=== block 1 ===
Fig. 1: block 1, routing congestion map
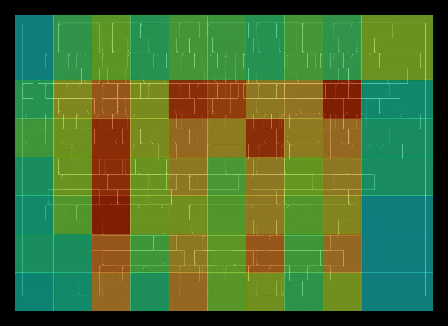

==> config.mk <==
export PLATFORM = sky130hd
export DESIGN_NAME = fifo_stream_reader_flat
export DESIGN_NICKNAME = d
export VERILOG_FILES = /design/src/rtl/fifo_pkg.sv /design/src/rtl/fifo_stream_reader_if.sv /design/src/rtl/fifo_rd_skid_buf.sv /design/src/rtl/fifo_stream_reader.sv /design/src/flat_wrapper.sv
export SDC_FILE = /design/constraint.sdc
export NUM_CORES = 1
export LEC_CHECK = 0
export CORE_ASPECT_RATIO = 0.7
export CORE_UTILIZATION = 43
export CTS_CLUSTER_DIAMETER = 40
export DETAILED_ROUTE_END_ITERATION = 7
export PLACE_DENSITY = 0.8
export SLEW_MARGIN = 10
export SYNTH_ARGS = -nofsm -noshare
export SYNTH_HDL_FRONTEND = slang
export SYNTH_HIERARCHICAL = 1
export SYNTH_SLANG_ARGS = --single-unit
==> constraint.sdc <==
create_clock -name clk -period 2.1 [get_ports clk]
set_input_delay 0.21 -clock clk [delete_from_list [all_inputs] [get_ports clk]]
set_output_delay 0.21 -clock clk [all_outputs]
set_load 0.01 [all_outputs]
==> src/rtl/fifo_pkg.sv <==
// Shared constants for the FIFO read-side consumer.
// Buffer depth and occupancy width are fixed by the 1-cycle pop latency.
package fifo_pkg;

  localparam int DATA_WIDTH_DEF = 8;
  localparam int BUF_DEPTH = 2;
  localparam int OCC_W = 2;

  typedef logic [OCC_W-1:0] occ_t;

endpackage

==> src/rtl/fifo_stream_reader_if.sv <==
// Valid/ready output stream of the FIFO reader.
// master drives words, slave applies backpressure.
interface fifo_stream_reader_if
  import fifo_pkg::*;
#(
  parameter int DATA_WIDTH = DATA_WIDTH_DEF
);

  logic                  m_valid;
  logic                  m_ready;
  logic [DATA_WIDTH-1:0] m_data;

  modport master (
    output m_valid,
    output m_data,
    input  m_ready
  );

  modport slave (
    input  m_valid,
    input  m_data,
    output m_ready
  );

endinterface

==> src/rtl/fifo_rd_skid_buf.sv <==
// Two-entry buffer absorbing the FIFO read latency.
// Push and pop may coincide; pop is only legal while valid.
module fifo_rd_skid_buf
  import fifo_pkg::*;
#(
  parameter int DATA_WIDTH = DATA_WIDTH_DEF
) (
  input  logic                  clk,
  input  logic                  rst,
  input  logic                  push,
  input  logic [DATA_WIDTH-1:0] push_data,
  input  logic                  pop,
  output logic                  valid,
  output logic [DATA_WIDTH-1:0] data,
  output occ_t                  occ
);

  logic [DATA_WIDTH-1:0] mem [BUF_DEPTH];
  logic                  wr_idx;
  logic                  rd_idx;

  always_ff @(posedge clk) begin
    if (rst) begin
      occ    <= '0;
      wr_idx <= 1'b0;
      rd_idx <= 1'b0;
    end else begin
      if (push) begin
        mem[wr_idx] <= push_data;
        wr_idx      <= ~wr_idx;
      end
      if (pop) begin
        rd_idx <= ~rd_idx;
      end
      unique case ({push, pop})
        2'b10:   occ <= occ + occ_t'(1);
        2'b01:   occ <= occ - occ_t'(1);
        default: occ <= occ;
      endcase
    end
  end

  assign valid = (occ != '0);
  assign data  = mem[rd_idx];

endmodule

==> src/rtl/fifo_stream_reader.sv <==
// Pops the synchronous FIFO and re-presents its words as a stream.
// Holds pop issue, the inflight flag and the transfer counter.
module fifo_stream_reader
  import fifo_pkg::*;
#(
  parameter int DATA_WIDTH = DATA_WIDTH_DEF,
  parameter int CNT_WIDTH  = 16
) (
  input  logic                  clk,
  input  logic                  rst,
  input  logic                  en,
  input  logic                  fifo_empty,
  input  logic [DATA_WIDTH-1:0] fifo_data_out,
  output logic                  fifo_r_en,
  fifo_stream_reader_if.master  strm,
  output logic [CNT_WIDTH-1:0]  xfer_cnt
);

  localparam int LVL_W = OCC_W + 1;

  occ_t             occ;
  logic             inflight;
  logic             pop_out;
  logic             buf_valid;
  logic [LVL_W-1:0] lvl;

  assign pop_out = buf_valid & strm.m_ready;

  // Words owed after this cycle; m_ready feeds this on purpose.
  assign lvl = {1'b0, occ}
             + LVL_W'(inflight)
             - LVL_W'(pop_out);

  assign fifo_r_en = !rst & en & !fifo_empty
                   & (lvl < LVL_W'(BUF_DEPTH));

  fifo_rd_skid_buf #(
    .DATA_WIDTH (DATA_WIDTH)
  ) u_buf (
    .clk       (clk),
    .rst       (rst),
    .push      (inflight),
    .push_data (fifo_data_out),
    .pop       (pop_out),
    .valid     (buf_valid),
    .data      (strm.m_data),
    .occ       (occ)
  );

  assign strm.m_valid = buf_valid;

  always_ff @(posedge clk) begin
    if (rst) begin
      inflight <= 1'b0;
      xfer_cnt <= '0;
    end else begin
      inflight <= fifo_r_en;
      if (pop_out) begin
        xfer_cnt <= xfer_cnt + CNT_WIDTH'(1);
      end
    end
  end

endmodule

==> src/flat_wrapper.sv <==
// flat-port wrapper written by rule: the top's interface ports become plain ports
module fifo_stream_reader_flat import fifo_pkg::*;
#(
  parameter int DATA_WIDTH = DATA_WIDTH_DEF,
  parameter int CNT_WIDTH  = 16
)
  (clk, rst, en, fifo_empty, fifo_data_out, fifo_r_en, xfer_cnt, strm_m_valid, strm_m_data, strm_m_ready);
  fifo_stream_reader_if #(.DATA_WIDTH(DATA_WIDTH)) strm_i ();
  input  logic clk;
  input  logic rst;
  input  logic en;
  input  logic fifo_empty;
  input  logic [DATA_WIDTH-1:0] fifo_data_out;
  output logic fifo_r_en;
  output logic [CNT_WIDTH-1:0] xfer_cnt;
  output wire logic [$bits(strm_i.m_valid)-1:0] strm_m_valid;
  output wire logic [$bits(strm_i.m_data)-1:0] strm_m_data;
  input wire logic [$bits(strm_i.m_ready)-1:0] strm_m_ready;
  assign strm_m_valid = strm_i.m_valid;
  assign strm_m_data = strm_i.m_data;
  assign strm_i.m_ready = strm_m_ready;
  fifo_stream_reader #(.DATA_WIDTH(DATA_WIDTH), .CNT_WIDTH(CNT_WIDTH)) u_core (.clk(clk), .rst(rst), .en(en), .fifo_empty(fifo_empty), .fifo_data_out(fifo_data_out), .fifo_r_en(fifo_r_en), .strm(strm_i), .xfer_cnt(xfer_cnt));
endmodule
=== block 2 ===
$ cat config.mk
export PLATFORM = sky130hd
export DESIGN_NAME = regbank_port_sequencer_flat
export DESIGN_NICKNAME = d
export VERILOG_FILES = /design/src/rtl/regbank_pkg.sv /design/src/rtl/regbank_port_sequencer_if.sv /design/src/rtl/regbank_port_sequencer.sv /design/src/flat_wrapper.sv
export SDC_FILE = /design/constraint.sdc
export NUM_CORES = 1
export LEC_CHECK = 0
export CAP_MARGIN = 0
export CORE_ASPECT_RATIO = 1.25
export CORE_MARGIN = 2
export CORE_UTILIZATION = 35
export CTS_CLUSTER_DIAMETER = 200
export CTS_CLUSTER_SIZE = 12
export DETAILED_ROUTE_END_ITERATION = 10
export PLACE_DENSITY = 0.67
export SLEW_MARGIN = 20
export SYNTH_ARGS = -nofsm -noshare
export SYNTH_HDL_FRONTEND = slang
export SYNTH_SLANG_ARGS = --single-unit
$ cat constraint.sdc
create_clock -name clk -period 2.4 [get_ports clk]
set_input_delay 0.48 -clock clk [delete_from_list [all_inputs] [get_ports clk]]
set_output_delay 0.48 -clock clk [all_outputs]
set_load 0.02 [all_outputs]
$ cat src/rtl/regbank_pkg.sv
// Shared definitions for the general-purpose register bank and its port sequencer.
package regbank_pkg;

    localparam int XLEN   = 32;
    localparam int NREGS  = 16;
    localparam int REG_AW = 4;

    // x0 is hard-wired to zero: reads return 0 and writes are dropped.
    localparam logic [REG_AW-1:0] ZERO_REG = '0;

    typedef enum logic [2:0] {
        IDLE,
        RD_A,
        RD_B,
        HOLD,
        WR
    } seq_state_e;

endpackage

$ cat src/rtl/regbank_port_sequencer_if.sv
// Operand-request, writeback and bank-port signals of the register bank port sequencer.
interface regbank_port_sequencer_if;
    import regbank_pkg::*;

    logic              req_valid;
    logic              req_ready;
    logic [REG_AW-1:0] req_rs1;
    logic [REG_AW-1:0] req_rs2;

    logic              op_valid;
    logic              op_ready;
    logic [XLEN-1:0]   op_a;
    logic [XLEN-1:0]   op_b;

    logic              wb_valid;
    logic              wb_ready;
    logic [REG_AW-1:0] wb_rd;
    logic [XLEN-1:0]   wb_data;

    logic [REG_AW-1:0] bank_select;
    logic              bank_write;
    logic [XLEN-1:0]   bank_wdata;
    logic [XLEN-1:0]   bank_rdata;

    // master: the sequencer; slave: decode/execute plus the register bank.
    modport master (
        input  req_valid, req_rs1, req_rs2, op_ready, wb_valid, wb_rd, wb_data, bank_rdata,
        output req_ready, op_valid, op_a, op_b, wb_ready, bank_select, bank_write, bank_wdata
    );

    modport slave (
        output req_valid, req_rs1, req_rs2, op_ready, wb_valid, wb_rd, wb_data, bank_rdata,
        input  req_ready, op_valid, op_a, op_b, wb_ready, bank_select, bank_write, bank_wdata
    );

endinterface

$ cat src/rtl/regbank_port_sequencer.sv
// Serialises two-operand reads and single-cycle writebacks onto the single-port register bank.
//
// state | meaning
// IDLE  | ready for a writeback (priority) or an operand read request
// RD_A  | bank_select = rs1, capture op_a (and op_b when rs2 == rs1)
// RD_B  | bank_select = rs2, capture op_b
// HOLD  | op_valid high, operands held until op_ready
// WR    | drive latched rd/data to the bank; write suppressed for x0
module regbank_port_sequencer
    import regbank_pkg::*;
(
    input  logic                     clk,
    input  logic                     reset,
    regbank_port_sequencer_if.master bus
);

    seq_state_e        state_q, state_d;
    logic [REG_AW-1:0] rs1_q, rs1_d;
    logic [REG_AW-1:0] rs2_q, rs2_d;
    logic [REG_AW-1:0] rd_q, rd_d;
    logic [XLEN-1:0]   wdata_q, wdata_d;
    logic [XLEN-1:0]   op_a_q, op_a_d;
    logic [XLEN-1:0]   op_b_q, op_b_d;

    logic              req_ready;
    logic              wb_ready;
    logic              op_valid;
    logic [REG_AW-1:0] bank_select;
    logic              bank_write;
    logic [XLEN-1:0]   bank_wdata;
    logic [XLEN-1:0]   rd_value;

    always_ff @(posedge clk) begin
        if (reset) begin
            state_q <= IDLE;
            rs1_q   <= '0;
            rs2_q   <= '0;
            rd_q    <= '0;
            wdata_q <= '0;
            op_a_q  <= '0;
            op_b_q  <= '0;
        end else begin
            state_q <= state_d;
            rs1_q   <= rs1_d;
            rs2_q   <= rs2_d;
            rd_q    <= rd_d;
            wdata_q <= wdata_d;
            op_a_q  <= op_a_d;
            op_b_q  <= op_b_d;
        end
    end

    always_comb begin
        state_d     = state_q;
        rs1_d       = rs1_q;
        rs2_d       = rs2_q;
        rd_d        = rd_q;
        wdata_d     = wdata_q;
        op_a_d      = op_a_q;
        op_b_d      = op_b_q;
        req_ready   = 1'b0;
        wb_ready    = 1'b0;
        op_valid    = 1'b0;
        bank_select = ZERO_REG;
        bank_write  = 1'b0;
        bank_wdata  = '0;
        rd_value    = '0;

        case (state_q)
            IDLE: begin
                wb_ready  = 1'b1;
                // Writeback wins so a read issued alongside it sees the new value.
                req_ready = !bus.wb_valid;
                if (bus.wb_valid) begin
                    rd_d    = bus.wb_rd;
                    wdata_d = bus.wb_data;
                    state_d = WR;
                end else if (bus.req_valid) begin
                    rs1_d   = bus.req_rs1;
                    rs2_d   = bus.req_rs2;
                    state_d = RD_A;
                end
            end
            WR: begin
                bank_select = rd_q;
                bank_wdata  = wdata_q;
                bank_write  = (rd_q != ZERO_REG);
                state_d     = IDLE;
            end
            RD_A: begin
                bank_select = rs1_q;
                rd_value    = (rs1_q == ZERO_REG) ? '0 : bus.bank_rdata;
                op_a_d      = rd_value;
                if (rs2_q == rs1_q) begin
                    op_b_d  = rd_value;
                    state_d = HOLD;
                end else begin
                    state_d = RD_B;
                end
            end
            RD_B: begin
                bank_select = rs2_q;
                op_b_d      = (rs2_q == ZERO_REG) ? '0 : bus.bank_rdata;
                state_d     = HOLD;
            end
            HOLD: begin
                op_valid = 1'b1;
                if (bus.op_ready) begin
                    state_d = IDLE;
                end
            end
            default: state_d = IDLE;
        endcase

        // Nothing is offered or written to the bank while reset is held.
        if (reset) begin
            req_ready   = 1'b0;
            wb_ready    = 1'b0;
            op_valid    = 1'b0;
            bank_select = ZERO_REG;
            bank_write  = 1'b0;
            bank_wdata  = '0;
        end
    end

    assign bus.req_ready   = req_ready;
    assign bus.wb_ready    = wb_ready;
    assign bus.op_valid    = op_valid;
    assign bus.op_a        = op_a_q;
    assign bus.op_b        = op_b_q;
    assign bus.bank_select = bank_select;
    assign bus.bank_write  = bank_write;
    assign bus.bank_wdata  = bank_wdata;

endmodule
$ cat src/flat_wrapper.sv
// flat-port wrapper written by rule: the top's interface ports become plain ports
module regbank_port_sequencer_flat import regbank_pkg::*;
  (clk, reset, bus_req_valid, bus_req_rs1, bus_req_rs2, bus_op_ready, bus_wb_valid, bus_wb_rd, bus_wb_data, bus_bank_rdata, bus_req_ready, bus_op_valid, bus_op_a, bus_op_b, bus_wb_ready, bus_bank_select, bus_bank_write, bus_bank_wdata);
  regbank_port_sequencer_if bus_i ();
  input  logic clk;
  input  logic reset;
  input wire logic [$bits(bus_i.req_valid)-1:0] bus_req_valid;
  input wire logic [$bits(bus_i.req_rs1)-1:0] bus_req_rs1;
  input wire logic [$bits(bus_i.req_rs2)-1:0] bus_req_rs2;
  input wire logic [$bits(bus_i.op_ready)-1:0] bus_op_ready;
  input wire logic [$bits(bus_i.wb_valid)-1:0] bus_wb_valid;
  input wire logic [$bits(bus_i.wb_rd)-1:0] bus_wb_rd;
  input wire logic [$bits(bus_i.wb_data)-1:0] bus_wb_data;
  input wire logic [$bits(bus_i.bank_rdata)-1:0] bus_bank_rdata;
  output wire logic [$bits(bus_i.req_ready)-1:0] bus_req_ready;
  output wire logic [$bits(bus_i.op_valid)-1:0] bus_op_valid;
  output wire logic [$bits(bus_i.op_a)-1:0] bus_op_a;
  output wire logic [$bits(bus_i.op_b)-1:0] bus_op_b;
  output wire logic [$bits(bus_i.wb_ready)-1:0] bus_wb_ready;
  output wire logic [$bits(bus_i.bank_select)-1:0] bus_bank_select;
  output wire logic [$bits(bus_i.bank_write)-1:0] bus_bank_write;
  output wire logic [$bits(bus_i.bank_wdata)-1:0] bus_bank_wdata;
  assign bus_i.req_valid = bus_req_valid;
  assign bus_i.req_rs1 = bus_req_rs1;
  assign bus_i.req_rs2 = bus_req_rs2;
  assign bus_i.op_ready = bus_op_ready;
  assign bus_i.wb_valid = bus_wb_valid;
  assign bus_i.wb_rd = bus_wb_rd;
  assign bus_i.wb_data = bus_wb_data;
  assign bus_i.bank_rdata = bus_bank_rdata;
  assign bus_req_ready = bus_i.req_ready;
  assign bus_op_valid = bus_i.op_valid;
  assign bus_op_a = bus_i.op_a;
  assign bus_op_b = bus_i.op_b;
  assign bus_wb_ready = bus_i.wb_ready;
  assign bus_bank_select = bus_i.bank_select;
  assign bus_bank_write = bus_i.bank_write;
  assign bus_bank_wdata = bus_i.bank_wdata;
  regbank_port_sequencer u_core (.clk(clk), .reset(reset), .bus(bus_i));
endmodule
=== block 3 ===
--- src/rtl/led_frame_streamer_if.sv ---
// Bus between the frame streamer and its surroundings: the frame buffer read port, the
// LED driver chain pins and the animator handshake. The master modport is the streamer side.
interface led_frame_streamer_if #(
  parameter int c_addr_w = 10,
  parameter int c_bpc    = 12
);
  logic                i_en;
  logic [c_addr_w-1:0] o_addr;
  logic [c_bpc-1:0]    i_data;
  logic                o_sclk;
  logic                o_sdata;
  logic                o_latch;
  logic                o_drq;
  logic                o_busy;

  modport master (
    input  i_en, i_data,
    output o_addr, o_sclk, o_sdata, o_latch, o_drq, o_busy
  );

  modport slave (
    output i_en, i_data,
    input  o_addr, o_sclk, o_sdata, o_latch, o_drq, o_busy
  );
endinterface

--- src/rtl/led_frame_streamer.sv ---
// Scans the frame buffer from the highest channel down to 0, shifts each value MSB-first onto
// the LED driver chain, strobes latch, then pulses o_drq to ask the animator for the next frame.
module led_frame_streamer #(
  parameter int c_ledboards = 30,
  parameter int c_channels  = c_ledboards * 32,
  parameter int c_addr_w    = $clog2(c_channels),
  parameter int c_bpc       = 12,
  parameter int c_div       = 4
) (
  input  logic                   i_clk,
  input  logic                   i_rst_n,
  led_frame_streamer_if.master   bus
);

  localparam int c_bit_w = $clog2(c_bpc);
  localparam int c_div_w = $clog2(c_div) + 1;

  localparam logic [c_addr_w-1:0] c_last_addr = c_addr_w'(c_channels - 1);
  localparam logic [c_bit_w-1:0]  c_last_bit  = c_bit_w'(c_bpc - 1);
  localparam logic [c_div_w-1:0]  c_div_max   = c_div_w'(c_div - 1);

  typedef enum logic [2:0] {
    s_idle,
    s_fetch,
    s_load,
    s_shift,
    s_latch,
    s_done
  } state_t;

  state_t              state_q,   state_d;
  logic [c_addr_w-1:0] addr_q,    addr_d;
  logic [c_bpc-1:0]    shreg_q,   shreg_d;
  logic [c_bit_w-1:0]  bit_cnt_q, bit_cnt_d;
  logic [c_div_w-1:0]  div_cnt_q, div_cnt_d;
  logic                sclk_q,    sclk_d;
  logic                sdata_q,   sdata_d;
  logic                latch_q,   latch_d;
  logic                drq_q,     drq_d;
  logic                busy_q,    busy_d;

  always_comb begin
    // NOTE: every value gets a default first so no path through the case leaves it unassigned;
    // otherwise synthesis would infer a latch to hold the old value.
    state_d   = state_q;
    addr_d    = addr_q;
    shreg_d   = shreg_q;
    bit_cnt_d = bit_cnt_q;
    div_cnt_d = div_cnt_q;
    sclk_d    = sclk_q;
    sdata_d   = sdata_q;
    latch_d   = latch_q;
    drq_d     = 1'b0;
    busy_d    = busy_q;

    case (state_q)
      s_idle: begin
        if (bus.i_en) begin
          addr_d  = c_last_addr;
          busy_d  = 1'b1;
          state_d = s_fetch;
        end
      end

      // The RAM samples o_addr during this cycle; its data appears in s_load.
      s_fetch: state_d = s_load;

      s_load: begin
        shreg_d   = bus.i_data;
        bit_cnt_d = c_last_bit;
        sdata_d   = bus.i_data[c_bpc-1];
        div_cnt_d = '0;
        sclk_d    = 1'b0;
        state_d   = s_shift;
      end

      s_shift: begin
        if (div_cnt_q != c_div_max) begin
          div_cnt_d = div_cnt_q + c_div_w'(1);
        end else begin
          div_cnt_d = '0;
          if (!sclk_q) begin
            sclk_d = 1'b1;
          end else begin
            // End of a high phase: the next bit is presented together with the falling edge.
            sclk_d = 1'b0;
            if (bit_cnt_q != '0) begin
              bit_cnt_d = bit_cnt_q - c_bit_w'(1);
              shreg_d   = {shreg_q[c_bpc-2:0], 1'b0};
              sdata_d   = shreg_q[c_bpc-2];
            end else if (addr_q == '0) begin
              sdata_d = 1'b0;
              latch_d = 1'b1;
              state_d = s_latch;
            end else begin
              addr_d  = addr_q - c_addr_w'(1);
              state_d = s_fetch;
            end
          end
        end
      end

      s_latch: begin
        if (div_cnt_q != c_div_max) begin
          div_cnt_d = div_cnt_q + c_div_w'(1);
        end else begin
          div_cnt_d = '0;
          latch_d   = 1'b0;
          drq_d     = 1'b1;
          state_d   = s_done;
        end
      end

      s_done: begin
        busy_d  = 1'b0;
        state_d = s_idle;
      end

      default: state_d = s_idle;
    endcase
  end

  always_ff @(posedge i_clk) begin
    // NOTE: state flops use non-blocking assignments so every flop samples the values from
    // before this edge, independent of statement order.
    if (!i_rst_n) begin
      state_q   <= s_idle;
      addr_q    <= '0;
      shreg_q   <= '0;
      bit_cnt_q <= '0;
      div_cnt_q <= '0;
      sclk_q    <= 1'b0;
      sdata_q   <= 1'b0;
      latch_q   <= 1'b0;
      drq_q     <= 1'b0;
      busy_q    <= 1'b0;
    end else begin
      state_q   <= state_d;
      addr_q    <= addr_d;
      shreg_q   <= shreg_d;
      bit_cnt_q <= bit_cnt_d;
      div_cnt_q <= div_cnt_d;
      sclk_q    <= sclk_d;
      sdata_q   <= sdata_d;
      latch_q   <= latch_d;
      drq_q     <= drq_d;
      busy_q    <= busy_d;
    end
  end

  assign bus.o_addr  = addr_q;
  assign bus.o_sclk  = sclk_q;
  assign bus.o_sdata = sdata_q;
  assign bus.o_latch = latch_q;
  assign bus.o_drq   = drq_q;
  assign bus.o_busy  = busy_q;

endmodule
--- src/flat_wrapper.sv ---
// flat-port wrapper written by rule: the top's interface ports become plain ports
module led_frame_streamer_flat 
#(
  parameter int c_ledboards = 30,
  parameter int c_channels  = c_ledboards * 32,
  parameter int c_addr_w    = $clog2(c_channels),
  parameter int c_bpc       = 12,
  parameter int c_div       = 4
)
  (i_clk, i_rst_n, bus_i_en, bus_i_data, bus_o_addr, bus_o_sclk, bus_o_sdata, bus_o_latch, bus_o_drq, bus_o_busy);
  led_frame_streamer_if #(.c_addr_w(c_addr_w), .c_bpc(c_bpc)) bus_i ();
  input  logic i_clk;
  input  logic i_rst_n;
  input wire logic [$bits(bus_i.i_en)-1:0] bus_i_en;
  input wire logic [$bits(bus_i.i_data)-1:0] bus_i_data;
  output wire logic [$bits(bus_i.o_addr)-1:0] bus_o_addr;
  output wire logic [$bits(bus_i.o_sclk)-1:0] bus_o_sclk;
  output wire logic [$bits(bus_i.o_sdata)-1:0] bus_o_sdata;
  output wire logic [$bits(bus_i.o_latch)-1:0] bus_o_latch;
  output wire logic [$bits(bus_i.o_drq)-1:0] bus_o_drq;
  output wire logic [$bits(bus_i.o_busy)-1:0] bus_o_busy;
  assign bus_i.i_en = bus_i_en;
  assign bus_i.i_data = bus_i_data;
  assign bus_o_addr = bus_i.o_addr;
  assign bus_o_sclk = bus_i.o_sclk;
  assign bus_o_sdata = bus_i.o_sdata;
  assign bus_o_latch = bus_i.o_latch;
  assign bus_o_drq = bus_i.o_drq;
  assign bus_o_busy = bus_i.o_busy;
  led_frame_streamer #(.c_ledboards(c_ledboards), .c_channels(c_channels), .c_addr_w(c_addr_w), .c_bpc(c_bpc), .c_div(c_div)) u_core (.i_clk(i_clk), .i_rst_n(i_rst_n), .bus(bus_i));
endmodule
--- config.mk ---
export PLATFORM = sky130hd
export DESIGN_NAME = led_frame_streamer_flat
export DESIGN_NICKNAME = d
export VERILOG_FILES = /design/src/rtl/led_frame_streamer_if.sv /design/src/rtl/led_frame_streamer.sv /design/src/flat_wrapper.sv
export SDC_FILE = /design/constraint.sdc
export NUM_CORES = 1
export LEC_CHECK = 0
export CAP_MARGIN = 25
export CELL_PAD_IN_SITES_DETAIL_PLACEMENT = 0
export CELL_PAD_IN_SITES_GLOBAL_PLACEMENT = 1
export CORE_ASPECT_RATIO = 0.9
export CORE_MARGIN = 2
export CORE_UTILIZATION = 41
export CTS_BUF_LIST = sky130_fd_sc_hd__clkbuf_8
export DETAILED_ROUTE_END_ITERATION = 8
export MAX_ROUTING_LAYER = met4
export PLACE_DENSITY_LB_ADDON = 0.1
export SYNTH_ARGS = -nofsm -noshare
export SYNTH_HDL_FRONTEND = slang
export SYNTH_SLANG_ARGS = --single-unit
--- constraint.sdc ---
create_clock -name i_clk -period 2.2 [get_ports i_clk]
set_clock_uncertainty 0.05 [all_clocks]
set_input_delay 0.55 -clock i_clk [delete_from_list [all_inputs] [get_ports i_clk]]
set_output_delay 0.55 -clock i_clk [all_outputs]
set_load 0.005 [all_outputs]
=== block 4 ===
File: src/rtl/clkdiv_multi.sv
// clkdiv_multi: CH independent programmable clock/tick generators.
// Each channel counts 0..div and, at the terminal count, emits a one-cycle
// tick plus either a square-wave toggle (mode 0) or a one-cycle pulse
// (mode 1) on clk_out.
//
// Divisor/mode updates to a running channel are staged in a shadow register
// and only take effect at that channel's next terminal count. The current
// period therefore always finishes under the old settings, and no runt or
// truncated period is ever produced.
//
// While a shadow update is pending, further writes to that channel are
// refused (cfg_ready low) and flagged on cfg_err one cycle later.
//
// A global sync restarts every enabled channel from zero with its outputs
// low, so all enabled channels come back into phase.
module clkdiv_multi #(
    parameter int unsigned       CLK_HZ  = 50_000_000,
    parameter int unsigned       CH      = 4,
    parameter int unsigned       CNT_W   = 28,
    // Reset divisor: one toggle per second of CLK_HZ (28'd49_999_999 at 50 MHz).
    parameter logic [CNT_W-1:0]  DEF_DIV = CNT_W'(CLK_HZ - 1),
    parameter logic [CH-1:0]     RST_EN  = {CH{1'b1}},
    localparam int unsigned      CH_W    = (CH > 1) ? $clog2(CH) : 1
) (
    input  logic             clk,
    input  logic             rst_n,
    input  logic             cfg_wr,
    input  logic [CH_W-1:0]  cfg_ch,
    input  logic [CNT_W-1:0] cfg_div,
    input  logic             cfg_mode,
    input  logic             cfg_en,
    output logic             cfg_ready,
    output logic             cfg_err,
    input  logic             sync,
    output logic [CH-1:0]    clk_out,
    output logic [CH-1:0]    tick
);

    // Pending flags of all channels. The vector is padded to the full cfg_ch
    // range so that an index with no channel behind it reads as "not pending":
    // a write to a non-existent channel is accepted and simply has no effect.
    logic [CH-1:0]          pend;
    logic [(1<<CH_W)-1:0]   pend_pad;
    logic                   wr_ok;

    // Zero-extend the per-channel pending flags to the full cfg_ch range.
    always_comb begin
        pend_pad           = '0;
        pend_pad[CH-1:0]   = pend;
    end

    // A channel can take a write only while no shadow update is waiting.
    assign cfg_ready = !pend_pad[cfg_ch];
    assign wr_ok     = cfg_wr && cfg_ready;

    // Flag a refused write one cycle after it was presented.
    always_ff @(posedge clk or negedge rst_n) begin
        if (!rst_n) begin
            cfg_err <= 1'b0;
        end else begin
            cfg_err <= cfg_wr && !cfg_ready;
        end
    end

    for (genvar c = 0; c < CH; c++) begin : g_ch
        logic [CNT_W-1:0] cnt;
        logic [CNT_W-1:0] div;
        logic [CNT_W-1:0] sh_div;
        logic             mode;
        logic             sh_mode;
        logic             en;
        logic             pending;
        logic             out_q;
        logic             tick_q;
        logic             wr_hit;
        logic             tc;

        assign wr_hit = wr_ok && (cfg_ch == CH_W'(c));
        assign tc     = (cnt == div);

        // Channel counter, output generation and configuration handling.
        // Priority: an accepted write is handled before sync, so a write
        // presented together with sync is applied at once rather than
        // being left pending.
        always_ff @(posedge clk or negedge rst_n) begin
            if (!rst_n) begin
                cnt     <= '0;
                div     <= DEF_DIV;
                sh_div  <= DEF_DIV;
                mode    <= 1'b0;
                sh_mode <= 1'b0;
                en      <= RST_EN[c];
                pending <= 1'b0;
                out_q   <= 1'b0;
                tick_q  <= 1'b0;
            end else if (wr_hit && !cfg_en) begin
                // Disable: stop immediately and load settings directly.
                en      <= 1'b0;
                cnt     <= '0;
                out_q   <= 1'b0;
                tick_q  <= 1'b0;
                div     <= cfg_div;
                mode    <= cfg_mode;
                pending <= 1'b0;
            end else if (wr_hit && !en) begin
                // Enable from idle: start a fresh period under the new settings.
                en      <= 1'b1;
                cnt     <= '0;
                out_q   <= 1'b0;
                tick_q  <= 1'b0;
                div     <= cfg_div;
                mode    <= cfg_mode;
                pending <= 1'b0;
            end else if (sync && en) begin
                // Restart in phase; a simultaneous write outranks any older shadow.
                if (wr_hit) begin
                    div  <= cfg_div;
                    mode <= cfg_mode;
                end else if (pending) begin
                    div  <= sh_div;
                    mode <= sh_mode;
                end
                pending <= 1'b0;
                cnt     <= '0;
                out_q   <= 1'b0;
                tick_q  <= 1'b0;
            end else if (en) begin
                if (tc) begin
                    // Terminal count completes under the current settings.
                    cnt    <= '0;
                    tick_q <= 1'b1;
                    out_q  <= mode ? 1'b1 : !out_q;
                    if (pending) begin
                        div     <= sh_div;
                        mode    <= sh_mode;
                        pending <= 1'b0;
                    end
                end else begin
                    cnt    <= cnt + CNT_W'(1);
                    tick_q <= 1'b0;
                    if (mode) begin
                        out_q <= 1'b0;
                    end
                end
                // A write to a running channel is staged; it was accepted, so
                // no older shadow can exist and the apply above cannot clash.
                if (wr_hit) begin
                    sh_div  <= cfg_div;
                    sh_mode <= cfg_mode;
                    pending <= 1'b1;
                end
            end
        end

        assign clk_out[c] = out_q;
        assign tick[c]    = tick_q;
        assign pend[c]    = pending;
    end

endmodule

File: config.mk
export PLATFORM = sky130hd
export DESIGN_NAME = clkdiv_multi
export DESIGN_NICKNAME = d
export VERILOG_FILES = /design/src/rtl/clkdiv_multi.sv
export SDC_FILE = /design/constraint.sdc
export NUM_CORES = 1
export LEC_CHECK = 0
export CAP_MARGIN = 40
export CORE_MARGIN = 1
export CORE_UTILIZATION = 30
export CTS_BUF_LIST = sky130_fd_sc_hd__clkbuf_16
export DETAILED_ROUTE_END_ITERATION = 6
export DONT_BUFFER_PORTS = 1
export PLACE_DENSITY = 0.48
export RECOVER_POWER = 100
export SYNTH_ARGS = -nofsm -noshare
export SYNTH_HDL_FRONTEND = slang
export SYNTH_SLANG_ARGS = --single-unit
export TNS_END_PERCENT = 50
File: constraint.sdc
create_clock -name clk -period 2.9 [get_ports clk]
set_input_delay 0.435 -clock clk [delete_from_list [all_inputs] [get_ports clk]]
set_output_delay 0.435 -clock clk [all_outputs]
set_load 0.02 [all_outputs]
Fig. 2: block 1, M1 wires
The bar under the picture is 20 um long. Supply wires on this layer in gray.
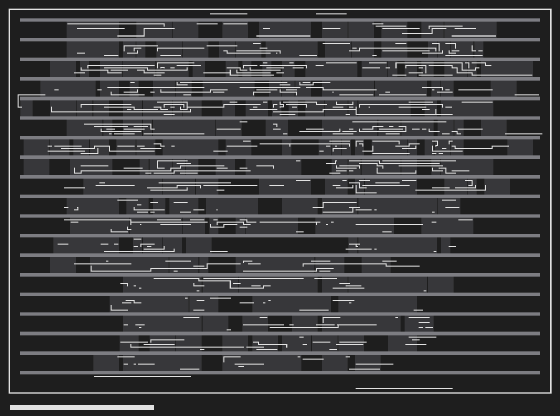
nets with wire on the layer: 189
main direction: horizontal
longest straight run: 19.3 um
wire length on this layer: 1390 um

About Fig. 1:
M1 GR Usage: 0.2079
met3 usage: 0.04381

==> impl_metrics.json, block 1 <==
{
  "seq-cell-share": 0.4091,
  "fin_skew_ns": 0.01051,
  "taps": 50,
  "status": "complete, but fails checks",
  "cts.sink_count": 38,
  "powerDensity_mw_per_mm2": 865.5,
  "rsz0062_at_grt": "true",
  "viasPerCell": 4.909,
  "setup_viol": 1,
  "netlist_instances": 138,
  "hpwl_um": 2485,
  "common_cells": "22 x dfxtp_1, 19 x nor2_1, 16 x edfxtp_1",
  "p_int_mw": 1.415,
  "area_growth_pct": 41.22,
  "worstSetupStartpoint": "u_core/u_buf/occ[0]",
  "violations": "negative setup slack",
  "setup_ws_ns": -0.3534,
  "max-vdd-ir-drop_mv": 0.5533
}
## block 1: cells by family (layout without fill, tap and decap cells)
kind of cell    count (synthesis)  in the layout  share of synthesized area
simple gates                   52             52                     0.1819
flops                          38             38                     0.5745
xor+xnor                       16             16                    0.08744
buf+inv                        10             65                    0.02420
compound gates                  9              9                    0.03044
mux                             9              9                    0.06557
fa+ha+maj                       4              4                    0.03591
## block 1: per-layer routing
layer	up-vias	track usage	part of all wire
met4	0	0.09748	0.019
met3	7	0.04381	0.030
li1	587	-	-
met5	-	0	0
met2	26	0.3318	0.53
met1	573	0.2079	0.42
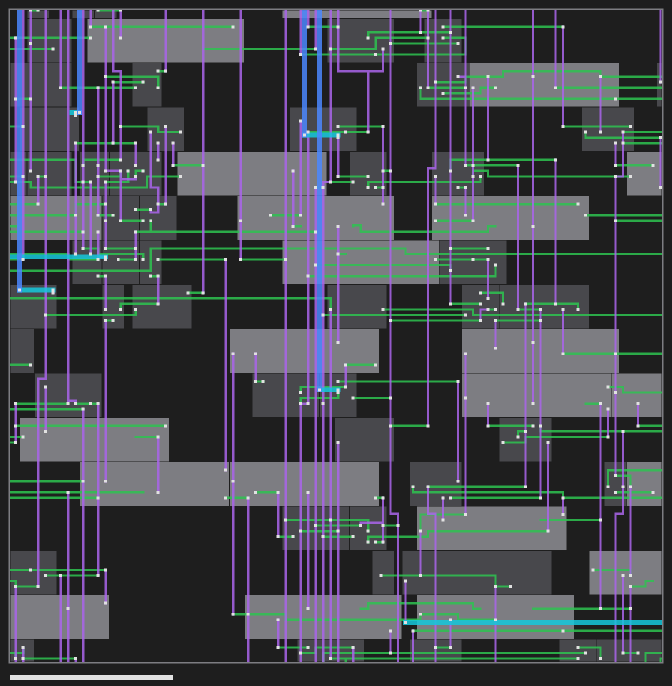
Fig. 3. A small window of the routed layout (block 4).
The bar under the picture is 10 um long. Region (102, 53) to (142, 93) um. Cells in gray, sequential cells in the stronger gray; small squares are vias.
[metal 2] purple
[metal 1] green
[metal 3] cyan
[metal 4] blue
cells with their middle in the window: 60
netlist names of flops here include: g_ch.sh_div (7), g_ch.div (6)
sequential cells in the window: 17
most frequent: dfrtp_1 (10), mux2_2 (8)

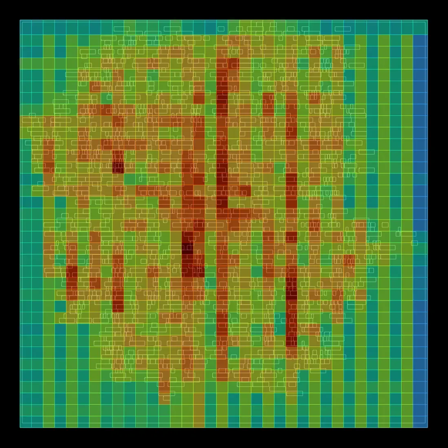
Fig. 4. Routing congestion map (block 4).
GRT Resource Usage Total: 0.1753
M1 GR Usage: 0.2418
routed len/inst: 21.97 um

==> impl_metrics.json, block 4 <==
{
  "status": "complete, but fails checks",
  "violations": "negative hold slack",
  "fin_skew_ns": 0.02138,
  "cts.sink_count": 361,
  "crit_end": "g_ch[2].sh_div[16]",
  "comb_area_sq_mm": 0.007592,
  "synthTopCellsByArea": "dfrtp_1 30%, dfstp_2 22%, mux2_2 7.5%",
  "hold_violations": 213,
  "antenna_found_initial": 2,
  "period_used_share": 0.8911,
  "reg2reg_to": "g_ch[2].sh_div[16]",
  "setup_viol": 0,
  "crit_type": "flop to flop",
  "aoi_share": 0.1493,
  "die_h_um": 243.4,
  "flop_area_sq_mm": 0.009219,
  "p_int_mw": 11.87,
  "fmax_mhz": 387.0,
  "ys.flops": 361,
  "holdWs_ns": -0.4123,
  "switching_power_mw": 4.916,
  "yosysWarningCount": 0,
  "wl_met2_um": 23050,
  "powerComb_mw": 3.51,
  "pwr-share-comb": 0.209,
  "tightest_slew_ns": 1.227
}
==> block 4: cell type report <==
class	instances	share of cell area
inverter	19	0.003609
clock inverter	34	0.01089
multi-input combinational	1051	0.3842
antenna	1	0.0001266
clock buffer	45	0.05699
tap	765	0.04844
timing repair buffer	69	0.02919
sequential	361	0.4665
==> block 4: worst max-delay path, cell delays in order, from the launching register on <==
cell       delay (ns)
dfrtp_1          0.49
nand4bb_1        0.40
nor2_1           0.22
clkbuf_1         0.92
mux2_2           0.42
==> block 4: what timing repair did <==
item	in CTS	in global routing
endpoints found under the hold margin	425	361
resized	0	0
setup endpoints to repair	0	0
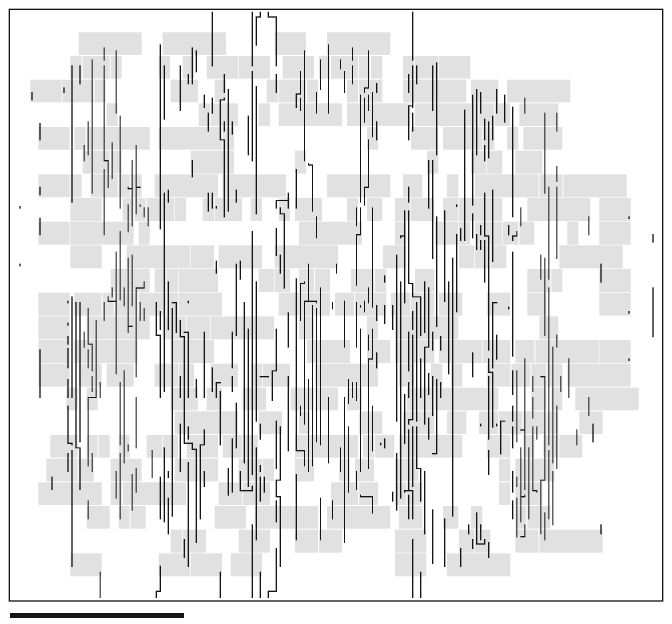
Fig. 5. The metal 2 layer (block 3).
The bar under the picture is 20 um long.
nets with wire on the layer: 215
main direction: vertical
share of all routed wire: 44%
wire length on this layer: 1970 um
longest straight run: 29.6 um

==> impl_metrics.json, block 3 <==
{
  "dr.pass1.iters": 4,
  "n_all_inverters": 8,
  "yosys_cells": 228,
  "crit_required_ns": 2.34,
  "place_ws_ns": -0.02569,
  "aoi_share": 0.2404,
  "comb_share": 0.4274,
  "status": "finished clean",
  "finalPower_mw": 2.004,
  "nClkBuffers": 6,
  "met1_length_um": 2320,
  "core_sq_mm": 0.004403,
  "ys.flops": 36,
  "drt-wirelength-per-cell_um": 13.30,
  "buffer_area_frac": 0.1987
}
[block 3: power groups by stage]
stage / Clock, mW / Combinational, mW / Sequential [mW]
final: 0.476 / 0.693 / 0.834
after global routing: 0.515 / 0.772 / 0.851
after CTS: 0.491 / 0.695 / 0.834
after detailed placement: 0 / 0.691 / 0.847
after global placement: 0 / 0.689 / 0.848
after floorplan: 0 / 0.411 / 0.834
[block 3: stage by stage]
step	instances	util	hold slack (ns)
after floorplan	228	-	0.3905
after global placement	330	0.5374	0.3857
after detailed placement	330	0.5374	0.3911
after CTS	338	0.5578	0.4017
after global routing	338	0.5578	0.4221
final	338	0.5578	0.3972
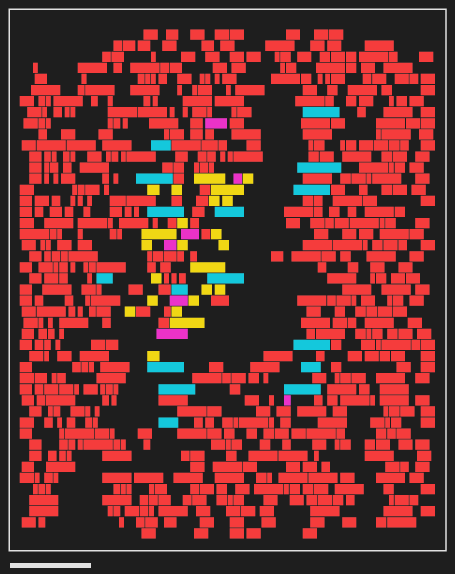
Fig. 6. Drive-strength map (block 2).
The bar under the picture is 20 um long.
[_2 cells] magenta | cells: 7 | share: 1.0%
[_6 and larger] cyan | cells: 16 | share: 2.3%
[_0 and _1 cells] red | cells: 649 | share: 93%
[_3 and _4 cells] yellow | cells: 23 | share: 3.3%

==> impl_metrics.json, block 2 <==
{
  "crit_end": "bus_bank_select[2]",
  "yosys-stat-area_sq_mm": 0.004626,
  "met1_usage": 0.2379,
  "common_cells": "111 x dfxtp_1, 74 x nand2_1, 46 x nor2_1",
  "top_usage_layer": "met2",
  "instances_no_fill": 863,
  "yosysWarningCount": 0,
  "pwr-share-comb": 0.209,
  "synthTopCellsByArea": "dfxtp_1 48%, mux2i_1 8.9%, a22oi_1 6.0%",
  "grt_pass1_vias": 4354,
  "cpMostUsedCell": "buf_4",
  "grt_use_met3": 0.04828,
  "die_h_um": 132.5,
  "wl_met2_um": 6205,
  "status": "finished clean",
  "fin_skew_ns": 0.006318,
  "ff2ff_setup_slack_ns": 0.32,
  "hold_class": "flop to flop",
  "gp_congestion": 0.7839,
  "dpl.cell_count": 846,
  "leakage_nw": 2.881,
  "overflow": 0,
  "numCtsBuffers": 9,
  "routed.top_layer": "met4",
  "dr.pass1.iters": 5,
  "worstPathCellList": "buf_4 > nor2b_1 > buf_4 > a22oi_1 > a2bb2oi_1 > nor2_1 > dlygate4sd2_1",
  "whs_path_depth": 2,
  "drt-total-wl_um": 13090,
  "post-route-min-period_ns": 2.277,
  "hp-start": "u_core.wdata_q[27]",
  "fmax_mhz": 439.3,
  "reg2reg_to": "u_core.bus.op_a[21]",
  "yosys_cells": 520,
  "powerComb_mw": 0.949,
  "path_clk_slew_ns": 0.07,
  "chip_area_sq_mm": 0.01416,
  "max-cap-violations": 0,
  "core_sq_mm": 0.01278,
  "aoi_share": 0.1255,
  "setup_viol": 0,
  "max-vdd-ir-drop_mv": 0.3231,
  "synth_nets": 601,
  "cp_slowest_cell": "dfxtp_4",
  "slew_headroom": 0.4968,
  "cpPeakStageDelay_ns": 0.37,
  "yosysTopAreaCell": "dfxtp_1",
  "critPathLaunchType": "flop"
}
==> block 2: logic make-up (layout without fill, tap and decap cells) <==
kind of cell,count (synthesis),count (layout)
simple gates,235,235
flops,111,111
compound gates,86,86
buf+inv,47,222
mux,41,41
==> block 2: cell type report <==
class                           instances  share of cell area
Multi-Input combinational cell        362              0.3232
Sequential cell                       111              0.3194
Timing Repair Buffer                  202              0.2795
Clock buffer                           12             0.03816
Tap cell                              168             0.03010
Clock inverter                          4            0.007524
Inverter                                4            0.002150

=== block 5 ===
Fig. 7: block 5, M1 wires
The bar under the picture is 20 um long. Supply wires on this layer in gray.
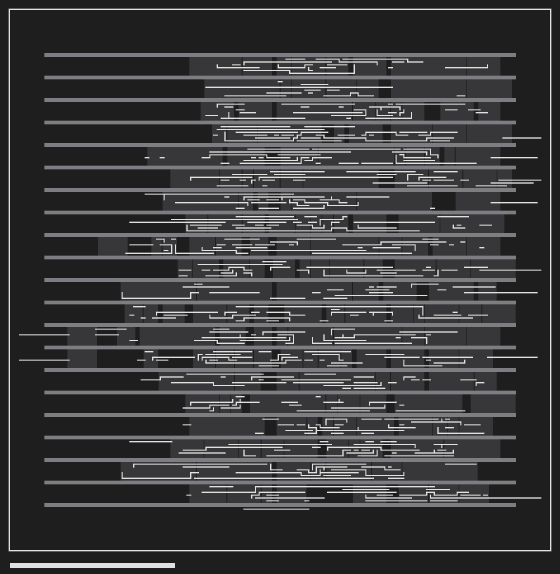

==> config.mk <==
export PLATFORM = sky130hd
export DESIGN_NAME = tube_r3_block_seq
export DESIGN_NICKNAME = d
export VERILOG_FILES = /design/src/rtl/tube_r3_block_seq.sv
export SDC_FILE = /design/constraint.sdc
export NUM_CORES = 1
export LEC_CHECK = 0
export CAP_MARGIN = 30
export CORE_MARGIN = 4
export CORE_UTILIZATION = 36
export CTS_CLUSTER_SIZE = 40
export DETAILED_ROUTE_END_ITERATION = 8
export GPL_TIMING_DRIVEN = 0
export PLACE_DENSITY = 0.76
export SYNTH_ARGS = -nofsm -noshare
export SYNTH_HDL_FRONTEND = slang
export SYNTH_SLANG_ARGS = --single-unit
==> constraint.sdc <==
create_clock -name h_phi2 -period 1.6 [get_ports h_phi2]
set_input_delay 0.16 -clock h_phi2 [delete_from_list [all_inputs] [get_ports h_phi2]]
set_output_delay 0.16 -clock h_phi2 [all_outputs]
set_load 0.05 [all_outputs]
==> src/rtl/tube_r3_block_seq.sv <==
// Host-domain sequencer for Tube register 3 block transfers: mode flags, unit counting,
// host DMA request, parasite NMI and completion status.
module tube_r3_block_seq #(
    parameter int unsigned CNT_W     = 8,
    parameter logic [2:0]  CTRL_ADDR = 3'd0,
    parameter logic [2:0]  CNT_ADDR  = 3'd1
) (
    input  logic       h_phi2,
    input  logic       h_rst_b,
    input  logic       h_cs_b,
    input  logic       h_we_b,
    input  logic [2:0] h_addr,
    input  logic [7:0] h_data,
    output logic [7:0] h_rdata,
    input  logic       hp_h_full,
    input  logic       ph_h_avail,
    input  logic       hp_p_avail,
    input  logic       ph_p_full,
    output logic       one_byte_mode,
    output logic       h_drq,
    output logic       h_irq_b,
    output logic       p_nmi_b
);

    typedef enum logic [1:0] {StIdle, StRun, StDrain} state_e;

    state_e             state_q, state_d;
    logic [CNT_W-1:0]   cnt_q, cnt_d;
    logic               v_q, v_d;
    logic               m_q, m_d;
    logic               dir_q, dir_d;
    logic               i_q, i_d;
    logic               done_q, done_d;
    logic               hf_q, hf_d;
    logic               ha_q, ha_d;

    logic               wr_en;
    logic               ctrl_wr;
    logic               cnt_wr;
    logic               abort;
    logic               hf_rise;
    logic               ha_fall;
    logic               run;
    logic               drain;
    logic [7:0]         cnt_rd;

    assign wr_en   = !h_cs_b && !h_we_b;
    assign ctrl_wr = wr_en && (h_addr == CTRL_ADDR);
    assign cnt_wr  = wr_en && (h_addr == CNT_ADDR);
    assign hf_rise = hp_h_full && !hf_q;
    assign ha_fall = !ph_h_avail && ha_q;
    assign run     = (state_q == StRun);
    assign drain   = (state_q == StDrain);
    // Changing direction or unit size under a live block leaves the count meaningless.
    assign abort   = ctrl_wr && (h_data[4] || h_data[2]) && (state_q != StIdle);

    always_comb begin
        state_d = state_q;
        cnt_d   = cnt_q;
        v_d     = v_q;
        m_d     = m_q;
        dir_d   = dir_q;
        i_d     = i_q;
        done_d  = done_q;
        hf_d    = hp_h_full;
        ha_d    = ph_h_avail;

        if (cnt_wr) begin
            cnt_d   = h_data[CNT_W-1:0];
            state_d = StRun;
            done_d  = 1'b0;
        end else if (abort) begin
            state_d = StIdle;
        end else begin
            case (state_q)
                StRun: begin
                    if (dir_q ? hf_rise : ha_fall) begin
                        cnt_d = cnt_q - 1'b1;
                        if (cnt_q == CNT_W'(1)) begin
                            if (dir_q) begin
                                state_d = StDrain;
                            end else begin
                                state_d = StIdle;
                                done_d  = 1'b1;
                            end
                        end
                    end
                end
                StDrain: begin
                    if (!hp_h_full) begin
                        state_d = StIdle;
                        done_d  = 1'b1;
                    end
                end
                default: ;
            endcase
        end

        if (ctrl_wr) begin
            if (h_data[4]) v_d   = h_data[7];
            if (h_data[3]) m_d   = h_data[7];
            if (h_data[2]) dir_d = h_data[7];
            if (h_data[1]) i_d   = h_data[7];
            if (!h_data[7] && h_data[0]) done_d = 1'b0;
        end
    end

    always_ff @(negedge h_phi2 or negedge h_rst_b) begin
        if (!h_rst_b) begin
            state_q <= StIdle;
            cnt_q   <= '0;
            v_q     <= 1'b0;
            m_q     <= 1'b0;
            dir_q   <= 1'b0;
            i_q     <= 1'b0;
            done_q  <= 1'b0;
            hf_q    <= 1'b0;
            ha_q    <= 1'b0;
        end else begin
            state_q <= state_d;
            cnt_q   <= cnt_d;
            v_q     <= v_d;
            m_q     <= m_d;
            dir_q   <= dir_d;
            i_q     <= i_d;
            done_q  <= done_d;
            hf_q    <= hf_d;
            ha_q    <= ha_d;
        end
    end

    generate
        if (CNT_W >= 8) begin : g_cnt_trunc
            assign cnt_rd = cnt_q[7:0];
        end else begin : g_cnt_ext
            assign cnt_rd = {{(8 - CNT_W){1'b0}}, cnt_q};
        end
    endgenerate

    assign one_byte_mode = v_q;
    assign h_drq         = run && (dir_q ? !hp_h_full : ph_h_avail);
    assign h_irq_b       = !(done_q && i_q);
    assign p_nmi_b       = !(m_q && (run || drain) && (dir_q ? hp_p_avail : !ph_p_full));

    always_comb begin
        h_rdata = 8'h00;
        if (h_addr == CTRL_ADDR) begin
            h_rdata = {run || drain, done_q, drain, v_q, m_q, dir_q, i_q, 1'b0};
        end else if (h_addr == CNT_ADDR) begin
            h_rdata = cnt_rd;
        end
    end

endmodule

=== block 6 ===
## config.mk

```make
export PLATFORM = sky130hd
export DESIGN_NAME = mem_access_sequencer
export DESIGN_NICKNAME = d
export VERILOG_FILES = /design/src/rtl/mem_access_sequencer.sv
export SDC_FILE = /design/constraint.sdc
export NUM_CORES = 1
export LEC_CHECK = 0
export ABC_AREA = 1
export CAP_MARGIN = 20
export CORE_UTILIZATION = 31
export DETAILED_ROUTE_END_ITERATION = 8
export PLACE_DENSITY = 0.67
export SLEW_MARGIN = 30
export SYNTH_ARGS = -nofsm -noshare
export SYNTH_HDL_FRONTEND = slang
export SYNTH_SLANG_ARGS = --single-unit
```

## constraint.sdc

```tcl
create_clock -name CLK -period 1.1 [get_ports CLK]
set_input_delay 0.165 -clock CLK [delete_from_list [all_inputs] [get_ports CLK]]
set_output_delay 0.165 -clock CLK [all_outputs]
set_load 0.005 [all_outputs]
```

## src/rtl/mem_access_sequencer.sv

```systemverilog
// mem_access_sequencer
// Sequences EXE->MEM data-memory accesses through a req/ack handshake to a
// variable-latency memory, freezing the pipeline while an access is pending.
// Optional feature macro: MEM_TIMEOUT_EN (aborts an access after
// TIMEOUT_CYCLES cycles without ack and raises a sticky ERROR_OUT).

`ifndef WORD_LEN
`define WORD_LEN 32
`endif

module mem_access_sequencer #(
  parameter int ADDR_BASE      = 1024,
  parameter int TIMEOUT_CYCLES = 16
) (
  input  logic                 CLK,
  input  logic                 RESET,
  input  logic                 MEM_READ_EN_IN,
  input  logic                 MEM_WRITE_EN_IN,
  input  logic [`WORD_LEN-1:0] ALU_RESULT_IN,
  input  logic [`WORD_LEN-1:0] SW_OPERAND_IN,
  input  logic                 MEM_ACK,
  input  logic [`WORD_LEN-1:0] MEM_RDATA,
  output logic                 MEM_REQ,
  output logic                 MEM_WE,
  output logic [`WORD_LEN-1:0] MEM_ADDR,
  output logic [`WORD_LEN-1:0] MEM_WDATA,
  output logic [`WORD_LEN-1:0] READ_DATA_OUT,
  output logic                 FREEZE,
  output logic                 ERROR_OUT
);

  localparam int W = `WORD_LEN;

  // Reject timeout settings the 8-bit cycle counter cannot represent.
  if (TIMEOUT_CYCLES < 2 || TIMEOUT_CYCLES > 255) begin : g_timeout_range
    $error("TIMEOUT_CYCLES must lie in 2..255");
  end

  typedef enum logic [1:0] {
    IDLE   = 2'd0,
    ACCESS = 2'd1,
    DONE   = 2'd2
  } state_t;

  state_t state, state_nxt;
  logic   req_in;
  logic   timeout;

  assign req_in = MEM_READ_EN_IN | MEM_WRITE_EN_IN;

  // Byte address to word address: remove the data-segment base (modular,
  // underflow wraps silently) and drop the two byte-offset bits.
  function automatic logic [W-1:0] word_addr(input logic [W-1:0] byte_addr);
    logic [W-1:0] off;
    off = byte_addr - W'(ADDR_BASE);
    return off >> 2;
  endfunction

`ifdef MEM_TIMEOUT_EN
  logic [7:0] cnt;
  logic       err_q;

  // Timeout fires on the last allowed ACCESS cycle; a same-cycle ack wins.
  assign timeout = (cnt == 8'(TIMEOUT_CYCLES - 1)) & ~MEM_ACK;

  // ACCESS cycle counter: counts unacknowledged cycles, cleared in DONE.
  always_ff @(posedge CLK) begin
    if (RESET)
      cnt <= '0;
    else if (state == DONE)
      cnt <= '0;
    else if (state == ACCESS && !MEM_ACK)
      cnt <= cnt + 8'd1;
  end

  // Sticky timeout flag, cleared only by reset.
  always_ff @(posedge CLK) begin
    if (RESET)
      err_q <= 1'b0;
    else if (state == ACCESS && timeout)
      err_q <= 1'b1;
  end

  assign ERROR_OUT = err_q;
`else
  assign timeout   = 1'b0;
  assign ERROR_OUT = 1'b0;
`endif

  // State register.
  always_ff @(posedge CLK) begin
    if (RESET)
      state <= IDLE;
    else
      state <= state_nxt;
  end

  // Next state and pipeline freeze; DONE is the single unfrozen cycle that
  // lets the pipeline move past the instruction without re-issuing it.
  always_comb begin
    state_nxt = state;
    FREEZE    = 1'b0;
    case (state)
      IDLE: begin
        if (req_in) begin
          state_nxt = ACCESS;
          FREEZE    = 1'b1;
        end
      end
      ACCESS: begin
        FREEZE = 1'b1;
        if (MEM_ACK || timeout)
          state_nxt = DONE;
      end
      DONE:    state_nxt = IDLE;
      default: state_nxt = IDLE;
    endcase
  end

  // Memory request registers and held load data.
  always_ff @(posedge CLK) begin
    if (RESET) begin
      MEM_REQ       <= 1'b0;
      MEM_WE        <= 1'b0;
      MEM_ADDR      <= '0;
      MEM_WDATA     <= '0;
      READ_DATA_OUT <= '0;
    end else begin
      case (state)
        IDLE: begin
          if (req_in) begin
            MEM_REQ   <= 1'b1;
            MEM_WE    <= MEM_WRITE_EN_IN;
            MEM_ADDR  <= word_addr(ALU_RESULT_IN);
            MEM_WDATA <= SW_OPERAND_IN;
          end
        end
        ACCESS: begin
          if (MEM_ACK) begin
            MEM_REQ <= 1'b0;
            if (!MEM_WE)
              READ_DATA_OUT <= MEM_RDATA;
          end
`ifdef MEM_TIMEOUT_EN
          else if (timeout) begin
            MEM_REQ <= 1'b0;
            if (!MEM_WE)
              READ_DATA_OUT <= '0;
          end
`endif
        end
        default: ;
      endcase
    end
  end

endmodule

```

=== block 7 ===
**src/rtl/branch_resolve_unit.sv**
```systemverilog
// branch_resolve_unit: resolves EX-stage conditional branches and jumps,
// keeps a table of 2-bit saturating counters used by fetch for direction
// prediction, and issues a registered PC redirect plus a multi-cycle IF/ID
// flush when the carried prediction turns out wrong.
// Optional macro BRU_PERF_EN adds branch/mispredict performance counters.
module branch_resolve_unit #(
  parameter int BHT_ENTRIES  = 16,
  parameter int IDX_W        = 4,
  parameter int FLUSH_CYCLES = 2
) (
  input  logic        i_clk,
  input  logic        i_rst_n,
  input  logic [31:0] i_f_pc,
  output logic        o_f_pred_taken,
  input  logic        i_stall,
  input  logic        i_e_valid,
  input  logic        i_e_is_branch,
  input  logic        i_e_is_jump,
  input  logic [2:0]  i_e_funct3,
  input  logic        i_e_br_less,
  input  logic        i_e_br_equal,
  input  logic        i_e_pred_taken,
  input  logic [31:0] i_e_pc,
  input  logic [31:0] i_e_target,
  output logic        o_br_un,
  output logic        o_e_taken,
  output logic        o_redirect,
  output logic [31:0] o_redirect_pc,
  output logic        o_flush
`ifdef BRU_PERF_EN
  ,
  output logic [31:0] o_perf_branches,
  output logic [31:0] o_perf_mispredicts
`endif
);

  localparam logic [2:0] FLUSH_LOAD = 3'(FLUSH_CYCLES - 1);
  localparam logic [1:0] CTR_RESET  = 2'b01;  // weakly not-taken

  logic [1:0]       bht [BHT_ENTRIES];
  logic [2:0]       flush_cnt;
  logic [IDX_W-1:0] f_idx;
  logic [IDX_W-1:0] e_idx;
  logic             br_legal;
  logic             resolve;
  logic             mispredict;
  logic             bht_we;
  logic             unused_pc_bits;

  assign f_idx = i_f_pc[IDX_W+1:2];
  assign e_idx = i_e_pc[IDX_W+1:2];
  assign unused_pc_bits = ^{i_f_pc[31:IDX_W+2], i_f_pc[1:0]};

  // Prediction is a plain read of the registered table: a write landing on
  // the same index this cycle is seen only from the next cycle on.
  assign o_f_pred_taken = bht[f_idx][1];

  // Unsigned compare is selected by funct3[1] (BLTU/BGEU).
  assign o_br_un = i_e_funct3[1];

  // Decode the resolved direction from the comparator flags and funct3.
  always_comb begin
    // NOTE: defaults first so every path assigns both outputs and no latch is inferred.
    o_e_taken = 1'b0;
    br_legal  = 1'b0;
    if (i_e_is_jump) begin
      o_e_taken = 1'b1;
    end else if (i_e_is_branch) begin
      br_legal = 1'b1;
      case (i_e_funct3)
        3'b000:         o_e_taken = i_e_br_equal;
        3'b001:         o_e_taken = !i_e_br_equal;
        3'b100, 3'b110: o_e_taken = i_e_br_less;
        3'b101, 3'b111: o_e_taken = !i_e_br_less;
        default:        br_legal  = 1'b0;
      endcase
    end
  end

  // Wrong-path instructions behind a redirect are ignored until the flush ends.
  assign resolve    = i_e_valid && (i_e_is_branch || i_e_is_jump) && !i_stall
                      && !o_flush && (flush_cnt == 3'd0);
  assign mispredict = resolve && (i_e_is_jump || br_legal)
                      && (o_e_taken != i_e_pred_taken);
  assign bht_we     = resolve && !i_e_is_jump && br_legal;

  // Saturating counter update for resolved legal conditional branches.
  always_ff @(posedge i_clk or negedge i_rst_n) begin
    if (!i_rst_n) begin
      // NOTE: the table is reset entry by entry so prediction starts from a known weak state.
      for (int i = 0; i < BHT_ENTRIES; i++) bht[i] <= CTR_RESET;
    end else if (bht_we) begin
      // NOTE: non-blocking assignment keeps the lookup above on the pre-update value.
      if (o_e_taken) begin
        if (bht[e_idx] != 2'b11) bht[e_idx] <= bht[e_idx] + 2'b01;
      end else begin
        if (bht[e_idx] != 2'b00) bht[e_idx] <= bht[e_idx] - 2'b01;
      end
    end
  end

  // Redirect pulse, correct next PC and flush window after a mispredict.
  always_ff @(posedge i_clk or negedge i_rst_n) begin
    if (!i_rst_n) begin
      o_redirect    <= 1'b0;
      o_redirect_pc <= 32'h0;
      o_flush       <= 1'b0;
      flush_cnt     <= 3'd0;
    end else begin
      o_redirect <= mispredict;
      if (mispredict) begin
        o_redirect_pc <= o_e_taken ? i_e_target : i_e_pc + 32'd4;
        o_flush       <= 1'b1;
        flush_cnt     <= FLUSH_LOAD;
      end else begin
        // The flush window runs down even while the pipe is stalled.
        o_flush <= (flush_cnt != 3'd0);
        if (flush_cnt != 3'd0) flush_cnt <= flush_cnt - 3'd1;
      end
    end
  end

`ifdef BRU_PERF_EN
  // Free-running wrap-around counters of resolutions and mispredicts.
  always_ff @(posedge i_clk or negedge i_rst_n) begin
    if (!i_rst_n) begin
      o_perf_branches    <= 32'h0;
      o_perf_mispredicts <= 32'h0;
    end else begin
      if (resolve)    o_perf_branches    <= o_perf_branches + 32'd1;
      if (mispredict) o_perf_mispredicts <= o_perf_mispredicts + 32'd1;
    end
  end
`endif

endmodule
```
**config.mk**
```make
export PLATFORM = sky130hd
export DESIGN_NAME = branch_resolve_unit
export DESIGN_NICKNAME = d
export VERILOG_FILES = /design/src/rtl/branch_resolve_unit.sv
export SDC_FILE = /design/constraint.sdc
export NUM_CORES = 1
export LEC_CHECK = 0
export CAP_MARGIN = 10
export CORE_MARGIN = 5
export CORE_UTILIZATION = 45
export DETAILED_ROUTE_END_ITERATION = 10
export PLACE_DENSITY_LB_ADDON = 0.12
export SYNTH_ARGS = -nofsm -noshare
export SYNTH_HDL_FRONTEND = slang
export SYNTH_SLANG_ARGS = --single-unit
```
**constraint.sdc**
```tcl
create_clock -name i_clk -period 2.9 [get_ports i_clk]
set_input_delay 0.58 -clock i_clk [delete_from_list [all_inputs] [get_ports i_clk]]
set_output_delay 0.58 -clock i_clk [all_outputs]
set_load 0.02 [all_outputs]
```

==> gallery <==
The metal 2 layer.
The bar under the picture is 20 um long.
Plate I
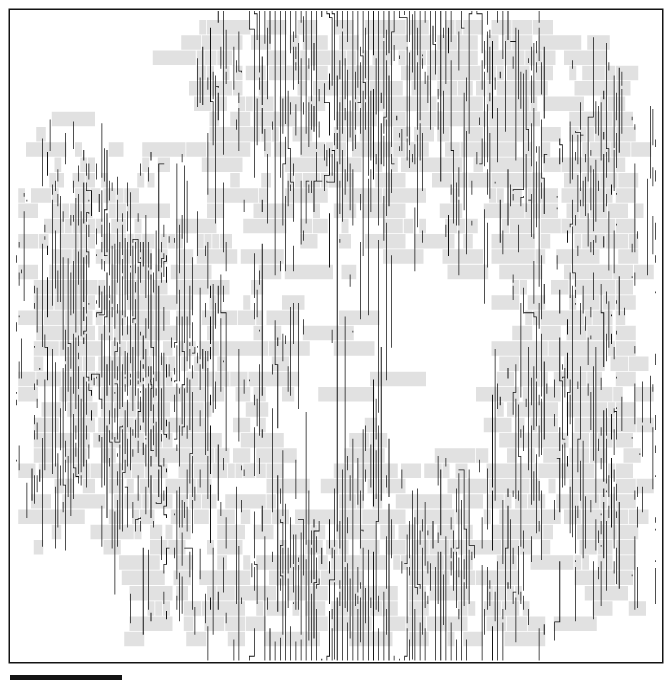
Plate II
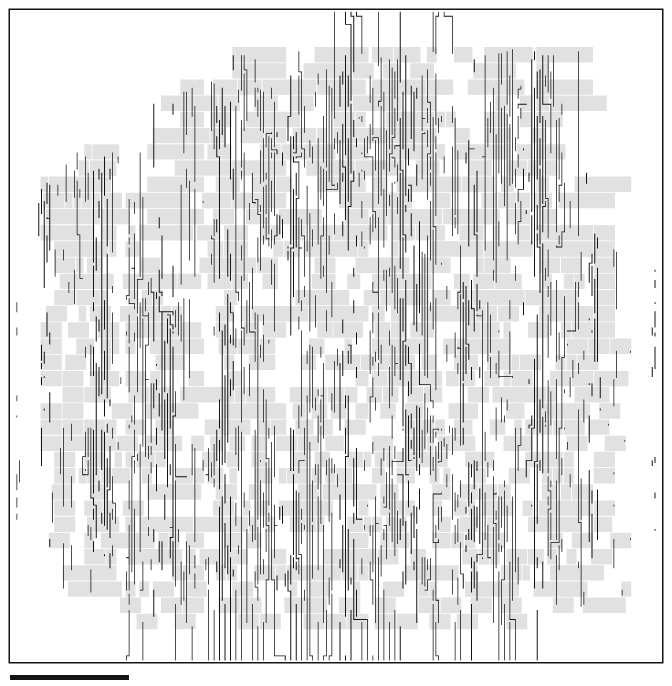
Plate III
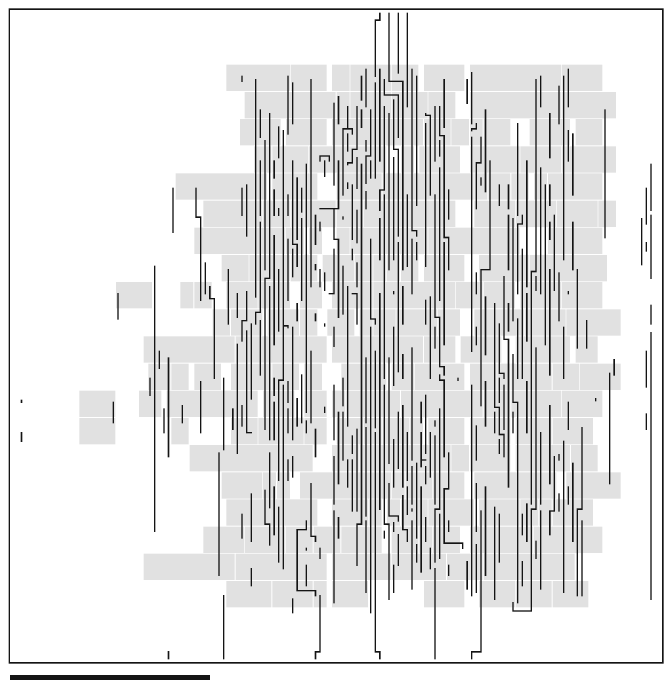
- block 5 = Plate III
- block 6 = Plate I
- block 7 = Plate II
The one with the smallest die is Plate III.

Fig. 8: block 5, a small window of the routed layout
The bar under the picture is 10 um long. Region (13, 0) to (53, 40) um. Cells in gray, sequential cells in the stronger gray; small squares are vias.
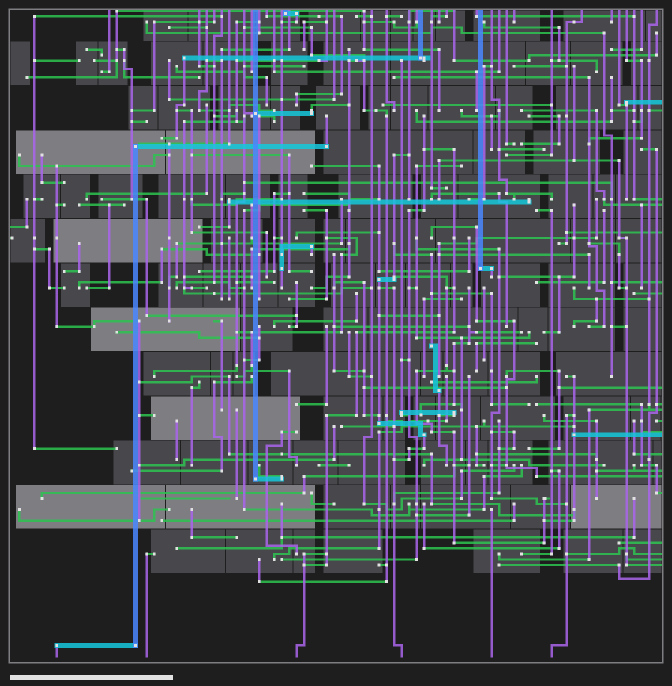
[metal 4] blue
[metal 3] cyan
[metal 2] purple
[metal 1] green
netlist names of flops here include: cnt_q (3), state_q (2)
sequential cells in the window: 8
cells with their middle in the window: 112
most frequent: buf_4 (13), buf_6 (9)

About Fig. 7:
share of all routed wire: 42%
nets with wire on the layer: 192

==> impl_metrics.json, block 5 <==
{
  "hpwl_um": 2438,
  "xor_area_frac": 0.04449,
  "yosysWarningCount": 0,
  "drt-total-wl_um": 4201,
  "grt_first_pass_wirelength_um": 5947,
  "yosys-stat-area_sq_mm": 0.001181,
  "switching_power_mw": 1.251,
  "leakage_nw": 0.9047,
  "ff_type": "dfrtn_1",
  "synth_cell_types": 36,
  "timing.rr.start": "cnt_q[0]",
  "gp_congestion": 0.8487,
  "simple_gate_share": 0.2722,
  "timing.critical_path.buf_inv": 2,
  "cp-end-kind": "output port",
  "chip_area_sq_mm": 0.004261,
  "grt_max_degree": 18,
  "route.antenna.remaining_nets": 0,
  "place_ws_ns": -1.189,
  "aoi_share": 0.1239,
  "powerDensity_mw_per_mm2": 1344,
  "setup_ws_ns": -0.8500,
  "reg2reg_to": "state_q[1]",
  "overflow": 0,
  "drc_errors": 0,
  "cp_num_cells": 5,
  "powerComb_mw": 1.86,
  "p_int_mw": 1.618,
  "synth-async-reset-ratio": 1.000,
  "common_cells": "20 x nand2_1, 17 x dfrtn_1, 15 x nor2_1",
  "r2r_cells": 8,
  "violations": "negative setup slack",
  "holdWs_ns": 0.5533,
  "seq_power_mw": 0.758,
  "core_sq_mm": 0.003103,
  "hold_class": "flop to flop",
  "slew_headroom": 0.3333,
  "diodes": 0,
  "path_delay_family": "flip-flops",
  "setup_viol": 27,
  "cts-root-buf": "clkbuf_4",
  "status": "complete, but fails checks",
  "synth_top_area_share": 0.3602,
  "fp_util": 0.3806,
  "warnings": 32,
  "cp.arrival_ns": 2.29,
  "viasPerCell": 5.400,
  "worstSetupStartpoint": "state_q[0]",
  "yosys.area_share.adder": 0.05297,
  "postSynthSeqShare": 0.3602,
  "cp_max_fo": 4
}
## block 5: area by class of cell
type                    instances  area share
plain buffers                   4     0.01876
flip-flops and latches         17      0.1993
clock buffers                   4     0.01231
repair buffers                 60      0.2778
well taps                      44     0.02579
multi-input cells             100      0.4555
inverters                       6     0.01055
## block 5: metal layers
| metal | up-vias | wire length (um) | track usage |
|---|---|---|---|
| met4 | 0 | 111 | 0.07772 |
| met1 | 632 | 1757 | 0.2251 |
| met3 | 11 | 239 | 0.01880 |
| li1 | 569 | - | - |
| met2 | 57 | 2092 | 0.3312 |
| met5 | - | 0 | 0 |
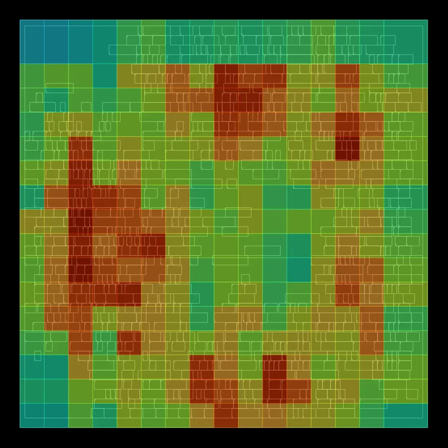
Fig. 9. Routing congestion map (block 6).
Most Crowded Layer GR: met2
GRT Resource Usage Total: 0.2100
routed len/inst: 15.60 um
met3 usage: 0.05021

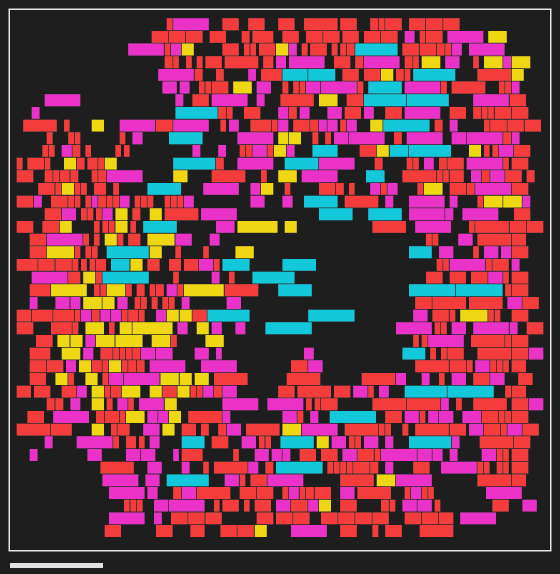
Fig. 10. Drive-strength map (block 6).
The bar under the picture is 20 um long.
[_3 and _4 cells] yellow | cells: 80 | share: 9.9%
[_2 cells] magenta | cells: 216 | share: 27%
[_6 and larger] cyan | cells: 43 | share: 5.3%
[_0 and _1 cells] red | cells: 468 | share: 58%

==> impl_metrics.json, block 6 <==
{
  "warnings": 31,
  "path_delay_family": "buffers and inverters",
  "vias": 4664,
  "synthTopCellsByArea": "dfxtp_1 49%, nor2_1 18%, o21ai_0 8.8%",
  "viasPerCell": 4.764,
  "cts.sink_count": 98,
  "setup_ws_ns": -0.1562,
  "worstSkewPairLatency_ns": 0.34,
  "power.group.top": "registers",
  "yosys_cells": 552,
  "ys.flops": 98,
  "ff_type": "dfxtp_1",
  "fin_skew_ns": 0.004153,
  "flop_area_sq_mm": 0.002043,
  "hold_violations": 0,
  "fmax_mhz": 796.0,
  "path_clk_slew_ns": 0.07,
  "cp-end-kind": "flop",
  "h-tree-depth": 3,
  "taps": 172,
  "violations": "negative setup slack",
  "cts_tree": "done",
  "xor_area_frac": 0.01306,
  "synth_cell_types": 29,
  "instances_no_fill": 979,
  "grt_first_pass_wirelength_um": 21670,
  "netlist_instances": 552,
  "ff2ff_setup_slack_ns": -0.16,
  "critPathLaunchType": "flop",
  "post-route-min-period_ns": 1.256,
  "crit_required_ns": 1.36,
  "worstPathCellList": "nor2_2 > nand2_2 > buf_8 > inv_12 > buf_12 > o21ai_1 > a31oi_1",
  "met1_usage": 0.2384,
  "leakage_nw": 3.391,
  "max-vdd-ir-drop_mv": 0.6709,
  "setup_viol": 86,
  "overflow": 0,
  "timing.rr.start": "state[1]",
  "dpl_cell_area_sq_mm": 0.006471,
  "muxShareOfSynthArea": 0,
  "final_util": 0.6165,
  "design_area_sq_mm": 0.007780,
  "numCtsBuffers": 9,
  "fillCellCount": 1087,
  "clock_path_buffers": 2,
  "drtIter0Drc": 306,
  "status": "complete, but fails checks"
}
-- block 6: sequential cells by signal, indices dropped and copies added (netlist names) --
register,cells
MEM_REQ,1
state,2
MEM_WDATA,32
MEM_ADDR,30
READ_DATA_OUT,32
MEM_WE,1
-- block 6: timing repair --
action / in CTS / in global routing
hold buffers: 0 / 0
pin swaps: 8 / 26
endpoints found under the setup margin: 190 / 164
buffers inserted: 5 / 9
cloned: 11 / 6
resized: 293 / 266
-- block 6: per-layer routing --
layer  routed length, um  vias up
li1                    -     2274
met1                6086     2166
met2                7758      195
met3                1064       29
met4                 363        0
met5                   0        -
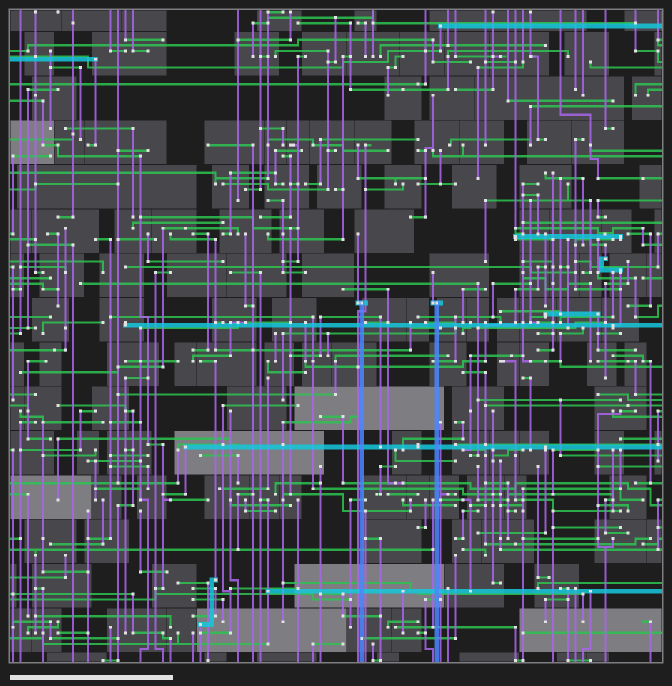
Fig. 11. A small window of the routed layout (block 7).
The bar under the picture is 10 um long. Region (35, 13) to (75, 53) um. Cells in gray, sequential cells in the stronger gray; small squares are vias.
[metal 2] purple
[metal 4] blue
[metal 3] cyan
[metal 1] green
sequential cells in the window: 6
cells with their middle in the window: 122
netlist names of flops here include: o_redirect_pc (6)
most frequent: buf_4 (18), clkdlybuf4s50_1 (11), nor3_1 (10)

==> impl_metrics.json, block 7 <==
{
  "ff_type": "dfrtp_1",
  "fin_skew_ns": 0.01493,
  "viasPerCell": 5.633,
  "dr.pass1.iters": 4,
  "post-route-min-period_ns": 2.768,
  "grt_first_pass_wirelength_um": 20890,
  "flop_area_sq_mm": 0.001747,
  "status": "finished clean",
  "power.share.switching": 0.3289,
  "powerDensity_mw_per_mm2": 512.4,
  "topCombFamilyByArea": "multiplexers",
  "wl_met2_um": 6223,
  "seq-cell-share": 0.2747,
  "synth_nets": 555,
  "drt-total-wl_um": 12820,
  "p_int_mw": 2.186,
  "synth-async-reset-ratio": 1.000,
  "overflow": 0,
  "muxShareOfSynthArea": 0.1907,
  "num_rows": 36,
  "warnings": 58
}
[block 7: metrics by stage]
step / instances / setup TNS (ns) / instance area [sq um]
after global placement: 705 / -17.79 / 6031
after global routing: 722 / 0 / 6359
after detailed placement: 705 / -19.18 / 6031
after floorplan: 439 / 0 / 4476
after CTS: 722 / 0 / 6339
final: 722 / 0 / 6359
[block 7: worst max-delay path, stage by stage]
cell	delay, ns
dlygate4sd2_1	0.24
buf_12	0.15
mux4_2	0.52
mux2_2	0.32
o21a_1	0.21
ha_4	0.17
and2_1	0.16
a2111oi_4	0.31
mux2_2	0.37

=== block 8 ===
==> src/rtl/ppu_pkg.sv <==
// Shared PPU types and constants: loader FSM states, palette base address and size.
// pal_mirror_idx folds NES sprite backdrop entries 16/20/24/28 onto 0/4/8/12.
package ppu_pkg;

    typedef enum logic [2:0] {
        ST_IDLE,
        ST_REQ,
        ST_ISSUE,
        ST_DRAIN,
        ST_DONE
    } pal_state_t;

    localparam logic [15:0] PPU_PALETTE_BASE    = 16'h3F00;
    localparam int          PPU_PALETTE_ENTRIES = 32;

    function automatic int pal_mirror_idx(input int idx);
        return ((idx & 'h13) == 'h10) ? (idx & ~'h10) : idx;
    endfunction

endpackage

==> src/rtl/ppu_tag_pipe.sv <==
// Fixed-latency valid+tag shift register that tracks reads in flight.
// flush clears every valid bit so aborted reads never land.
module ppu_tag_pipe #(
    parameter int DEPTH = 1,
    parameter int W     = 5
) (
    input  logic         clk,
    input  logic         flush,
    input  logic         push_vld,
    input  logic [W-1:0] push_tag,
    output logic         out_vld,
    output logic [W-1:0] out_tag,
    output logic         any_valid
);

    logic [DEPTH-1:0] vld;
    logic [W-1:0]     tag [DEPTH];

    always_ff @(posedge clk) begin
        if (flush) begin
            vld <= '0;
        end else begin
            vld[0] <= push_vld;
            for (int i = 1; i < DEPTH; i++) begin
                vld[i] <= vld[i-1];
            end
        end
    end

    always_ff @(posedge clk) begin
        tag[0] <= push_tag;
        for (int i = 1; i < DEPTH; i++) begin
            tag[i] <= tag[i-1];
        end
    end

    assign out_vld   = vld[DEPTH-1];
    assign out_tag   = tag[DEPTH-1];
    assign any_valid = |vld;

endmodule

==> src/rtl/ppu_palette_loader.sv <==
// Palette fetch engine: streams a (wrapping) range of VRAM entries into a register file.
// Define PPU_PALETTE_MIRROR_EN for NES mirroring of entries 16/20/24/28 onto 0/4/8/12.
module ppu_palette_loader
    import ppu_pkg::*;
#(
    parameter logic [15:0] BASE_ADDR    = PPU_PALETTE_BASE,
    parameter int          NUM_ENTRIES  = PPU_PALETTE_ENTRIES,
    parameter int          ENTRY_W      = 8,
    parameter int          READ_LATENCY = 1,
    parameter int          IDX_W        = $clog2(NUM_ENTRIES)
) (
    input  logic                           clk,
    input  logic                           rst,
    input  logic                           start,
    input  logic [IDX_W-1:0]               start_idx,
    input  logic [IDX_W:0]                 count,
    output logic                           vram_req,
    input  logic                           vram_gnt,
    output logic [15:0]                    vram_addr,
    output logic                           vram_addr_vld,
    input  logic [7:0]                     vram_data_in,
    output logic                           busy,
    output logic                           done,
    output logic [NUM_ENTRIES*ENTRY_W-1:0] palette
);

    localparam logic [IDX_W:0] MAX_CNT = (IDX_W+1)'(NUM_ENTRIES);

    pal_state_t       state;
    pal_state_t       state_nxt;
    logic [IDX_W-1:0] cur_idx;
    logic [IDX_W:0]   remaining;
    logic [IDX_W:0]   cnt_clamped;
    logic             consume;
    logic             pipe_vld;
    logic [IDX_W-1:0] pipe_tag;
    logic             pipe_busy;
    logic [IDX_W-1:0] wr_idx;
    logic [ENTRY_W-1:0] store [NUM_ENTRIES];

    assign cnt_clamped = (count > MAX_CNT) ? MAX_CNT : count;
    assign consume     = (state == ST_ISSUE) && vram_gnt;

    always_ff @(posedge clk) begin
        if (rst) begin
            state <= ST_IDLE;
        end else begin
            state <= state_nxt;
        end
    end

    always_comb begin
        state_nxt = state;
        unique case (state)
            ST_IDLE: begin
                if (start) begin
                    state_nxt = (cnt_clamped == '0) ? ST_DONE : ST_REQ;
                end
            end
            ST_REQ: begin
                if (vram_gnt) state_nxt = ST_ISSUE;
            end
            ST_ISSUE: begin
                if (consume && remaining == 1) state_nxt = ST_DRAIN;
            end
            ST_DRAIN: begin
                if (!pipe_busy) state_nxt = ST_DONE;
            end
            ST_DONE: state_nxt = ST_IDLE;
            default: state_nxt = ST_IDLE;
        endcase
    end

    always_comb begin
        vram_req      = (state == ST_REQ) || (state == ST_ISSUE);
        vram_addr_vld = (state == ST_ISSUE);
        busy          = (state != ST_IDLE);
        done          = (state == ST_DONE);
        vram_addr     = BASE_ADDR + 16'(cur_idx);
    end

    // cur_idx is IDX_W wide, so the increment wraps modulo NUM_ENTRIES
    always_ff @(posedge clk) begin
        if (rst) begin
            cur_idx   <= '0;
            remaining <= '0;
        end else if (state == ST_IDLE && start) begin
            cur_idx   <= start_idx;
            remaining <= cnt_clamped;
        end else if (consume) begin
            cur_idx   <= cur_idx + 1'b1;
            remaining <= remaining - 1'b1;
        end
    end

    ppu_tag_pipe #(
        .DEPTH (READ_LATENCY),
        .W     (IDX_W)
    ) u_tag_pipe (
        .clk       (clk),
        .flush     (rst),
        .push_vld  (consume),
        .push_tag  (cur_idx),
        .out_vld   (pipe_vld),
        .out_tag   (pipe_tag),
        .any_valid (pipe_busy)
    );

`ifdef PPU_PALETTE_MIRROR_EN
    assign wr_idx = IDX_W'(pal_mirror_idx(int'(pipe_tag)));
`else
    assign wr_idx = pipe_tag;
`endif

    always_ff @(posedge clk) begin
        if (rst) begin
            for (int i = 0; i < NUM_ENTRIES; i++) begin
                store[i] <= '0;
            end
        end else if (pipe_vld) begin
            store[wr_idx] <= vram_data_in[ENTRY_W-1:0];
        end
    end

    for (genvar g = 0; g < NUM_ENTRIES; g++) begin : g_out
`ifdef PPU_PALETTE_MIRROR_EN
        localparam int SRC = pal_mirror_idx(g);
`else
        localparam int SRC = g;
`endif
        assign palette[g*ENTRY_W +: ENTRY_W] = store[SRC];
    end

endmodule
==> config.mk <==
export PLATFORM = sky130hd
export DESIGN_NAME = ppu_palette_loader
export DESIGN_NICKNAME = d
export VERILOG_FILES = /design/src/rtl/ppu_pkg.sv /design/src/rtl/ppu_tag_pipe.sv /design/src/rtl/ppu_palette_loader.sv
export SDC_FILE = /design/constraint.sdc
export NUM_CORES = 1
export LEC_CHECK = 0
export CORE_UTILIZATION = 43
export DETAILED_ROUTE_END_ITERATION = 8
export PLACE_DENSITY = 0.76
export SYNTH_ARGS = -nofsm -noshare
export SYNTH_HDL_FRONTEND = slang
export SYNTH_SLANG_ARGS = --single-unit
export TNS_END_PERCENT = 50
==> constraint.sdc <==
create_clock -name clk -period 2 [get_ports clk]
set_input_delay 0.4 -clock clk [delete_from_list [all_inputs] [get_ports clk]]
set_output_delay 0.4 -clock clk [all_outputs]
set_load 0.02 [all_outputs]
=== block 9 ===
===== src/rtl/rst_seq.sv =====
// Staged reset sequencer: releases memory, core and I/O resets in order once DCM lock is
// stable and SDRAM init is done; pulses the DCM reset on timeouts and latches a fault.
module rst_seq #(
   parameter int unsigned LOCK_STABLE = 16,
   parameter int unsigned STAGE_DLY   = 8,
   parameter int unsigned LOCK_TMO    = 4096,
   parameter int unsigned MEM_TMO     = 1024,
   parameter int unsigned DCM_RST_LEN = 4,
   parameter int unsigned MAX_RETRY   = 3,
   parameter int unsigned CW          = 16
) (
   input  logic       clk,
   input  logic       async_n,
   input  logic       dcm_lock,
   input  logic       mem_ready,
   output logic       rst_mem_n,
   output logic       rst_core_n,
   output logic       rst_io_n,
   output logic       dcm_rst,
   output logic       seq_done,
   output logic       fault,
   output logic [7:0] lost_cnt
);

   localparam int unsigned RW = ($clog2(MAX_RETRY + 1) > 2) ? $clog2(MAX_RETRY + 1) : 2;

   localparam logic [CW-1:0] LockStableM1 = CW'(LOCK_STABLE - 1);
   localparam logic [CW-1:0] StageDlyM1   = CW'(STAGE_DLY - 1);
   localparam logic [CW-1:0] LockTmoM1    = CW'(LOCK_TMO - 1);
   localparam logic [CW-1:0] MemTmoM1     = CW'(MEM_TMO - 1);
   localparam logic [CW-1:0] DcmLenM1     = CW'(DCM_RST_LEN - 1);
   localparam logic [RW-1:0] MaxRetry     = RW'(MAX_RETRY);

   typedef enum logic [2:0] {
      StWaitLock,
      StRelMem,
      StCoreDly,
      StIoDly,
      StRun,
      StDcmRst,
      StFault
   } state_e;

   state_e          state_q, state_d;
   logic [CW-1:0]   cnt_q, cnt_d;
   logic [CW-1:0]   tmo_q, tmo_d;
   logic [RW-1:0]   retry_q, retry_d;
   logic [7:0]      lost_q, lost_d;
   logic            lock_s1, lock_s;
   logic            mem_d, core_d, io_d, dcm_d, done_d, fault_d;

   // dcm_lock is asynchronous to clk; only lock_s is used downstream.
   always_ff @(posedge clk or negedge async_n) begin
      if (!async_n) begin
         lock_s1 <= 1'b0;
         lock_s  <= 1'b0;
      end else begin
         lock_s1 <= dcm_lock;
         lock_s  <= lock_s1;
      end
   end

   always_comb begin
      state_d = state_q;
      cnt_d   = cnt_q;
      tmo_d   = tmo_q;
      retry_d = retry_q;
      lost_d  = lost_q;
      unique case (state_q)
         StWaitLock: begin
            tmo_d = tmo_q + CW'(1);
            cnt_d = lock_s ? cnt_q + CW'(1) : '0;
            if (lock_s && (cnt_q == LockStableM1)) begin
               state_d = StRelMem;
            end else if (tmo_q == LockTmoM1) begin
               state_d = StDcmRst;
            end
         end
         StRelMem: begin
            tmo_d = tmo_q + CW'(1);
            if (!lock_s) begin
               state_d = StWaitLock;
            end else if (mem_ready) begin
               state_d = StCoreDly;
            end else if (tmo_q == MemTmoM1) begin
               state_d = StDcmRst;
            end
         end
         StCoreDly: begin
            cnt_d = cnt_q + CW'(1);
            if (!lock_s) begin
               state_d = StWaitLock;
            end else if (cnt_q == StageDlyM1) begin
               state_d = StIoDly;
            end
         end
         StIoDly: begin
            cnt_d = cnt_q + CW'(1);
            if (!lock_s) begin
               state_d = StWaitLock;
            end else if (cnt_q == StageDlyM1) begin
               state_d = StRun;
            end
         end
         StRun: begin
            if (!lock_s) begin
               state_d = StWaitLock;
               if (lost_q != 8'hFF) begin
                  lost_d = lost_q + 8'd1;
               end
            end
         end
         StDcmRst: begin
            cnt_d = cnt_q + CW'(1);
            if (cnt_q == DcmLenM1) begin
               state_d = StWaitLock;
            end
         end
         StFault: begin
            state_d = StFault;
         end
         default: begin
            state_d = StWaitLock;
         end
      endcase

      // Retries exhausted: go straight to FAULT instead of pulsing the DCM again.
      if ((state_d == StDcmRst) && (state_q != StDcmRst)) begin
         if (retry_q == MaxRetry) begin
            state_d = StFault;
         end else begin
            retry_d = retry_q + RW'(1);
         end
      end
      if ((state_d == StRun) && (state_q != StRun)) begin
         retry_d = '0;
      end
      if (state_d != state_q) begin
         cnt_d = '0;
         tmo_d = '0;
      end
   end

   // Outputs are decoded from the next state so they change on the state-entry edge.
   always_comb begin
      mem_d   = 1'b0;
      core_d  = 1'b0;
      io_d    = 1'b0;
      dcm_d   = 1'b0;
      done_d  = 1'b0;
      fault_d = 1'b0;
      unique case (state_d)
         StRelMem, StCoreDly: begin
            mem_d = 1'b1;
         end
         StIoDly: begin
            mem_d  = 1'b1;
            core_d = 1'b1;
         end
         StRun: begin
            mem_d  = 1'b1;
            core_d = 1'b1;
            io_d   = 1'b1;
            done_d = 1'b1;
         end
         StDcmRst: begin
            dcm_d = 1'b1;
         end
         StFault: begin
            fault_d = 1'b1;
         end
         default: begin
         end
      endcase
   end

   always_ff @(posedge clk or negedge async_n) begin
      if (!async_n) begin
         state_q    <= StWaitLock;
         cnt_q      <= '0;
         tmo_q      <= '0;
         retry_q    <= '0;
         lost_q     <= '0;
         rst_mem_n  <= 1'b0;
         rst_core_n <= 1'b0;
         rst_io_n   <= 1'b0;
         dcm_rst    <= 1'b0;
         seq_done   <= 1'b0;
         fault      <= 1'b0;
      end else begin
         state_q    <= state_d;
         cnt_q      <= cnt_d;
         tmo_q      <= tmo_d;
         retry_q    <= retry_d;
         lost_q     <= lost_d;
         rst_mem_n  <= mem_d;
         rst_core_n <= core_d;
         rst_io_n   <= io_d;
         dcm_rst    <= dcm_d;
         seq_done   <= done_d;
         fault      <= fault_d;
      end
   end

   assign lost_cnt = lost_q;

endmodule

===== config.mk =====
export PLATFORM = sky130hd
export DESIGN_NAME = rst_seq
export DESIGN_NICKNAME = d
export VERILOG_FILES = /design/src/rtl/rst_seq.sv
export SDC_FILE = /design/constraint.sdc
export NUM_CORES = 1
export LEC_CHECK = 0
export CAP_MARGIN = 25
export CORE_ASPECT_RATIO = 1.75
export CORE_MARGIN = 2
export CORE_UTILIZATION = 50
export DETAILED_ROUTE_END_ITERATION = 12
export HOLD_SLACK_MARGIN = 0.05
export PLACE_DENSITY = 0.71
export SYNTH_ARGS = -nofsm -noshare
export SYNTH_HDL_FRONTEND = slang
export SYNTH_SLANG_ARGS = --single-unit

===== constraint.sdc =====
create_clock -name clk -period 3.5 [get_ports clk]
set_input_delay 0.7 -clock clk [delete_from_list [all_inputs] [get_ports clk]]
set_output_delay 0.7 -clock clk [all_outputs]
set_load 0.03 [all_outputs]

Fig. 12: block 9, the metal 2 layer
The bar under the picture is 20 um long.
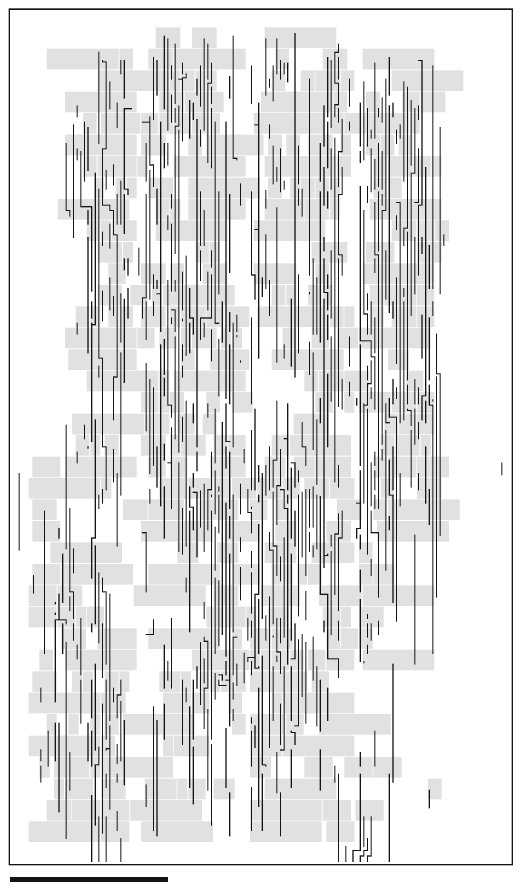
share of all routed wire: 56%
main direction: vertical
wire length on this layer: 3860 um
longest straight run: 43.5 um

==> impl_metrics.json, block 9 <==
{
  "hpwl_um": 4888,
  "dpl.cell_count": 422,
  "postSynthSeqShare": 0.4194,
  "synth_top_area_share": 0.4194,
  "grt.met2_usage": 0.4038,
  "n_all_inverters": 7,
  "topCombFamilyByArea": "simple AND/OR/NAND/NOR gates",
  "drt-total-wl_um": 6940,
  "taps": 80,
  "core_sq_mm": 0.006086,
  "instances_no_fill": 430,
  "cts-resized-gates": 0,
  "wl_met2_um": 3858,
  "power.group.top": "registers",
  "area_growth_pct": 11.13,
  "dpl_cell_area_sq_mm": 0.003358,
  "r2r_cells": 8,
  "cts.sink_count": 52,
  "aoi_share": 0.07016,
  "tightest_slew_ns": 0.6428,
  "ff_count": 52,
  "grt_pass1_vias": 2556,
  "final_util": 0.5666,
  "clock_path_buffers": 2,
  "drt-wirelength-per-cell_um": 16.14,
  "muxShareOfSynthArea": 0.01331,
  "common_cells": "52 x dfrtp_1, 41 x nand2_1, 38 x nor3_1",
  "met1_usage": 0.2464,
  "route.antenna.remaining_nets": 0,
  "timing.rr.start": "cnt_q[5]",
  "worstSkewPairLatency_ns": 0.31,
  "hold_violations": 0,
  "max-vdd-ir-drop_mv": 0.3042,
  "dr.pass1.iters": 4,
  "signal_buffers": 24,
  "flop_area_sq_mm": 0.001301,
  "die_h_um": 108.2,
  "fmax_mhz": 343.1,
  "diodes": 0,
  "status": "finished clean",
  "period_used_share": 0.8328,
  "path_delay_family": "simple AND/OR/NAND/NOR gates",
  "drive_gt1_frac": 0.08571,
  "power.share.switching": 0.2561,
  "pg_clk_mw": 0.358
}
==> block 9: cells in the final DEF (no fill, tap or decap), types with 4 or more instances in the layout <==
cell type,synthesis,routed
buf_4,3,4
dfrtp_1,52,52
clkdlybuf4s50_1,0,16
ha_1,4,4
nand3_1,25,25
xnor2_1,20,20
o21ai_0,7,7
o211ai_1,4,4
nor3_1,38,38
inv_1,7,7
xor2_1,16,16
clkbuf_8,0,6
nor2b_1,4,4
nand4_1,12,12
nor4_1,10,10
nor2_1,15,15
nand2_1,41,41
and4_1,6,6
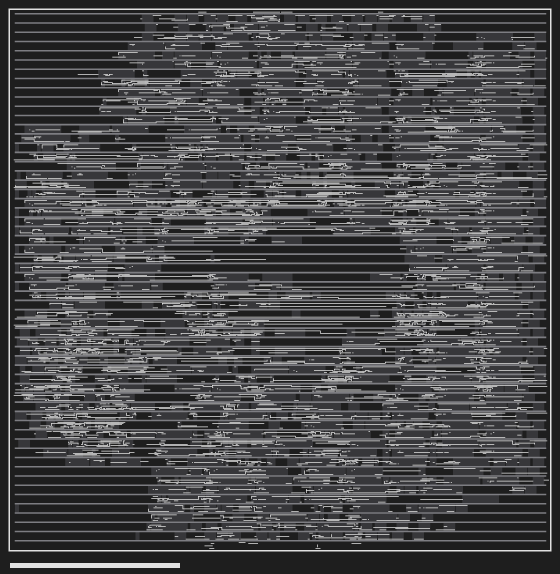
Fig. 13. M1 wires (block 8).
The bar under the picture is 50 um long. Supply wires on this layer in gray.
wire length on this layer: 11200 um
share of all routed wire: 39%
nets with wire on the layer: 1019
longest straight run: 52.0 um
main direction: horizontal

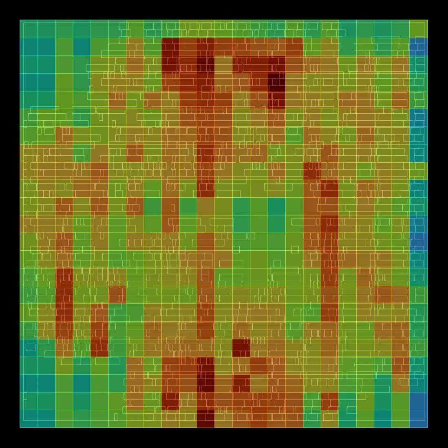
Fig. 14. Routing congestion map (block 8).
final design utilization: 0.6209
met2 Use GR: 0.4019
routed len/inst: 19.78 um
Most Crowded Layer GR: met2
M1 GR Usage: 0.2832

==> impl_metrics.json, block 8 <==
{
  "synth-async-reset-ratio": 0,
  "fin_skew_ns": 0.009126,
  "simple_gate_share": 0.1569,
  "setup_ws_ns": 0.05813,
  "num-multi-input-gates": 444,
  "largest_reg_flops": 256,
  "cp.arrival_ns": 1.54,
  "crit_type": "flop to output port",
  "edf_count": 256,
  "dr.pass1.iters": 5,
  "design_area_sq_mm": 0.01506,
  "synthTopCellsByArea": "edfxtp_1 73%, nor2_1 8.7%, dfxtp_1 3.8%",
  "hold_class": "primary input to flop",
  "aoi_share": 0.04210,
  "clock_path_buffers": 3,
  "buffer_area_frac": 0.2253,
  "warnings": 28,
  "hp-start": "rst",
  "fmax_mhz": 515.0,
  "place_ws_ns": -0.04608,
  "numCtsBuffers": 28,
  "cp_num_cells": 1,
  "setup_viol": 0,
  "synth_cell_types": 52,
  "hold_end": "u_tag_pipe.any_valid",
  "antenna_found_initial": 1,
  "grt_max_degree": 34,
  "taps": 324,
  "drive_gt1_frac": 0.1171,
  "worstPathCellList": "clkdlybuf4s50_1",
  "yosys.area_share.adder": 0.003548,
  "p_int_mw": 10.10,
  "grt_first_pass_wirelength_um": 43940,
  "fin_nets": 1140,
  "num_rows": 57,
  "drc_errors": 0,
  "die_h_um": 158.9,
  "gp_congestion": 0.8414,
  "area_growth_pct": 42.30,
  "powerDensity_mw_per_mm2": 875.6,
  "tightest_slew_ns": 0.6758,
  "power.group.top": "registers",
  "yosys-stat-area_sq_mm": 0.01058,
  "holdBufCountCts": 0,
  "flop_area_sq_mm": 0.008092,
  "pwr-share-comb": 0.104,
  "chip_area_sq_mm": 0.02524,
  "drt-total-wl_um": 28900,
  "cts-resized-gates": 12,
  "status": "finished clean",
  "cts.sink_count": 276,
  "fillCellCount": 1861,
  "route.antenna.remaining_nets": 0,
  "top_cell": "edfxtp_1",
  "overflow": 0,
  "cts-root-buf": "clkbuf_16",
  "fp.dieW_um": 158.9,
  "yosysTopAreaCell": "edfxtp_1",
  "cts_setup_buffers": 0,
  "most-common-layout-cells": "278 x clkdlybuf4s50_1, 256 x edfxtp_1, 246 x nor2_1"
}
[block 8: worst max path at each step]
stage          slack (ns)      endpoint        from
3_3_place_gp       -0.003    cur_idx[3]    vram_gnt
4_1_cts             0.007          busy    state[2]
5_1_grt              0.01  vram_addr[4]  cur_idx[4]
3_5_place_dp        -0.05    cur_idx[3]    vram_gnt
6_report             0.06  vram_addr[4]  cur_idx[4]
2_1_floorplan       -0.16  store[24][0]         rst
[block 8: layer usage]
metal  up-vias  track usage  wire length [um]
met5         -            0                 0
met4         0      0.07736               793
met3        55      0.04467              2124
met2       355       0.4019             14760
met1      3607       0.2832             11220
li1       3384            -                 -

=== block 10 ===
Fig. 15: block 10, a small window of the routed layout
The bar under the picture is 10 um long. Region (34, 12) to (74, 52) um. Cells in gray, sequential cells in the stronger gray; small squares are vias.
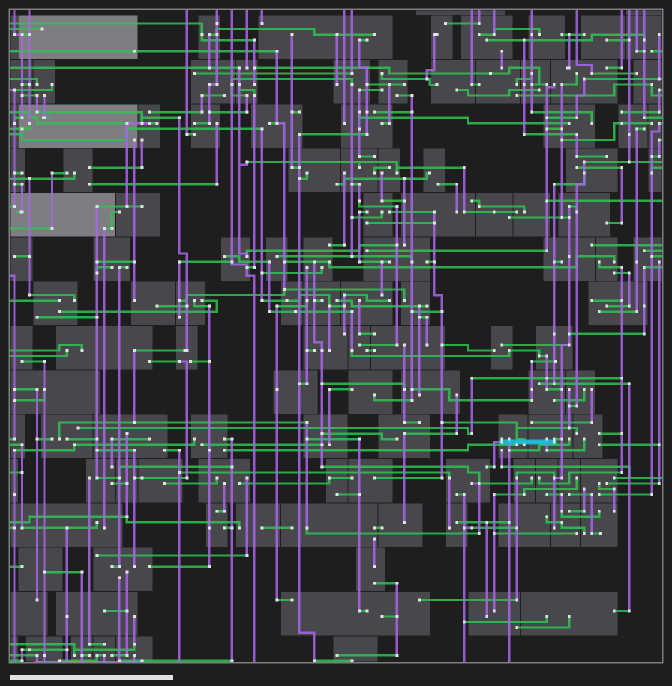

===== src/rtl/keypad_pkg.sv =====
// Shared types, constants and frame encoder for the keypad scanner.
package keypad_pkg;

    localparam int unsigned NUM_ROWS  = 3;
    localparam int unsigned NUM_COLS  = 3;
    localparam int unsigned NUM_KEYS  = NUM_ROWS * NUM_COLS;
    localparam int unsigned CODE_W    = 4;

    localparam logic [CODE_W-1:0] KEY_NONE = 4'd0;

    typedef enum logic [1:0] {
        IDLE = 2'd0,
        CAND = 2'd1,
        HELD = 2'd2
    } deb_state_e;

    typedef enum logic [1:0] {
        FR_NONE  = 2'd0,
        FR_KEY   = 2'd1,
        FR_MULTI = 2'd2
    } frame_res_e;

    typedef struct packed {
        frame_res_e        res;
        logic [CODE_W-1:0] code;
    } frame_t;

    // Classify one full-keypad frame; bit i corresponds to key code i+1.
    function automatic frame_t encode_frame(input logic [NUM_KEYS-1:0] keys);
        frame_t      f;
        int unsigned cnt;
        f.res  = FR_NONE;
        f.code = KEY_NONE;
        cnt    = 0;
        for (int i = 0; i < int'(NUM_KEYS); i++) begin
            if (keys[i]) begin
                cnt    = cnt + 1;
                f.code = CODE_W'(i + 1);
            end
        end
        if (cnt == 1) begin
            f.res = FR_KEY;
        end else if (cnt > 1) begin
            f.res  = FR_MULTI;
            f.code = KEY_NONE;
        end
        return f;
    endfunction

endpackage


===== src/rtl/key_debounce.sv =====
// Frame-level debouncer: accepts a press or release after DEBOUNCE_FRAMES identical frames.
module key_debounce
    import keypad_pkg::*;
#(
    parameter int unsigned DEBOUNCE_FRAMES = 20
) (
    input  logic              clk,
    input  logic              rst_n,
    input  logic              frame_valid,
    input  frame_t            frame,
    output logic [CODE_W-1:0] button,
    output logic              bstate,
    output logic              key_held
);

    localparam int unsigned SW   = $clog2(DEBOUNCE_FRAMES + 1);
    localparam logic [SW-1:0] DF_W = SW'(DEBOUNCE_FRAMES);
    localparam logic [SW-1:0] ONE_W = SW'(1);

    deb_state_e        state_q, state_d;
    logic [CODE_W-1:0] cand_q, cand_d;
    logic [SW-1:0]     stable_q, stable_d;
    logic [CODE_W-1:0] button_q, button_d;
    logic              bstate_q, bstate_d;
    logic              key_held_q, key_held_d;
    logic [SW-1:0]     stable_inc_c;

    // State and output registers.
    always_ff @(posedge clk) begin
        if (!rst_n) begin
            state_q    <= IDLE;
            cand_q     <= KEY_NONE;
            stable_q   <= '0;
            button_q   <= KEY_NONE;
            bstate_q   <= 1'b0;
            key_held_q <= 1'b0;
        end else begin
            state_q    <= state_d;
            cand_q     <= cand_d;
            stable_q   <= stable_d;
            button_q   <= button_d;
            bstate_q   <= bstate_d;
            key_held_q <= key_held_d;
        end
    end

    // Next-state logic, evaluated only on frame boundaries.
    always_comb begin
        state_d      = state_q;
        cand_d       = cand_q;
        stable_d     = stable_q;
        button_d     = button_q;
        bstate_d     = 1'b0;
        key_held_d   = key_held_q;
        stable_inc_c = (stable_q == DF_W) ? stable_q : stable_q + ONE_W;

        if (frame_valid) begin
            case (state_q)
                IDLE: begin
                    if (frame.res == FR_KEY) begin
                        cand_d = frame.code;
                        if (ONE_W == DF_W) begin
                            button_d   = frame.code;
                            bstate_d   = 1'b1;
                            key_held_d = 1'b1;
                            stable_d   = '0;
                            state_d    = HELD;
                        end else begin
                            stable_d = ONE_W;
                            state_d  = CAND;
                        end
                    end
                end
                CAND: begin
                    if (frame.res == FR_KEY && frame.code == cand_q) begin
                        if (stable_inc_c == DF_W) begin
                            button_d   = cand_q;
                            bstate_d   = 1'b1;
                            key_held_d = 1'b1;
                            stable_d   = '0;
                            state_d    = HELD;
                        end else begin
                            stable_d = stable_inc_c;
                        end
                    end else if (frame.res == FR_KEY) begin
                        cand_d   = frame.code;
                        stable_d = ONE_W;
                    end else begin
                        stable_d = '0;
                        state_d  = IDLE;
                    end
                end
                HELD: begin
                    if (frame.res == FR_NONE) begin
                        if (stable_inc_c == DF_W) begin
                            key_held_d = 1'b0;
                            stable_d   = '0;
                            state_d    = IDLE;
                        end else begin
                            stable_d = stable_inc_c;
                        end
                    end else begin
                        stable_d = '0;
                    end
                end
                default: begin
                    stable_d = '0;
                    state_d  = IDLE;
                end
            endcase
        end
    end

    assign button   = button_q;
    assign bstate   = bstate_q;
    assign key_held = key_held_q;

endmodule


===== src/rtl/keypad_scanner.sv =====
// 3x3 keypad row scanner with column synchronizers, frame encoder and debouncer.
module keypad_scanner
    import keypad_pkg::*;
#(
    parameter int unsigned SCAN_TICKS      = 12000,
    parameter int unsigned DEBOUNCE_FRAMES = 20
) (
    input  logic              hwclk,
    input  logic              rst_n,
    output logic              keypad_r1,
    output logic              keypad_r2,
    output logic              keypad_r3,
    input  logic              keypad_c1,
    input  logic              keypad_c2,
    input  logic              keypad_c3,
    output logic [CODE_W-1:0] button,
    output logic              bstate,
    output logic              key_held
);

    localparam int unsigned DW = (SCAN_TICKS > 1) ? $clog2(SCAN_TICKS) : 1;
    localparam logic [DW-1:0] DWELL_LAST = DW'(SCAN_TICKS - 1);
    localparam int unsigned ACC_W = (NUM_ROWS - 1) * NUM_COLS;

    logic [NUM_COLS-1:0] c_meta_q, c_meta_d;
    logic [NUM_COLS-1:0] c_sync_q, c_sync_d;
    logic [DW-1:0]       dwell_q, dwell_d;
    logic [1:0]          row_q, row_d;
    logic [NUM_ROWS-1:0] rows_n_q, rows_n_d;
    logic [ACC_W-1:0]    keys_q, keys_d;

    logic                sample_c;
    logic                frame_end_c;
    logic [NUM_COLS-1:0] cols_closed_c;
    logic [NUM_KEYS-1:0] frame_keys_c;
    frame_t              frame_c;

    // Scan, synchronizer and accumulator registers.
    always_ff @(posedge hwclk) begin
        if (!rst_n) begin
            c_meta_q <= 3'b111;
            c_sync_q <= 3'b111;
            dwell_q  <= '0;
            row_q    <= 2'd0;
            rows_n_q <= 3'b110;
            keys_q   <= '0;
        end else begin
            c_meta_q <= c_meta_d;
            c_sync_q <= c_sync_d;
            dwell_q  <= dwell_d;
            row_q    <= row_d;
            rows_n_q <= rows_n_d;
            keys_q   <= keys_d;
        end
    end

    // Dwell counter, row advance and per-row column capture.
    always_comb begin
        c_meta_d      = {keypad_c3, keypad_c2, keypad_c1};
        c_sync_d      = c_meta_q;
        dwell_d       = dwell_q + DW'(1);
        row_d         = row_q;
        rows_n_d      = rows_n_q;
        keys_d        = keys_q;
        cols_closed_c = ~c_sync_q;
        sample_c      = (dwell_q == DWELL_LAST);
        frame_end_c   = sample_c && (row_q == 2'd2);

        if (sample_c) begin
            dwell_d = '0;
            case (row_q)
                2'd0: begin
                    keys_d[2:0] = cols_closed_c;
                    row_d       = 2'd1;
                    rows_n_d    = 3'b101;
                end
                2'd1: begin
                    keys_d[5:3] = cols_closed_c;
                    row_d       = 2'd2;
                    rows_n_d    = 3'b011;
                end
                default: begin
                    keys_d   = '0;
                    row_d    = 2'd0;
                    rows_n_d = 3'b110;
                end
            endcase
        end
    end

    // Row 3 is classified straight from the synchronizer on the frame-end cycle.
    always_comb begin
        frame_keys_c = {cols_closed_c, keys_q};
        frame_c      = encode_frame(frame_keys_c);
    end

    key_debounce #(
        .DEBOUNCE_FRAMES(DEBOUNCE_FRAMES)
    ) u_debounce (
        .clk        (hwclk),
        .rst_n      (rst_n),
        .frame_valid(frame_end_c),
        .frame      (frame_c),
        .button     (button),
        .bstate     (bstate),
        .key_held   (key_held)
    );

    assign keypad_r1 = rows_n_q[0];
    assign keypad_r2 = rows_n_q[1];
    assign keypad_r3 = rows_n_q[2];

endmodule

===== config.mk =====
export PLATFORM = sky130hd
export DESIGN_NAME = keypad_scanner
export DESIGN_NICKNAME = d
export VERILOG_FILES = /design/src/rtl/keypad_pkg.sv /design/src/rtl/key_debounce.sv /design/src/rtl/keypad_scanner.sv
export SDC_FILE = /design/constraint.sdc
export NUM_CORES = 1
export LEC_CHECK = 0
export CORE_MARGIN = 2
export CORE_UTILIZATION = 30
export CTS_BUF_LIST = sky130_fd_sc_hd__clkbuf_8 sky130_fd_sc_hd__clkbuf_16
export DETAILED_ROUTE_END_ITERATION = 16
export PLACE_DENSITY = 0.48
export SLEW_MARGIN = 5
export SYNTH_ARGS = -nofsm -noshare
export SYNTH_HDL_FRONTEND = slang
export SYNTH_SLANG_ARGS = --single-unit

===== constraint.sdc =====
create_clock -name hwclk -period 5.5 [get_ports hwclk]
set_input_delay 1.1 -clock hwclk [delete_from_list [all_inputs] [get_ports hwclk]]
set_output_delay 1.1 -clock hwclk [all_outputs]
set_load 0.005 [all_outputs]

=== block 11 ===
<file path="src/rtl/alu_pkg.sv">
// Shared types for the sequential ALU: opcodes, flag bit positions and FSM states.
package alu_pkg;

    typedef enum logic [3:0] {
        OP_ADD  = 4'h0,
        OP_SUB  = 4'h1,
        OP_MUL  = 4'h2,
        OP_DIV  = 4'h3,
        OP_SHL  = 4'h4,
        OP_SHR  = 4'h5,
        OP_AND  = 4'h6,
        OP_OR   = 4'h7,
        OP_XOR  = 4'h8,
        OP_XNOR = 4'h9,
        OP_NAND = 4'hA,
        OP_NOR  = 4'hB
    } op_e;

    localparam int FLAG_Z = 0;
    localparam int FLAG_C = 1;
    localparam int FLAG_V = 2;
    localparam int FLAG_U = 3;

    typedef enum logic [1:0] {
        IDLE = 2'd0,
        BUSY = 2'd1,
        DONE = 2'd2
    } state_e;

    localparam logic MODE_MUL = 1'b0;
    localparam logic MODE_DIV = 1'b1;

endpackage

</file>
<file path="src/rtl/alu_iter_muldiv.sv">
// Shared WIDTH-step engine: shift-add multiplier or restoring divider over one 2*WIDTH register.
// done is combinational so the caller can leave BUSY on the edge that completes the last step.
module alu_iter_muldiv
    import alu_pkg::*;
#(
    parameter int WIDTH = 8
) (
    input  logic             clk,
    input  logic             rst,
    input  logic             start,
    input  logic             mode,
    input  logic [WIDTH-1:0] a,
    input  logic [WIDTH-1:0] b,
    output logic             done,
    output logic [WIDTH-1:0] result,
    output logic             hi_nonzero
);

    localparam int CW = $clog2(WIDTH);

    // MUL: {partial product, remaining multiplier}; DIV: {remainder, dividend/quotient}
    logic [2*WIDTH-1:0] acc_reg, acc_next;
    logic [WIDTH-1:0]   opnd_reg;
    logic               mode_reg;
    logic               running_reg;
    logic [CW-1:0]      cnt_reg;

    logic [WIDTH:0]     add_sum;
    logic [WIDTH:0]     rem_shift;
    logic [WIDTH-1:0]   rem_diff;

    always_comb begin
        add_sum   = {1'b0, acc_reg[2*WIDTH-1:WIDTH]} + {1'b0, (acc_reg[0] ? opnd_reg : {WIDTH{1'b0}})};
        rem_shift = acc_reg[2*WIDTH-1:WIDTH-1];
        rem_diff  = rem_shift[WIDTH-1:0] - opnd_reg;
        if (mode_reg == MODE_DIV) begin
            if (rem_shift >= {1'b0, opnd_reg})
                acc_next = {rem_diff, acc_reg[WIDTH-2:0], 1'b1};
            else
                acc_next = {rem_shift[WIDTH-1:0], acc_reg[WIDTH-2:0], 1'b0};
        end else begin
            acc_next = {add_sum, acc_reg[WIDTH-1:1]};
        end
    end

    assign done       = running_reg && (cnt_reg == CW'(WIDTH - 1));
    assign result     = acc_reg[WIDTH-1:0];
    assign hi_nonzero = |acc_reg[2*WIDTH-1:WIDTH];

    always_ff @(posedge clk) begin
        if (rst) begin
            acc_reg     <= '0;
            opnd_reg    <= '0;
            mode_reg    <= MODE_MUL;
            running_reg <= 1'b0;
            cnt_reg     <= '0;
        end else if (start) begin
            acc_reg     <= (mode == MODE_DIV) ? {{WIDTH{1'b0}}, a} : {{WIDTH{1'b0}}, b};
            opnd_reg    <= (mode == MODE_DIV) ? b : a;
            mode_reg    <= mode;
            running_reg <= 1'b1;
            cnt_reg     <= '0;
        end else if (running_reg) begin
            acc_reg <= acc_next;
            cnt_reg <= cnt_reg + 1'b1;
            if (done)
                running_reg <= 1'b0;
        end
    end

endmodule

</file>
<file path="src/rtl/seq_alu.sv">
// Handshaked WIDTH-bit ALU: single-cycle ops are registered on accept, MUL/DIV iterate
// in alu_iter_muldiv, and the result is held in DONE until the consumer takes it.
module seq_alu
    import alu_pkg::*;
#(
    parameter int WIDTH    = 8,
    parameter int FAST_MUL = 0
) (
    input  logic             clk,
    input  logic             rst,
    input  logic             in_valid,
    output logic             in_ready,
    input  logic [WIDTH-1:0] in_a,
    input  logic [WIDTH-1:0] in_b,
    input  logic [3:0]       in_op,
    output logic             out_valid,
    input  logic             out_ready,
    output logic [WIDTH-1:0] out_result,
    output logic [3:0]       out_flags,
    output logic             busy
);

    state_e             state_reg, state_next;
    logic [WIDTH-1:0]   result_reg, result_next;
    logic [3:0]         flags_reg, flags_next;
    logic               iter_reg, div_reg, lt_reg;

    op_e                op;
    logic               legal, iter_op, accept, md_start, md_done, md_hi;
    logic [WIDTH-1:0]   md_result;
    logic [3:0]         md_flags;
    logic [WIDTH:0]     add_full, shl_full, shr_full;
    logic [2*WIDTH-1:0] mul_full;

    assign op = op_e'(in_op);

    generate
        if (FAST_MUL != 0) begin : g_fast_mul
            assign mul_full = {{WIDTH{1'b0}}, in_a} * {{WIDTH{1'b0}}, in_b};
        end else begin : g_iter_mul
            assign mul_full = '0;
        end
    endgenerate

    // Shifting into an extra bit captures the last bit shifted out; amounts above WIDTH yield zero
    always_comb begin
        add_full    = {1'b0, in_a} + {1'b0, in_b};
        shl_full    = {1'b0, in_a} << in_b;
        shr_full    = {in_a, 1'b0} >> in_b;
        result_next = '0;
        flags_next  = '0;
        legal       = 1'b1;
        case (op)
            OP_ADD: begin
                result_next        = add_full[WIDTH-1:0];
                flags_next[FLAG_C] = add_full[WIDTH];
            end
            OP_SUB: begin
                result_next        = in_a + ~in_b + 1'b1;
                flags_next[FLAG_U] = (in_a < in_b);
            end
            OP_MUL: begin
                result_next        = mul_full[WIDTH-1:0];
                flags_next[FLAG_V] = |mul_full[2*WIDTH-1:WIDTH];
            end
            OP_DIV: begin
                result_next        = '1;
                flags_next[FLAG_V] = 1'b1;
            end
            OP_SHL:  {flags_next[FLAG_C], result_next} = shl_full;
            OP_SHR:  {result_next, flags_next[FLAG_C]} = shr_full;
            OP_AND:  result_next = in_a & in_b;
            OP_OR:   result_next = in_a | in_b;
            OP_XOR:  result_next = in_a ^ in_b;
            OP_XNOR: result_next = ~(in_a ^ in_b);
            OP_NAND: result_next = ~(in_a & in_b);
            OP_NOR:  result_next = ~(in_a | in_b);
            default: legal = 1'b0;
        endcase
        flags_next[FLAG_Z] = legal && (result_next == '0);
    end

    assign iter_op = ((op == OP_MUL) && (FAST_MUL == 0)) || ((op == OP_DIV) && (in_b != '0));

    always_comb begin
        state_next = state_reg;
        accept     = 1'b0;
        case (state_reg)
            IDLE: begin
                if (in_valid) begin
                    accept     = 1'b1;
                    state_next = iter_op ? BUSY : DONE;
                end
            end
            BUSY: if (md_done) state_next = DONE;
            DONE: if (out_ready) state_next = IDLE;
            default: state_next = IDLE;
        endcase
    end

    assign md_start = accept && iter_op;

    alu_iter_muldiv #(.WIDTH(WIDTH)) u_muldiv (
        .clk        (clk),
        .rst        (rst),
        .start      (md_start),
        .mode       ((op == OP_DIV) ? MODE_DIV : MODE_MUL),
        .a          (in_a),
        .b          (in_b),
        .done       (md_done),
        .result     (md_result),
        .hi_nonzero (md_hi)
    );

    always_ff @(posedge clk) begin
        if (rst) begin
            state_reg  <= IDLE;
            result_reg <= '0;
            flags_reg  <= '0;
            iter_reg   <= 1'b0;
            div_reg    <= 1'b0;
            lt_reg     <= 1'b0;
        end else begin
            state_reg <= state_next;
            if (accept) begin
                result_reg <= result_next;
                flags_reg  <= flags_next;
                iter_reg   <= iter_op;
                div_reg    <= (op == OP_DIV);
                lt_reg     <= (in_a < in_b);
            end
        end
    end

    always_comb begin
        md_flags         = '0;
        md_flags[FLAG_Z] = (md_result == '0);
        md_flags[FLAG_V] = !div_reg && md_hi;
        md_flags[FLAG_U] = div_reg && lt_reg;
    end

    assign in_ready   = (state_reg == IDLE);
    assign out_valid  = (state_reg == DONE);
    assign busy       = (state_reg == BUSY) || (state_reg == DONE);
    assign out_result = (state_reg == DONE) ? (iter_reg ? md_result : result_reg) : '0;
    assign out_flags  = (state_reg == DONE) ? (iter_reg ? md_flags : flags_reg) : '0;

endmodule

</file>
<file path="config.mk">
export PLATFORM = sky130hd
export DESIGN_NAME = seq_alu
export DESIGN_NICKNAME = d
export VERILOG_FILES = /design/src/rtl/alu_pkg.sv /design/src/rtl/alu_iter_muldiv.sv /design/src/rtl/seq_alu.sv
export SDC_FILE = /design/constraint.sdc
export NUM_CORES = 1
export LEC_CHECK = 0
export CAP_MARGIN = 20
export CORE_MARGIN = 5
export CORE_UTILIZATION = 35
export DETAILED_ROUTE_END_ITERATION = 7
export GPL_ROUTABILITY_DRIVEN = 0
export SYNTH_ARGS = -nofsm -noshare
export SYNTH_HDL_FRONTEND = slang
export SYNTH_HIERARCHICAL = 1
export SYNTH_SLANG_ARGS = --single-unit
</file>
<file path="constraint.sdc">
create_clock -name clk -period 3.9 [get_ports clk]
set_input_delay 1.17 -clock clk [delete_from_list [all_inputs] [get_ports clk]]
set_output_delay 1.17 -clock clk [all_outputs]
set_load 0.01 [all_outputs]
</file>
Fig. 16: block 10, the metal 2 layer
The bar under the picture is 20 um long.
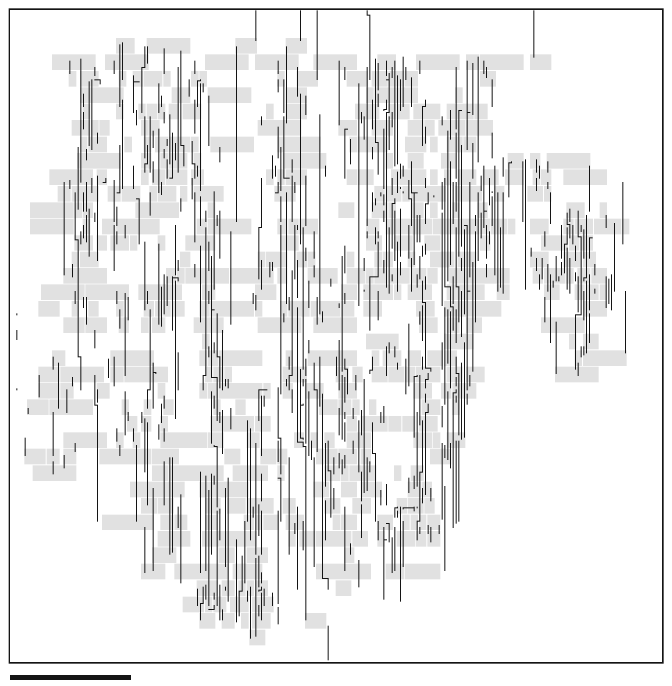
share of all routed wire: 48%
longest straight run: 36.7 um
main direction: vertical

## Picture notes: Fig. 15
[metal 3] cyan
[metal 2] purple
[metal 1] green
cells with their middle in the window: 111
most frequent: buf_4 (14), nand2_1 (12), xnor2_1 (8)
sequential cells in the window: 3
netlist names of flops here include: keys_q (3)

==> impl_metrics.json, block 10 <==
{
  "synthTopCellsByArea": "dfxtp_1 30%, ha_1 6.6%, nor2_1 5.7%",
  "dr.pass1.iters": 4,
  "status": "finished clean",
  "dr_wl_met3_um": 176,
  "power_frac_clock": 0.361,
  "drtIter0Drc": 105,
  "finalPower_mw": 0.6323,
  "hp-start": "c_meta_q[2]",
  "grt.met2_usage": 0.2350,
  "max-vdd-ir-drop_mv": 0.09593,
  "edf_count": 0,
  "gp_congestion": 0.8123,
  "overflow": 0,
  "p_int_mw": 0.4733,
  "rsz0062_at_grt": "true",
  "yosysWarningCount": 0,
  "warnings": 35,
  "yosys-stat-area_sq_mm": 0.003241
}
## block 10: cell type report
cell class	count	share of cell area
Tap cell	136	0.04246
Inverter	21	0.02123
Sequential cell	48	0.2420
Multi-Input combinational cell	315	0.5732
Clock buffer	6	0.02061
Clock inverter	2	0.003434
Timing Repair Buffer	46	0.09710
## block 10: synth_stat cells, drive strengths merged (8+ instances only)
cell,instances
clkbuf,12
nor2,49
nand2,39
dfxtp,48
xnor2,20
nand2b,10
inv,20
nor3,8
nand3,17
a21oi,19
mux2i,11
ha,17
o21ai,17
xor2,13
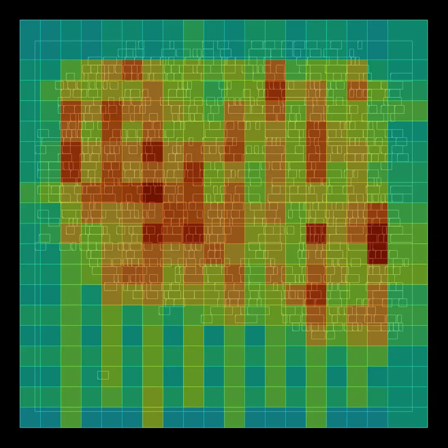
Fig. 17. Routing congestion map (block 11).
routed len/inst: 17.21 um
M1 GR Usage: 0.2586
Most Crowded Layer GR: met2
met2 Use GR: 0.2999

==> impl_metrics.json, block 11 <==
{
  "grt_pass1_vias": 5468,
  "edf_count": 0,
  "status": "finished clean",
  "muxShareOfSynthArea": 0.1251,
  "pin_count": 39,
  "topCombFamilyByArea": "AND-OR/OR-AND gates",
  "finalPower_mw": 1.520,
  "warnings": 47,
  "pg_clk_mw": 0.403,
  "dpl_cell_area_sq_mm": 0.006555,
  "powerDensity_mw_per_mm2": 226.8,
  "worstSetupStartpoint": "in_b[1]",
  "grt_max_degree": 39,
  "cpPeakStageDelay_ns": 0.57,
  "timing.rr.start": "u_muldiv/acc_reg[7]",
  "yosys-stat-area_sq_mm": 0.005702,
  "worstPathCellList": "clkdlybuf4s50_1 > clkinv_1 > ha_1 > buf_4 > o21ba_2 > o21ai_0 > mux2i_1 > o41ai_2 > o2111ai_1 > nor4_2 > a41o_1",
  "ff2ff_setup_slack_ns": 1.18,
  "worstSkewPairLatency_ns": 0.28,
  "met1_length_um": 8094,
  "power.group.top": "combinational logic",
  "cp-end-kind": "flop",
  "cts-resized-gates": 0,
  "crit_type": "primary input to flop",
  "max-cap-violations": 0,
  "whs_path_depth": 2,
  "seq_power_mw": 0.502,
  "clock_path_buffers": 2,
  "hpwl_um": 13440,
  "drtIter0Drc": 548,
  "tightest_slew_ns": 0.9073,
  "path_clk_slew_ns": 0.06,
  "antenna_found_initial": 0,
  "overflow": 0
}
## block 11: cell type report
class | count | share of cell area
tap | 216 | 0.04034
inverter | 56 | 0.03137
timing repair buffer | 98 | 0.1352
sequential | 45 | 0.1345
multi-input combinational | 583 | 0.6381
clock buffer | 6 | 0.01923
clock inverter | 1 | 0.001307
## block 11: worst register-to-register path: cells and delay by family, from the launching register on
kind | cells | cell delay (ns)
compound gates | 4 | 1.21
flops | 1 | 0.45
mux | 1 | 0.17
simple gates | 1 | 0.15
fa+ha+maj | 1 | 0.31
buf+inv | 2 | 0.33

==> screenshots <==
Drive-strength map.
image #1
The bar under the picture is 20 um long.
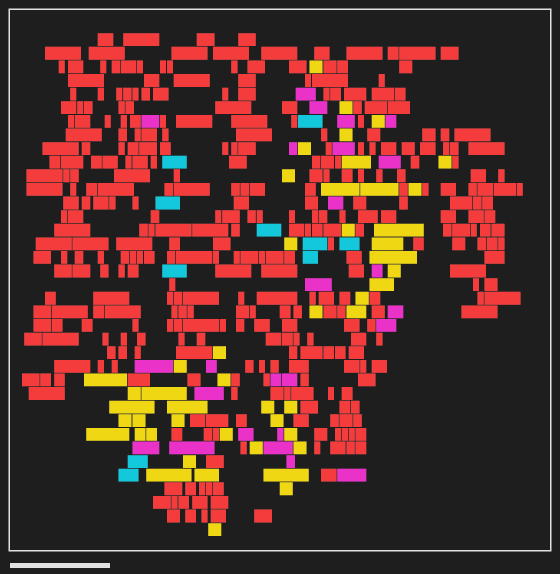
image #2
The bar under the picture is 50 um long.
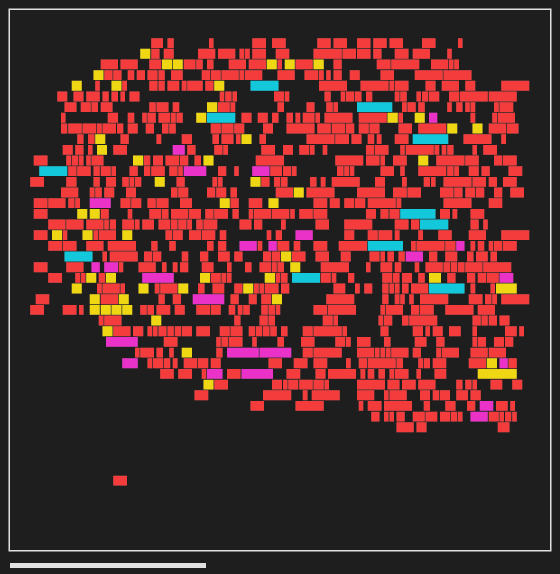
image #1: block 10
image #2: block 11
- most cells: image #2



==> notes/layouts.md <==
Pictures saved along the way, in no particular order.

A small window of the routed layout.
shot_01.png
The bar under the picture is 10 um long. Region (12, 12) to (52, 52) um. Cells in gray, sequential cells in the stronger gray; small squares are vias.
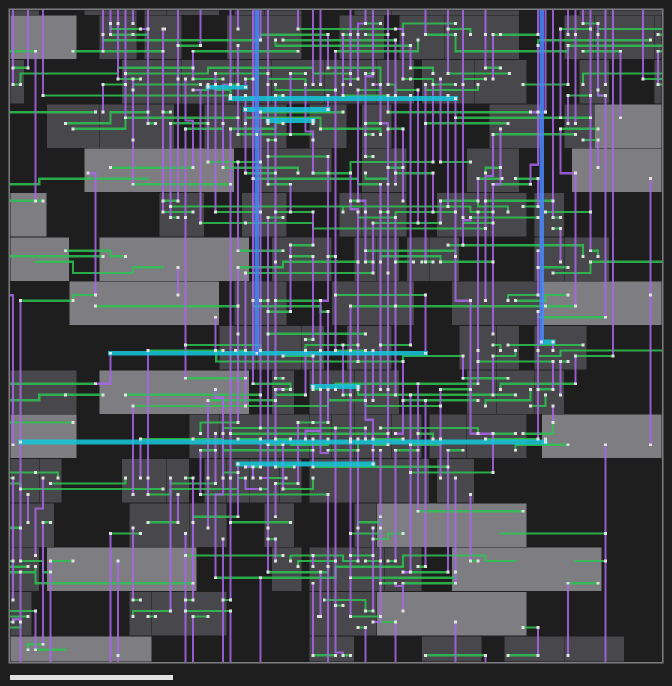
shot_02.png
The bar under the picture is 10 um long. Region (59, 28) to (99, 68) um. Cells in gray, sequential cells in the stronger gray; small squares are vias.
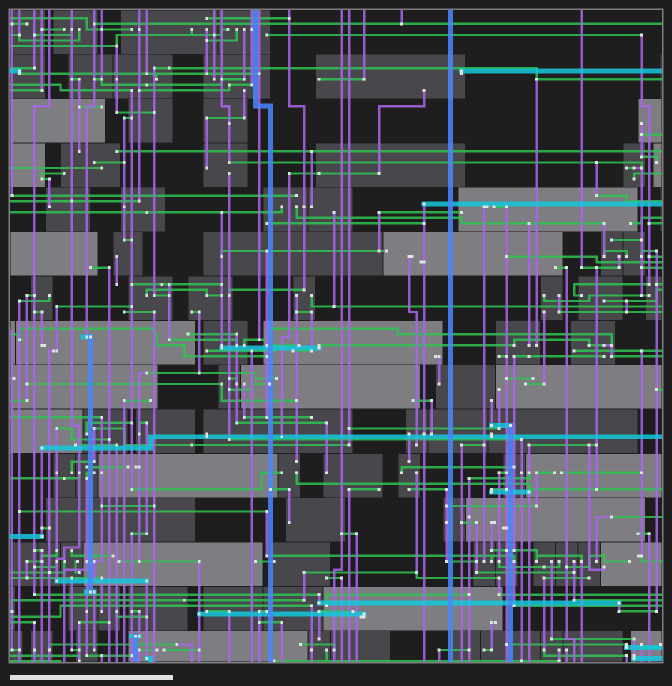
shot_03.png
The bar under the picture is 10 um long. Region (38, 15) to (78, 55) um. Cells in gray, sequential cells in the stronger gray; small squares are vias.
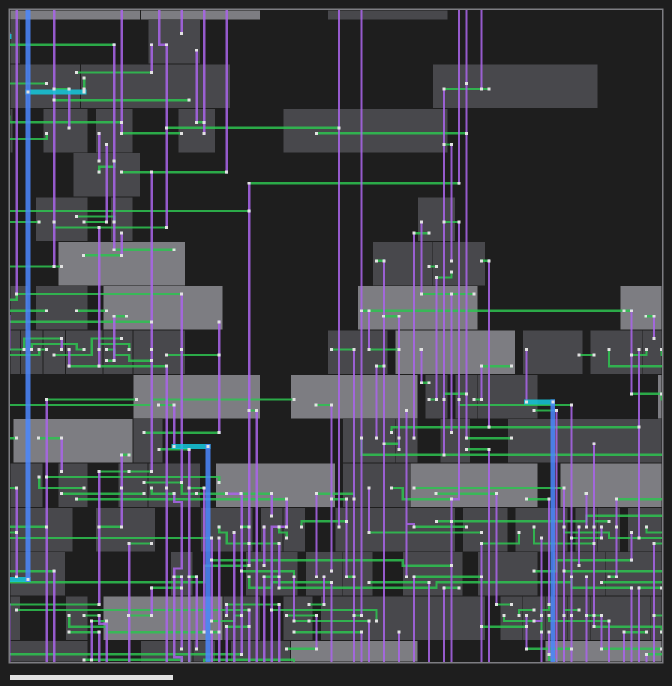
shot_04.png
The bar under the picture is 10 um long. Region (17, 0) to (57, 40) um. Cells in gray, sequential cells in the stronger gray; small squares are vias.
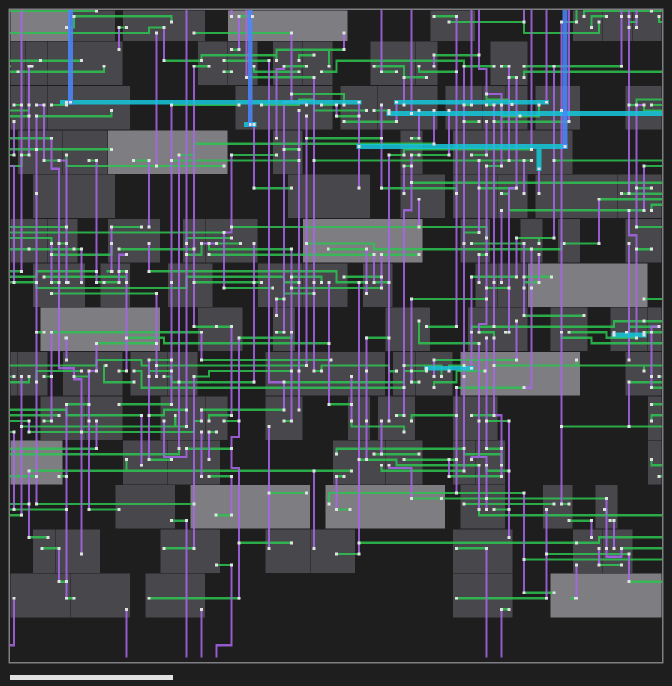
shot_05.png
The bar under the picture is 10 um long. Region (49, 21) to (89, 61) um. Cells in gray, sequential cells in the stronger gray; small squares are vias.
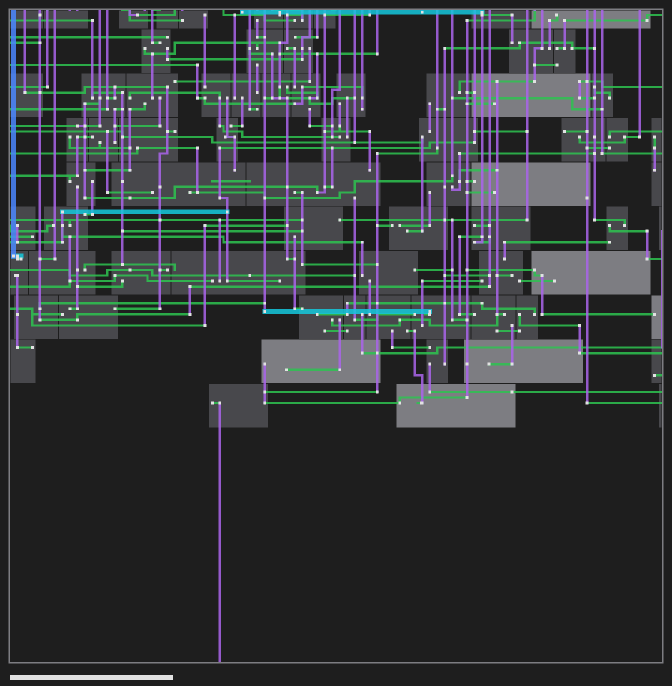
shot_06.png
The bar under the picture is 10 um long. Region (33, 20) to (73, 60) um. Cells in gray, sequential cells in the stronger gray; small squares are vias.
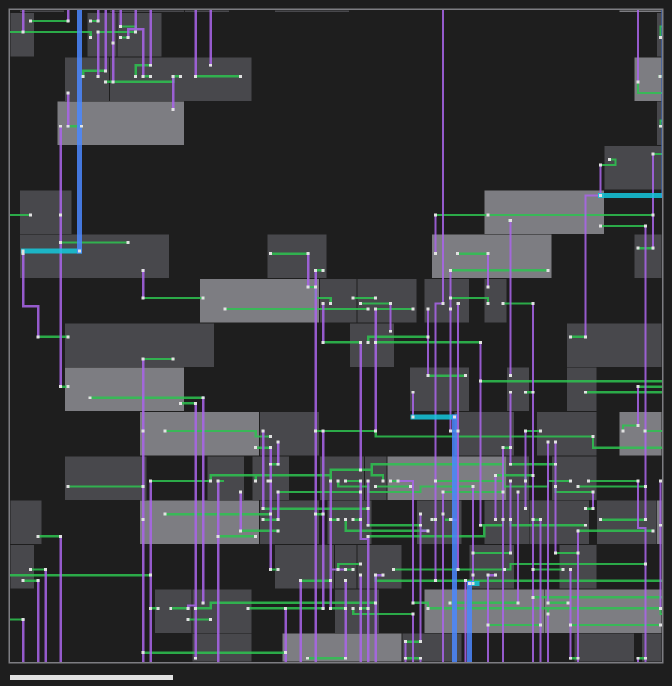
The one with the largest die is shot_02.png.
The one with the smallest die is shot_04.png.
- shot_03.png = block 6
- shot_02.png = block 8
- shot_01.png = block 9
- shot_05.png = block 11
- shot_04.png = block 3
- shot_06.png = block 2


==> notes/layouts.md <==
Pictures saved along the way, in no particular order.

Drive-strength map.
picture 1
The bar under the picture is 20 um long.
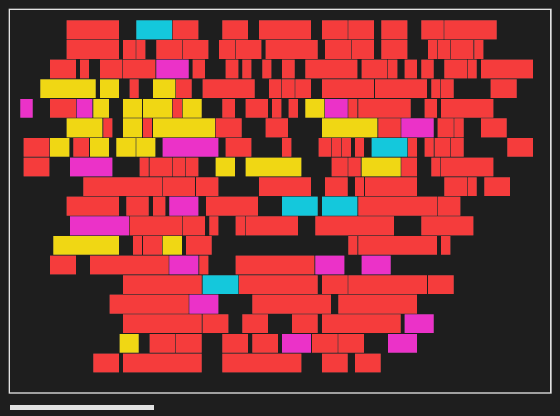
picture 2
The bar under the picture is 20 um long.
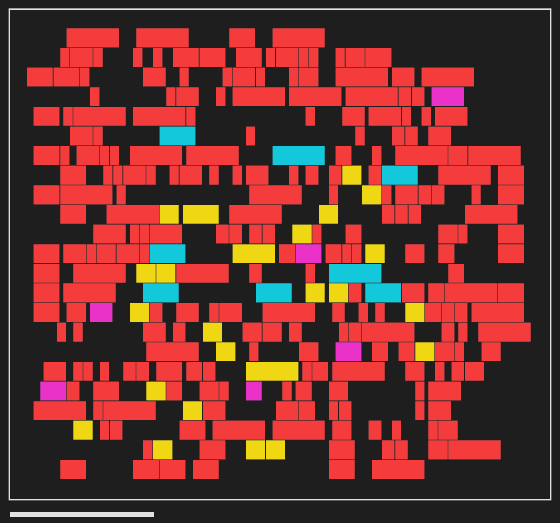
picture 3
The bar under the picture is 20 um long.
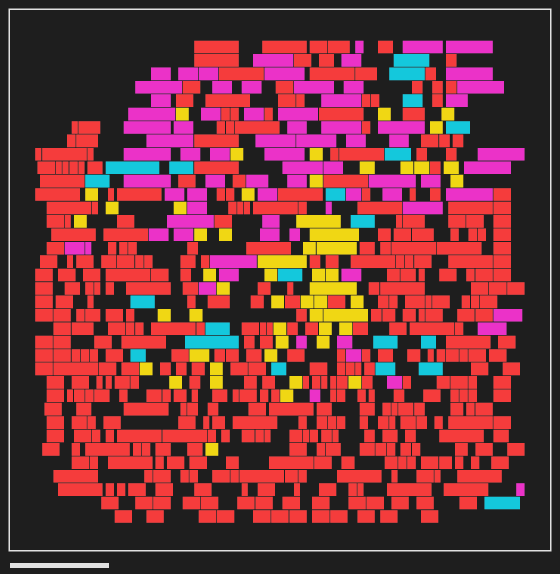
| picture | from |
|---|---|
| picture 2 | block 3 |
| picture 3 | block 7 |
| picture 1 | block 1 |

Key to picture 1:
[_3 and _4 cells] yellow | cells: 22 | share: 11%
[_2 cells] magenta | cells: 16 | share: 8.3%
[_0 and _1 cells] red | cells: 150 | share: 78%
[_6 and larger] cyan | cells: 5 | share: 2.6%

Power is estimated from default activity; no workload was simulated.
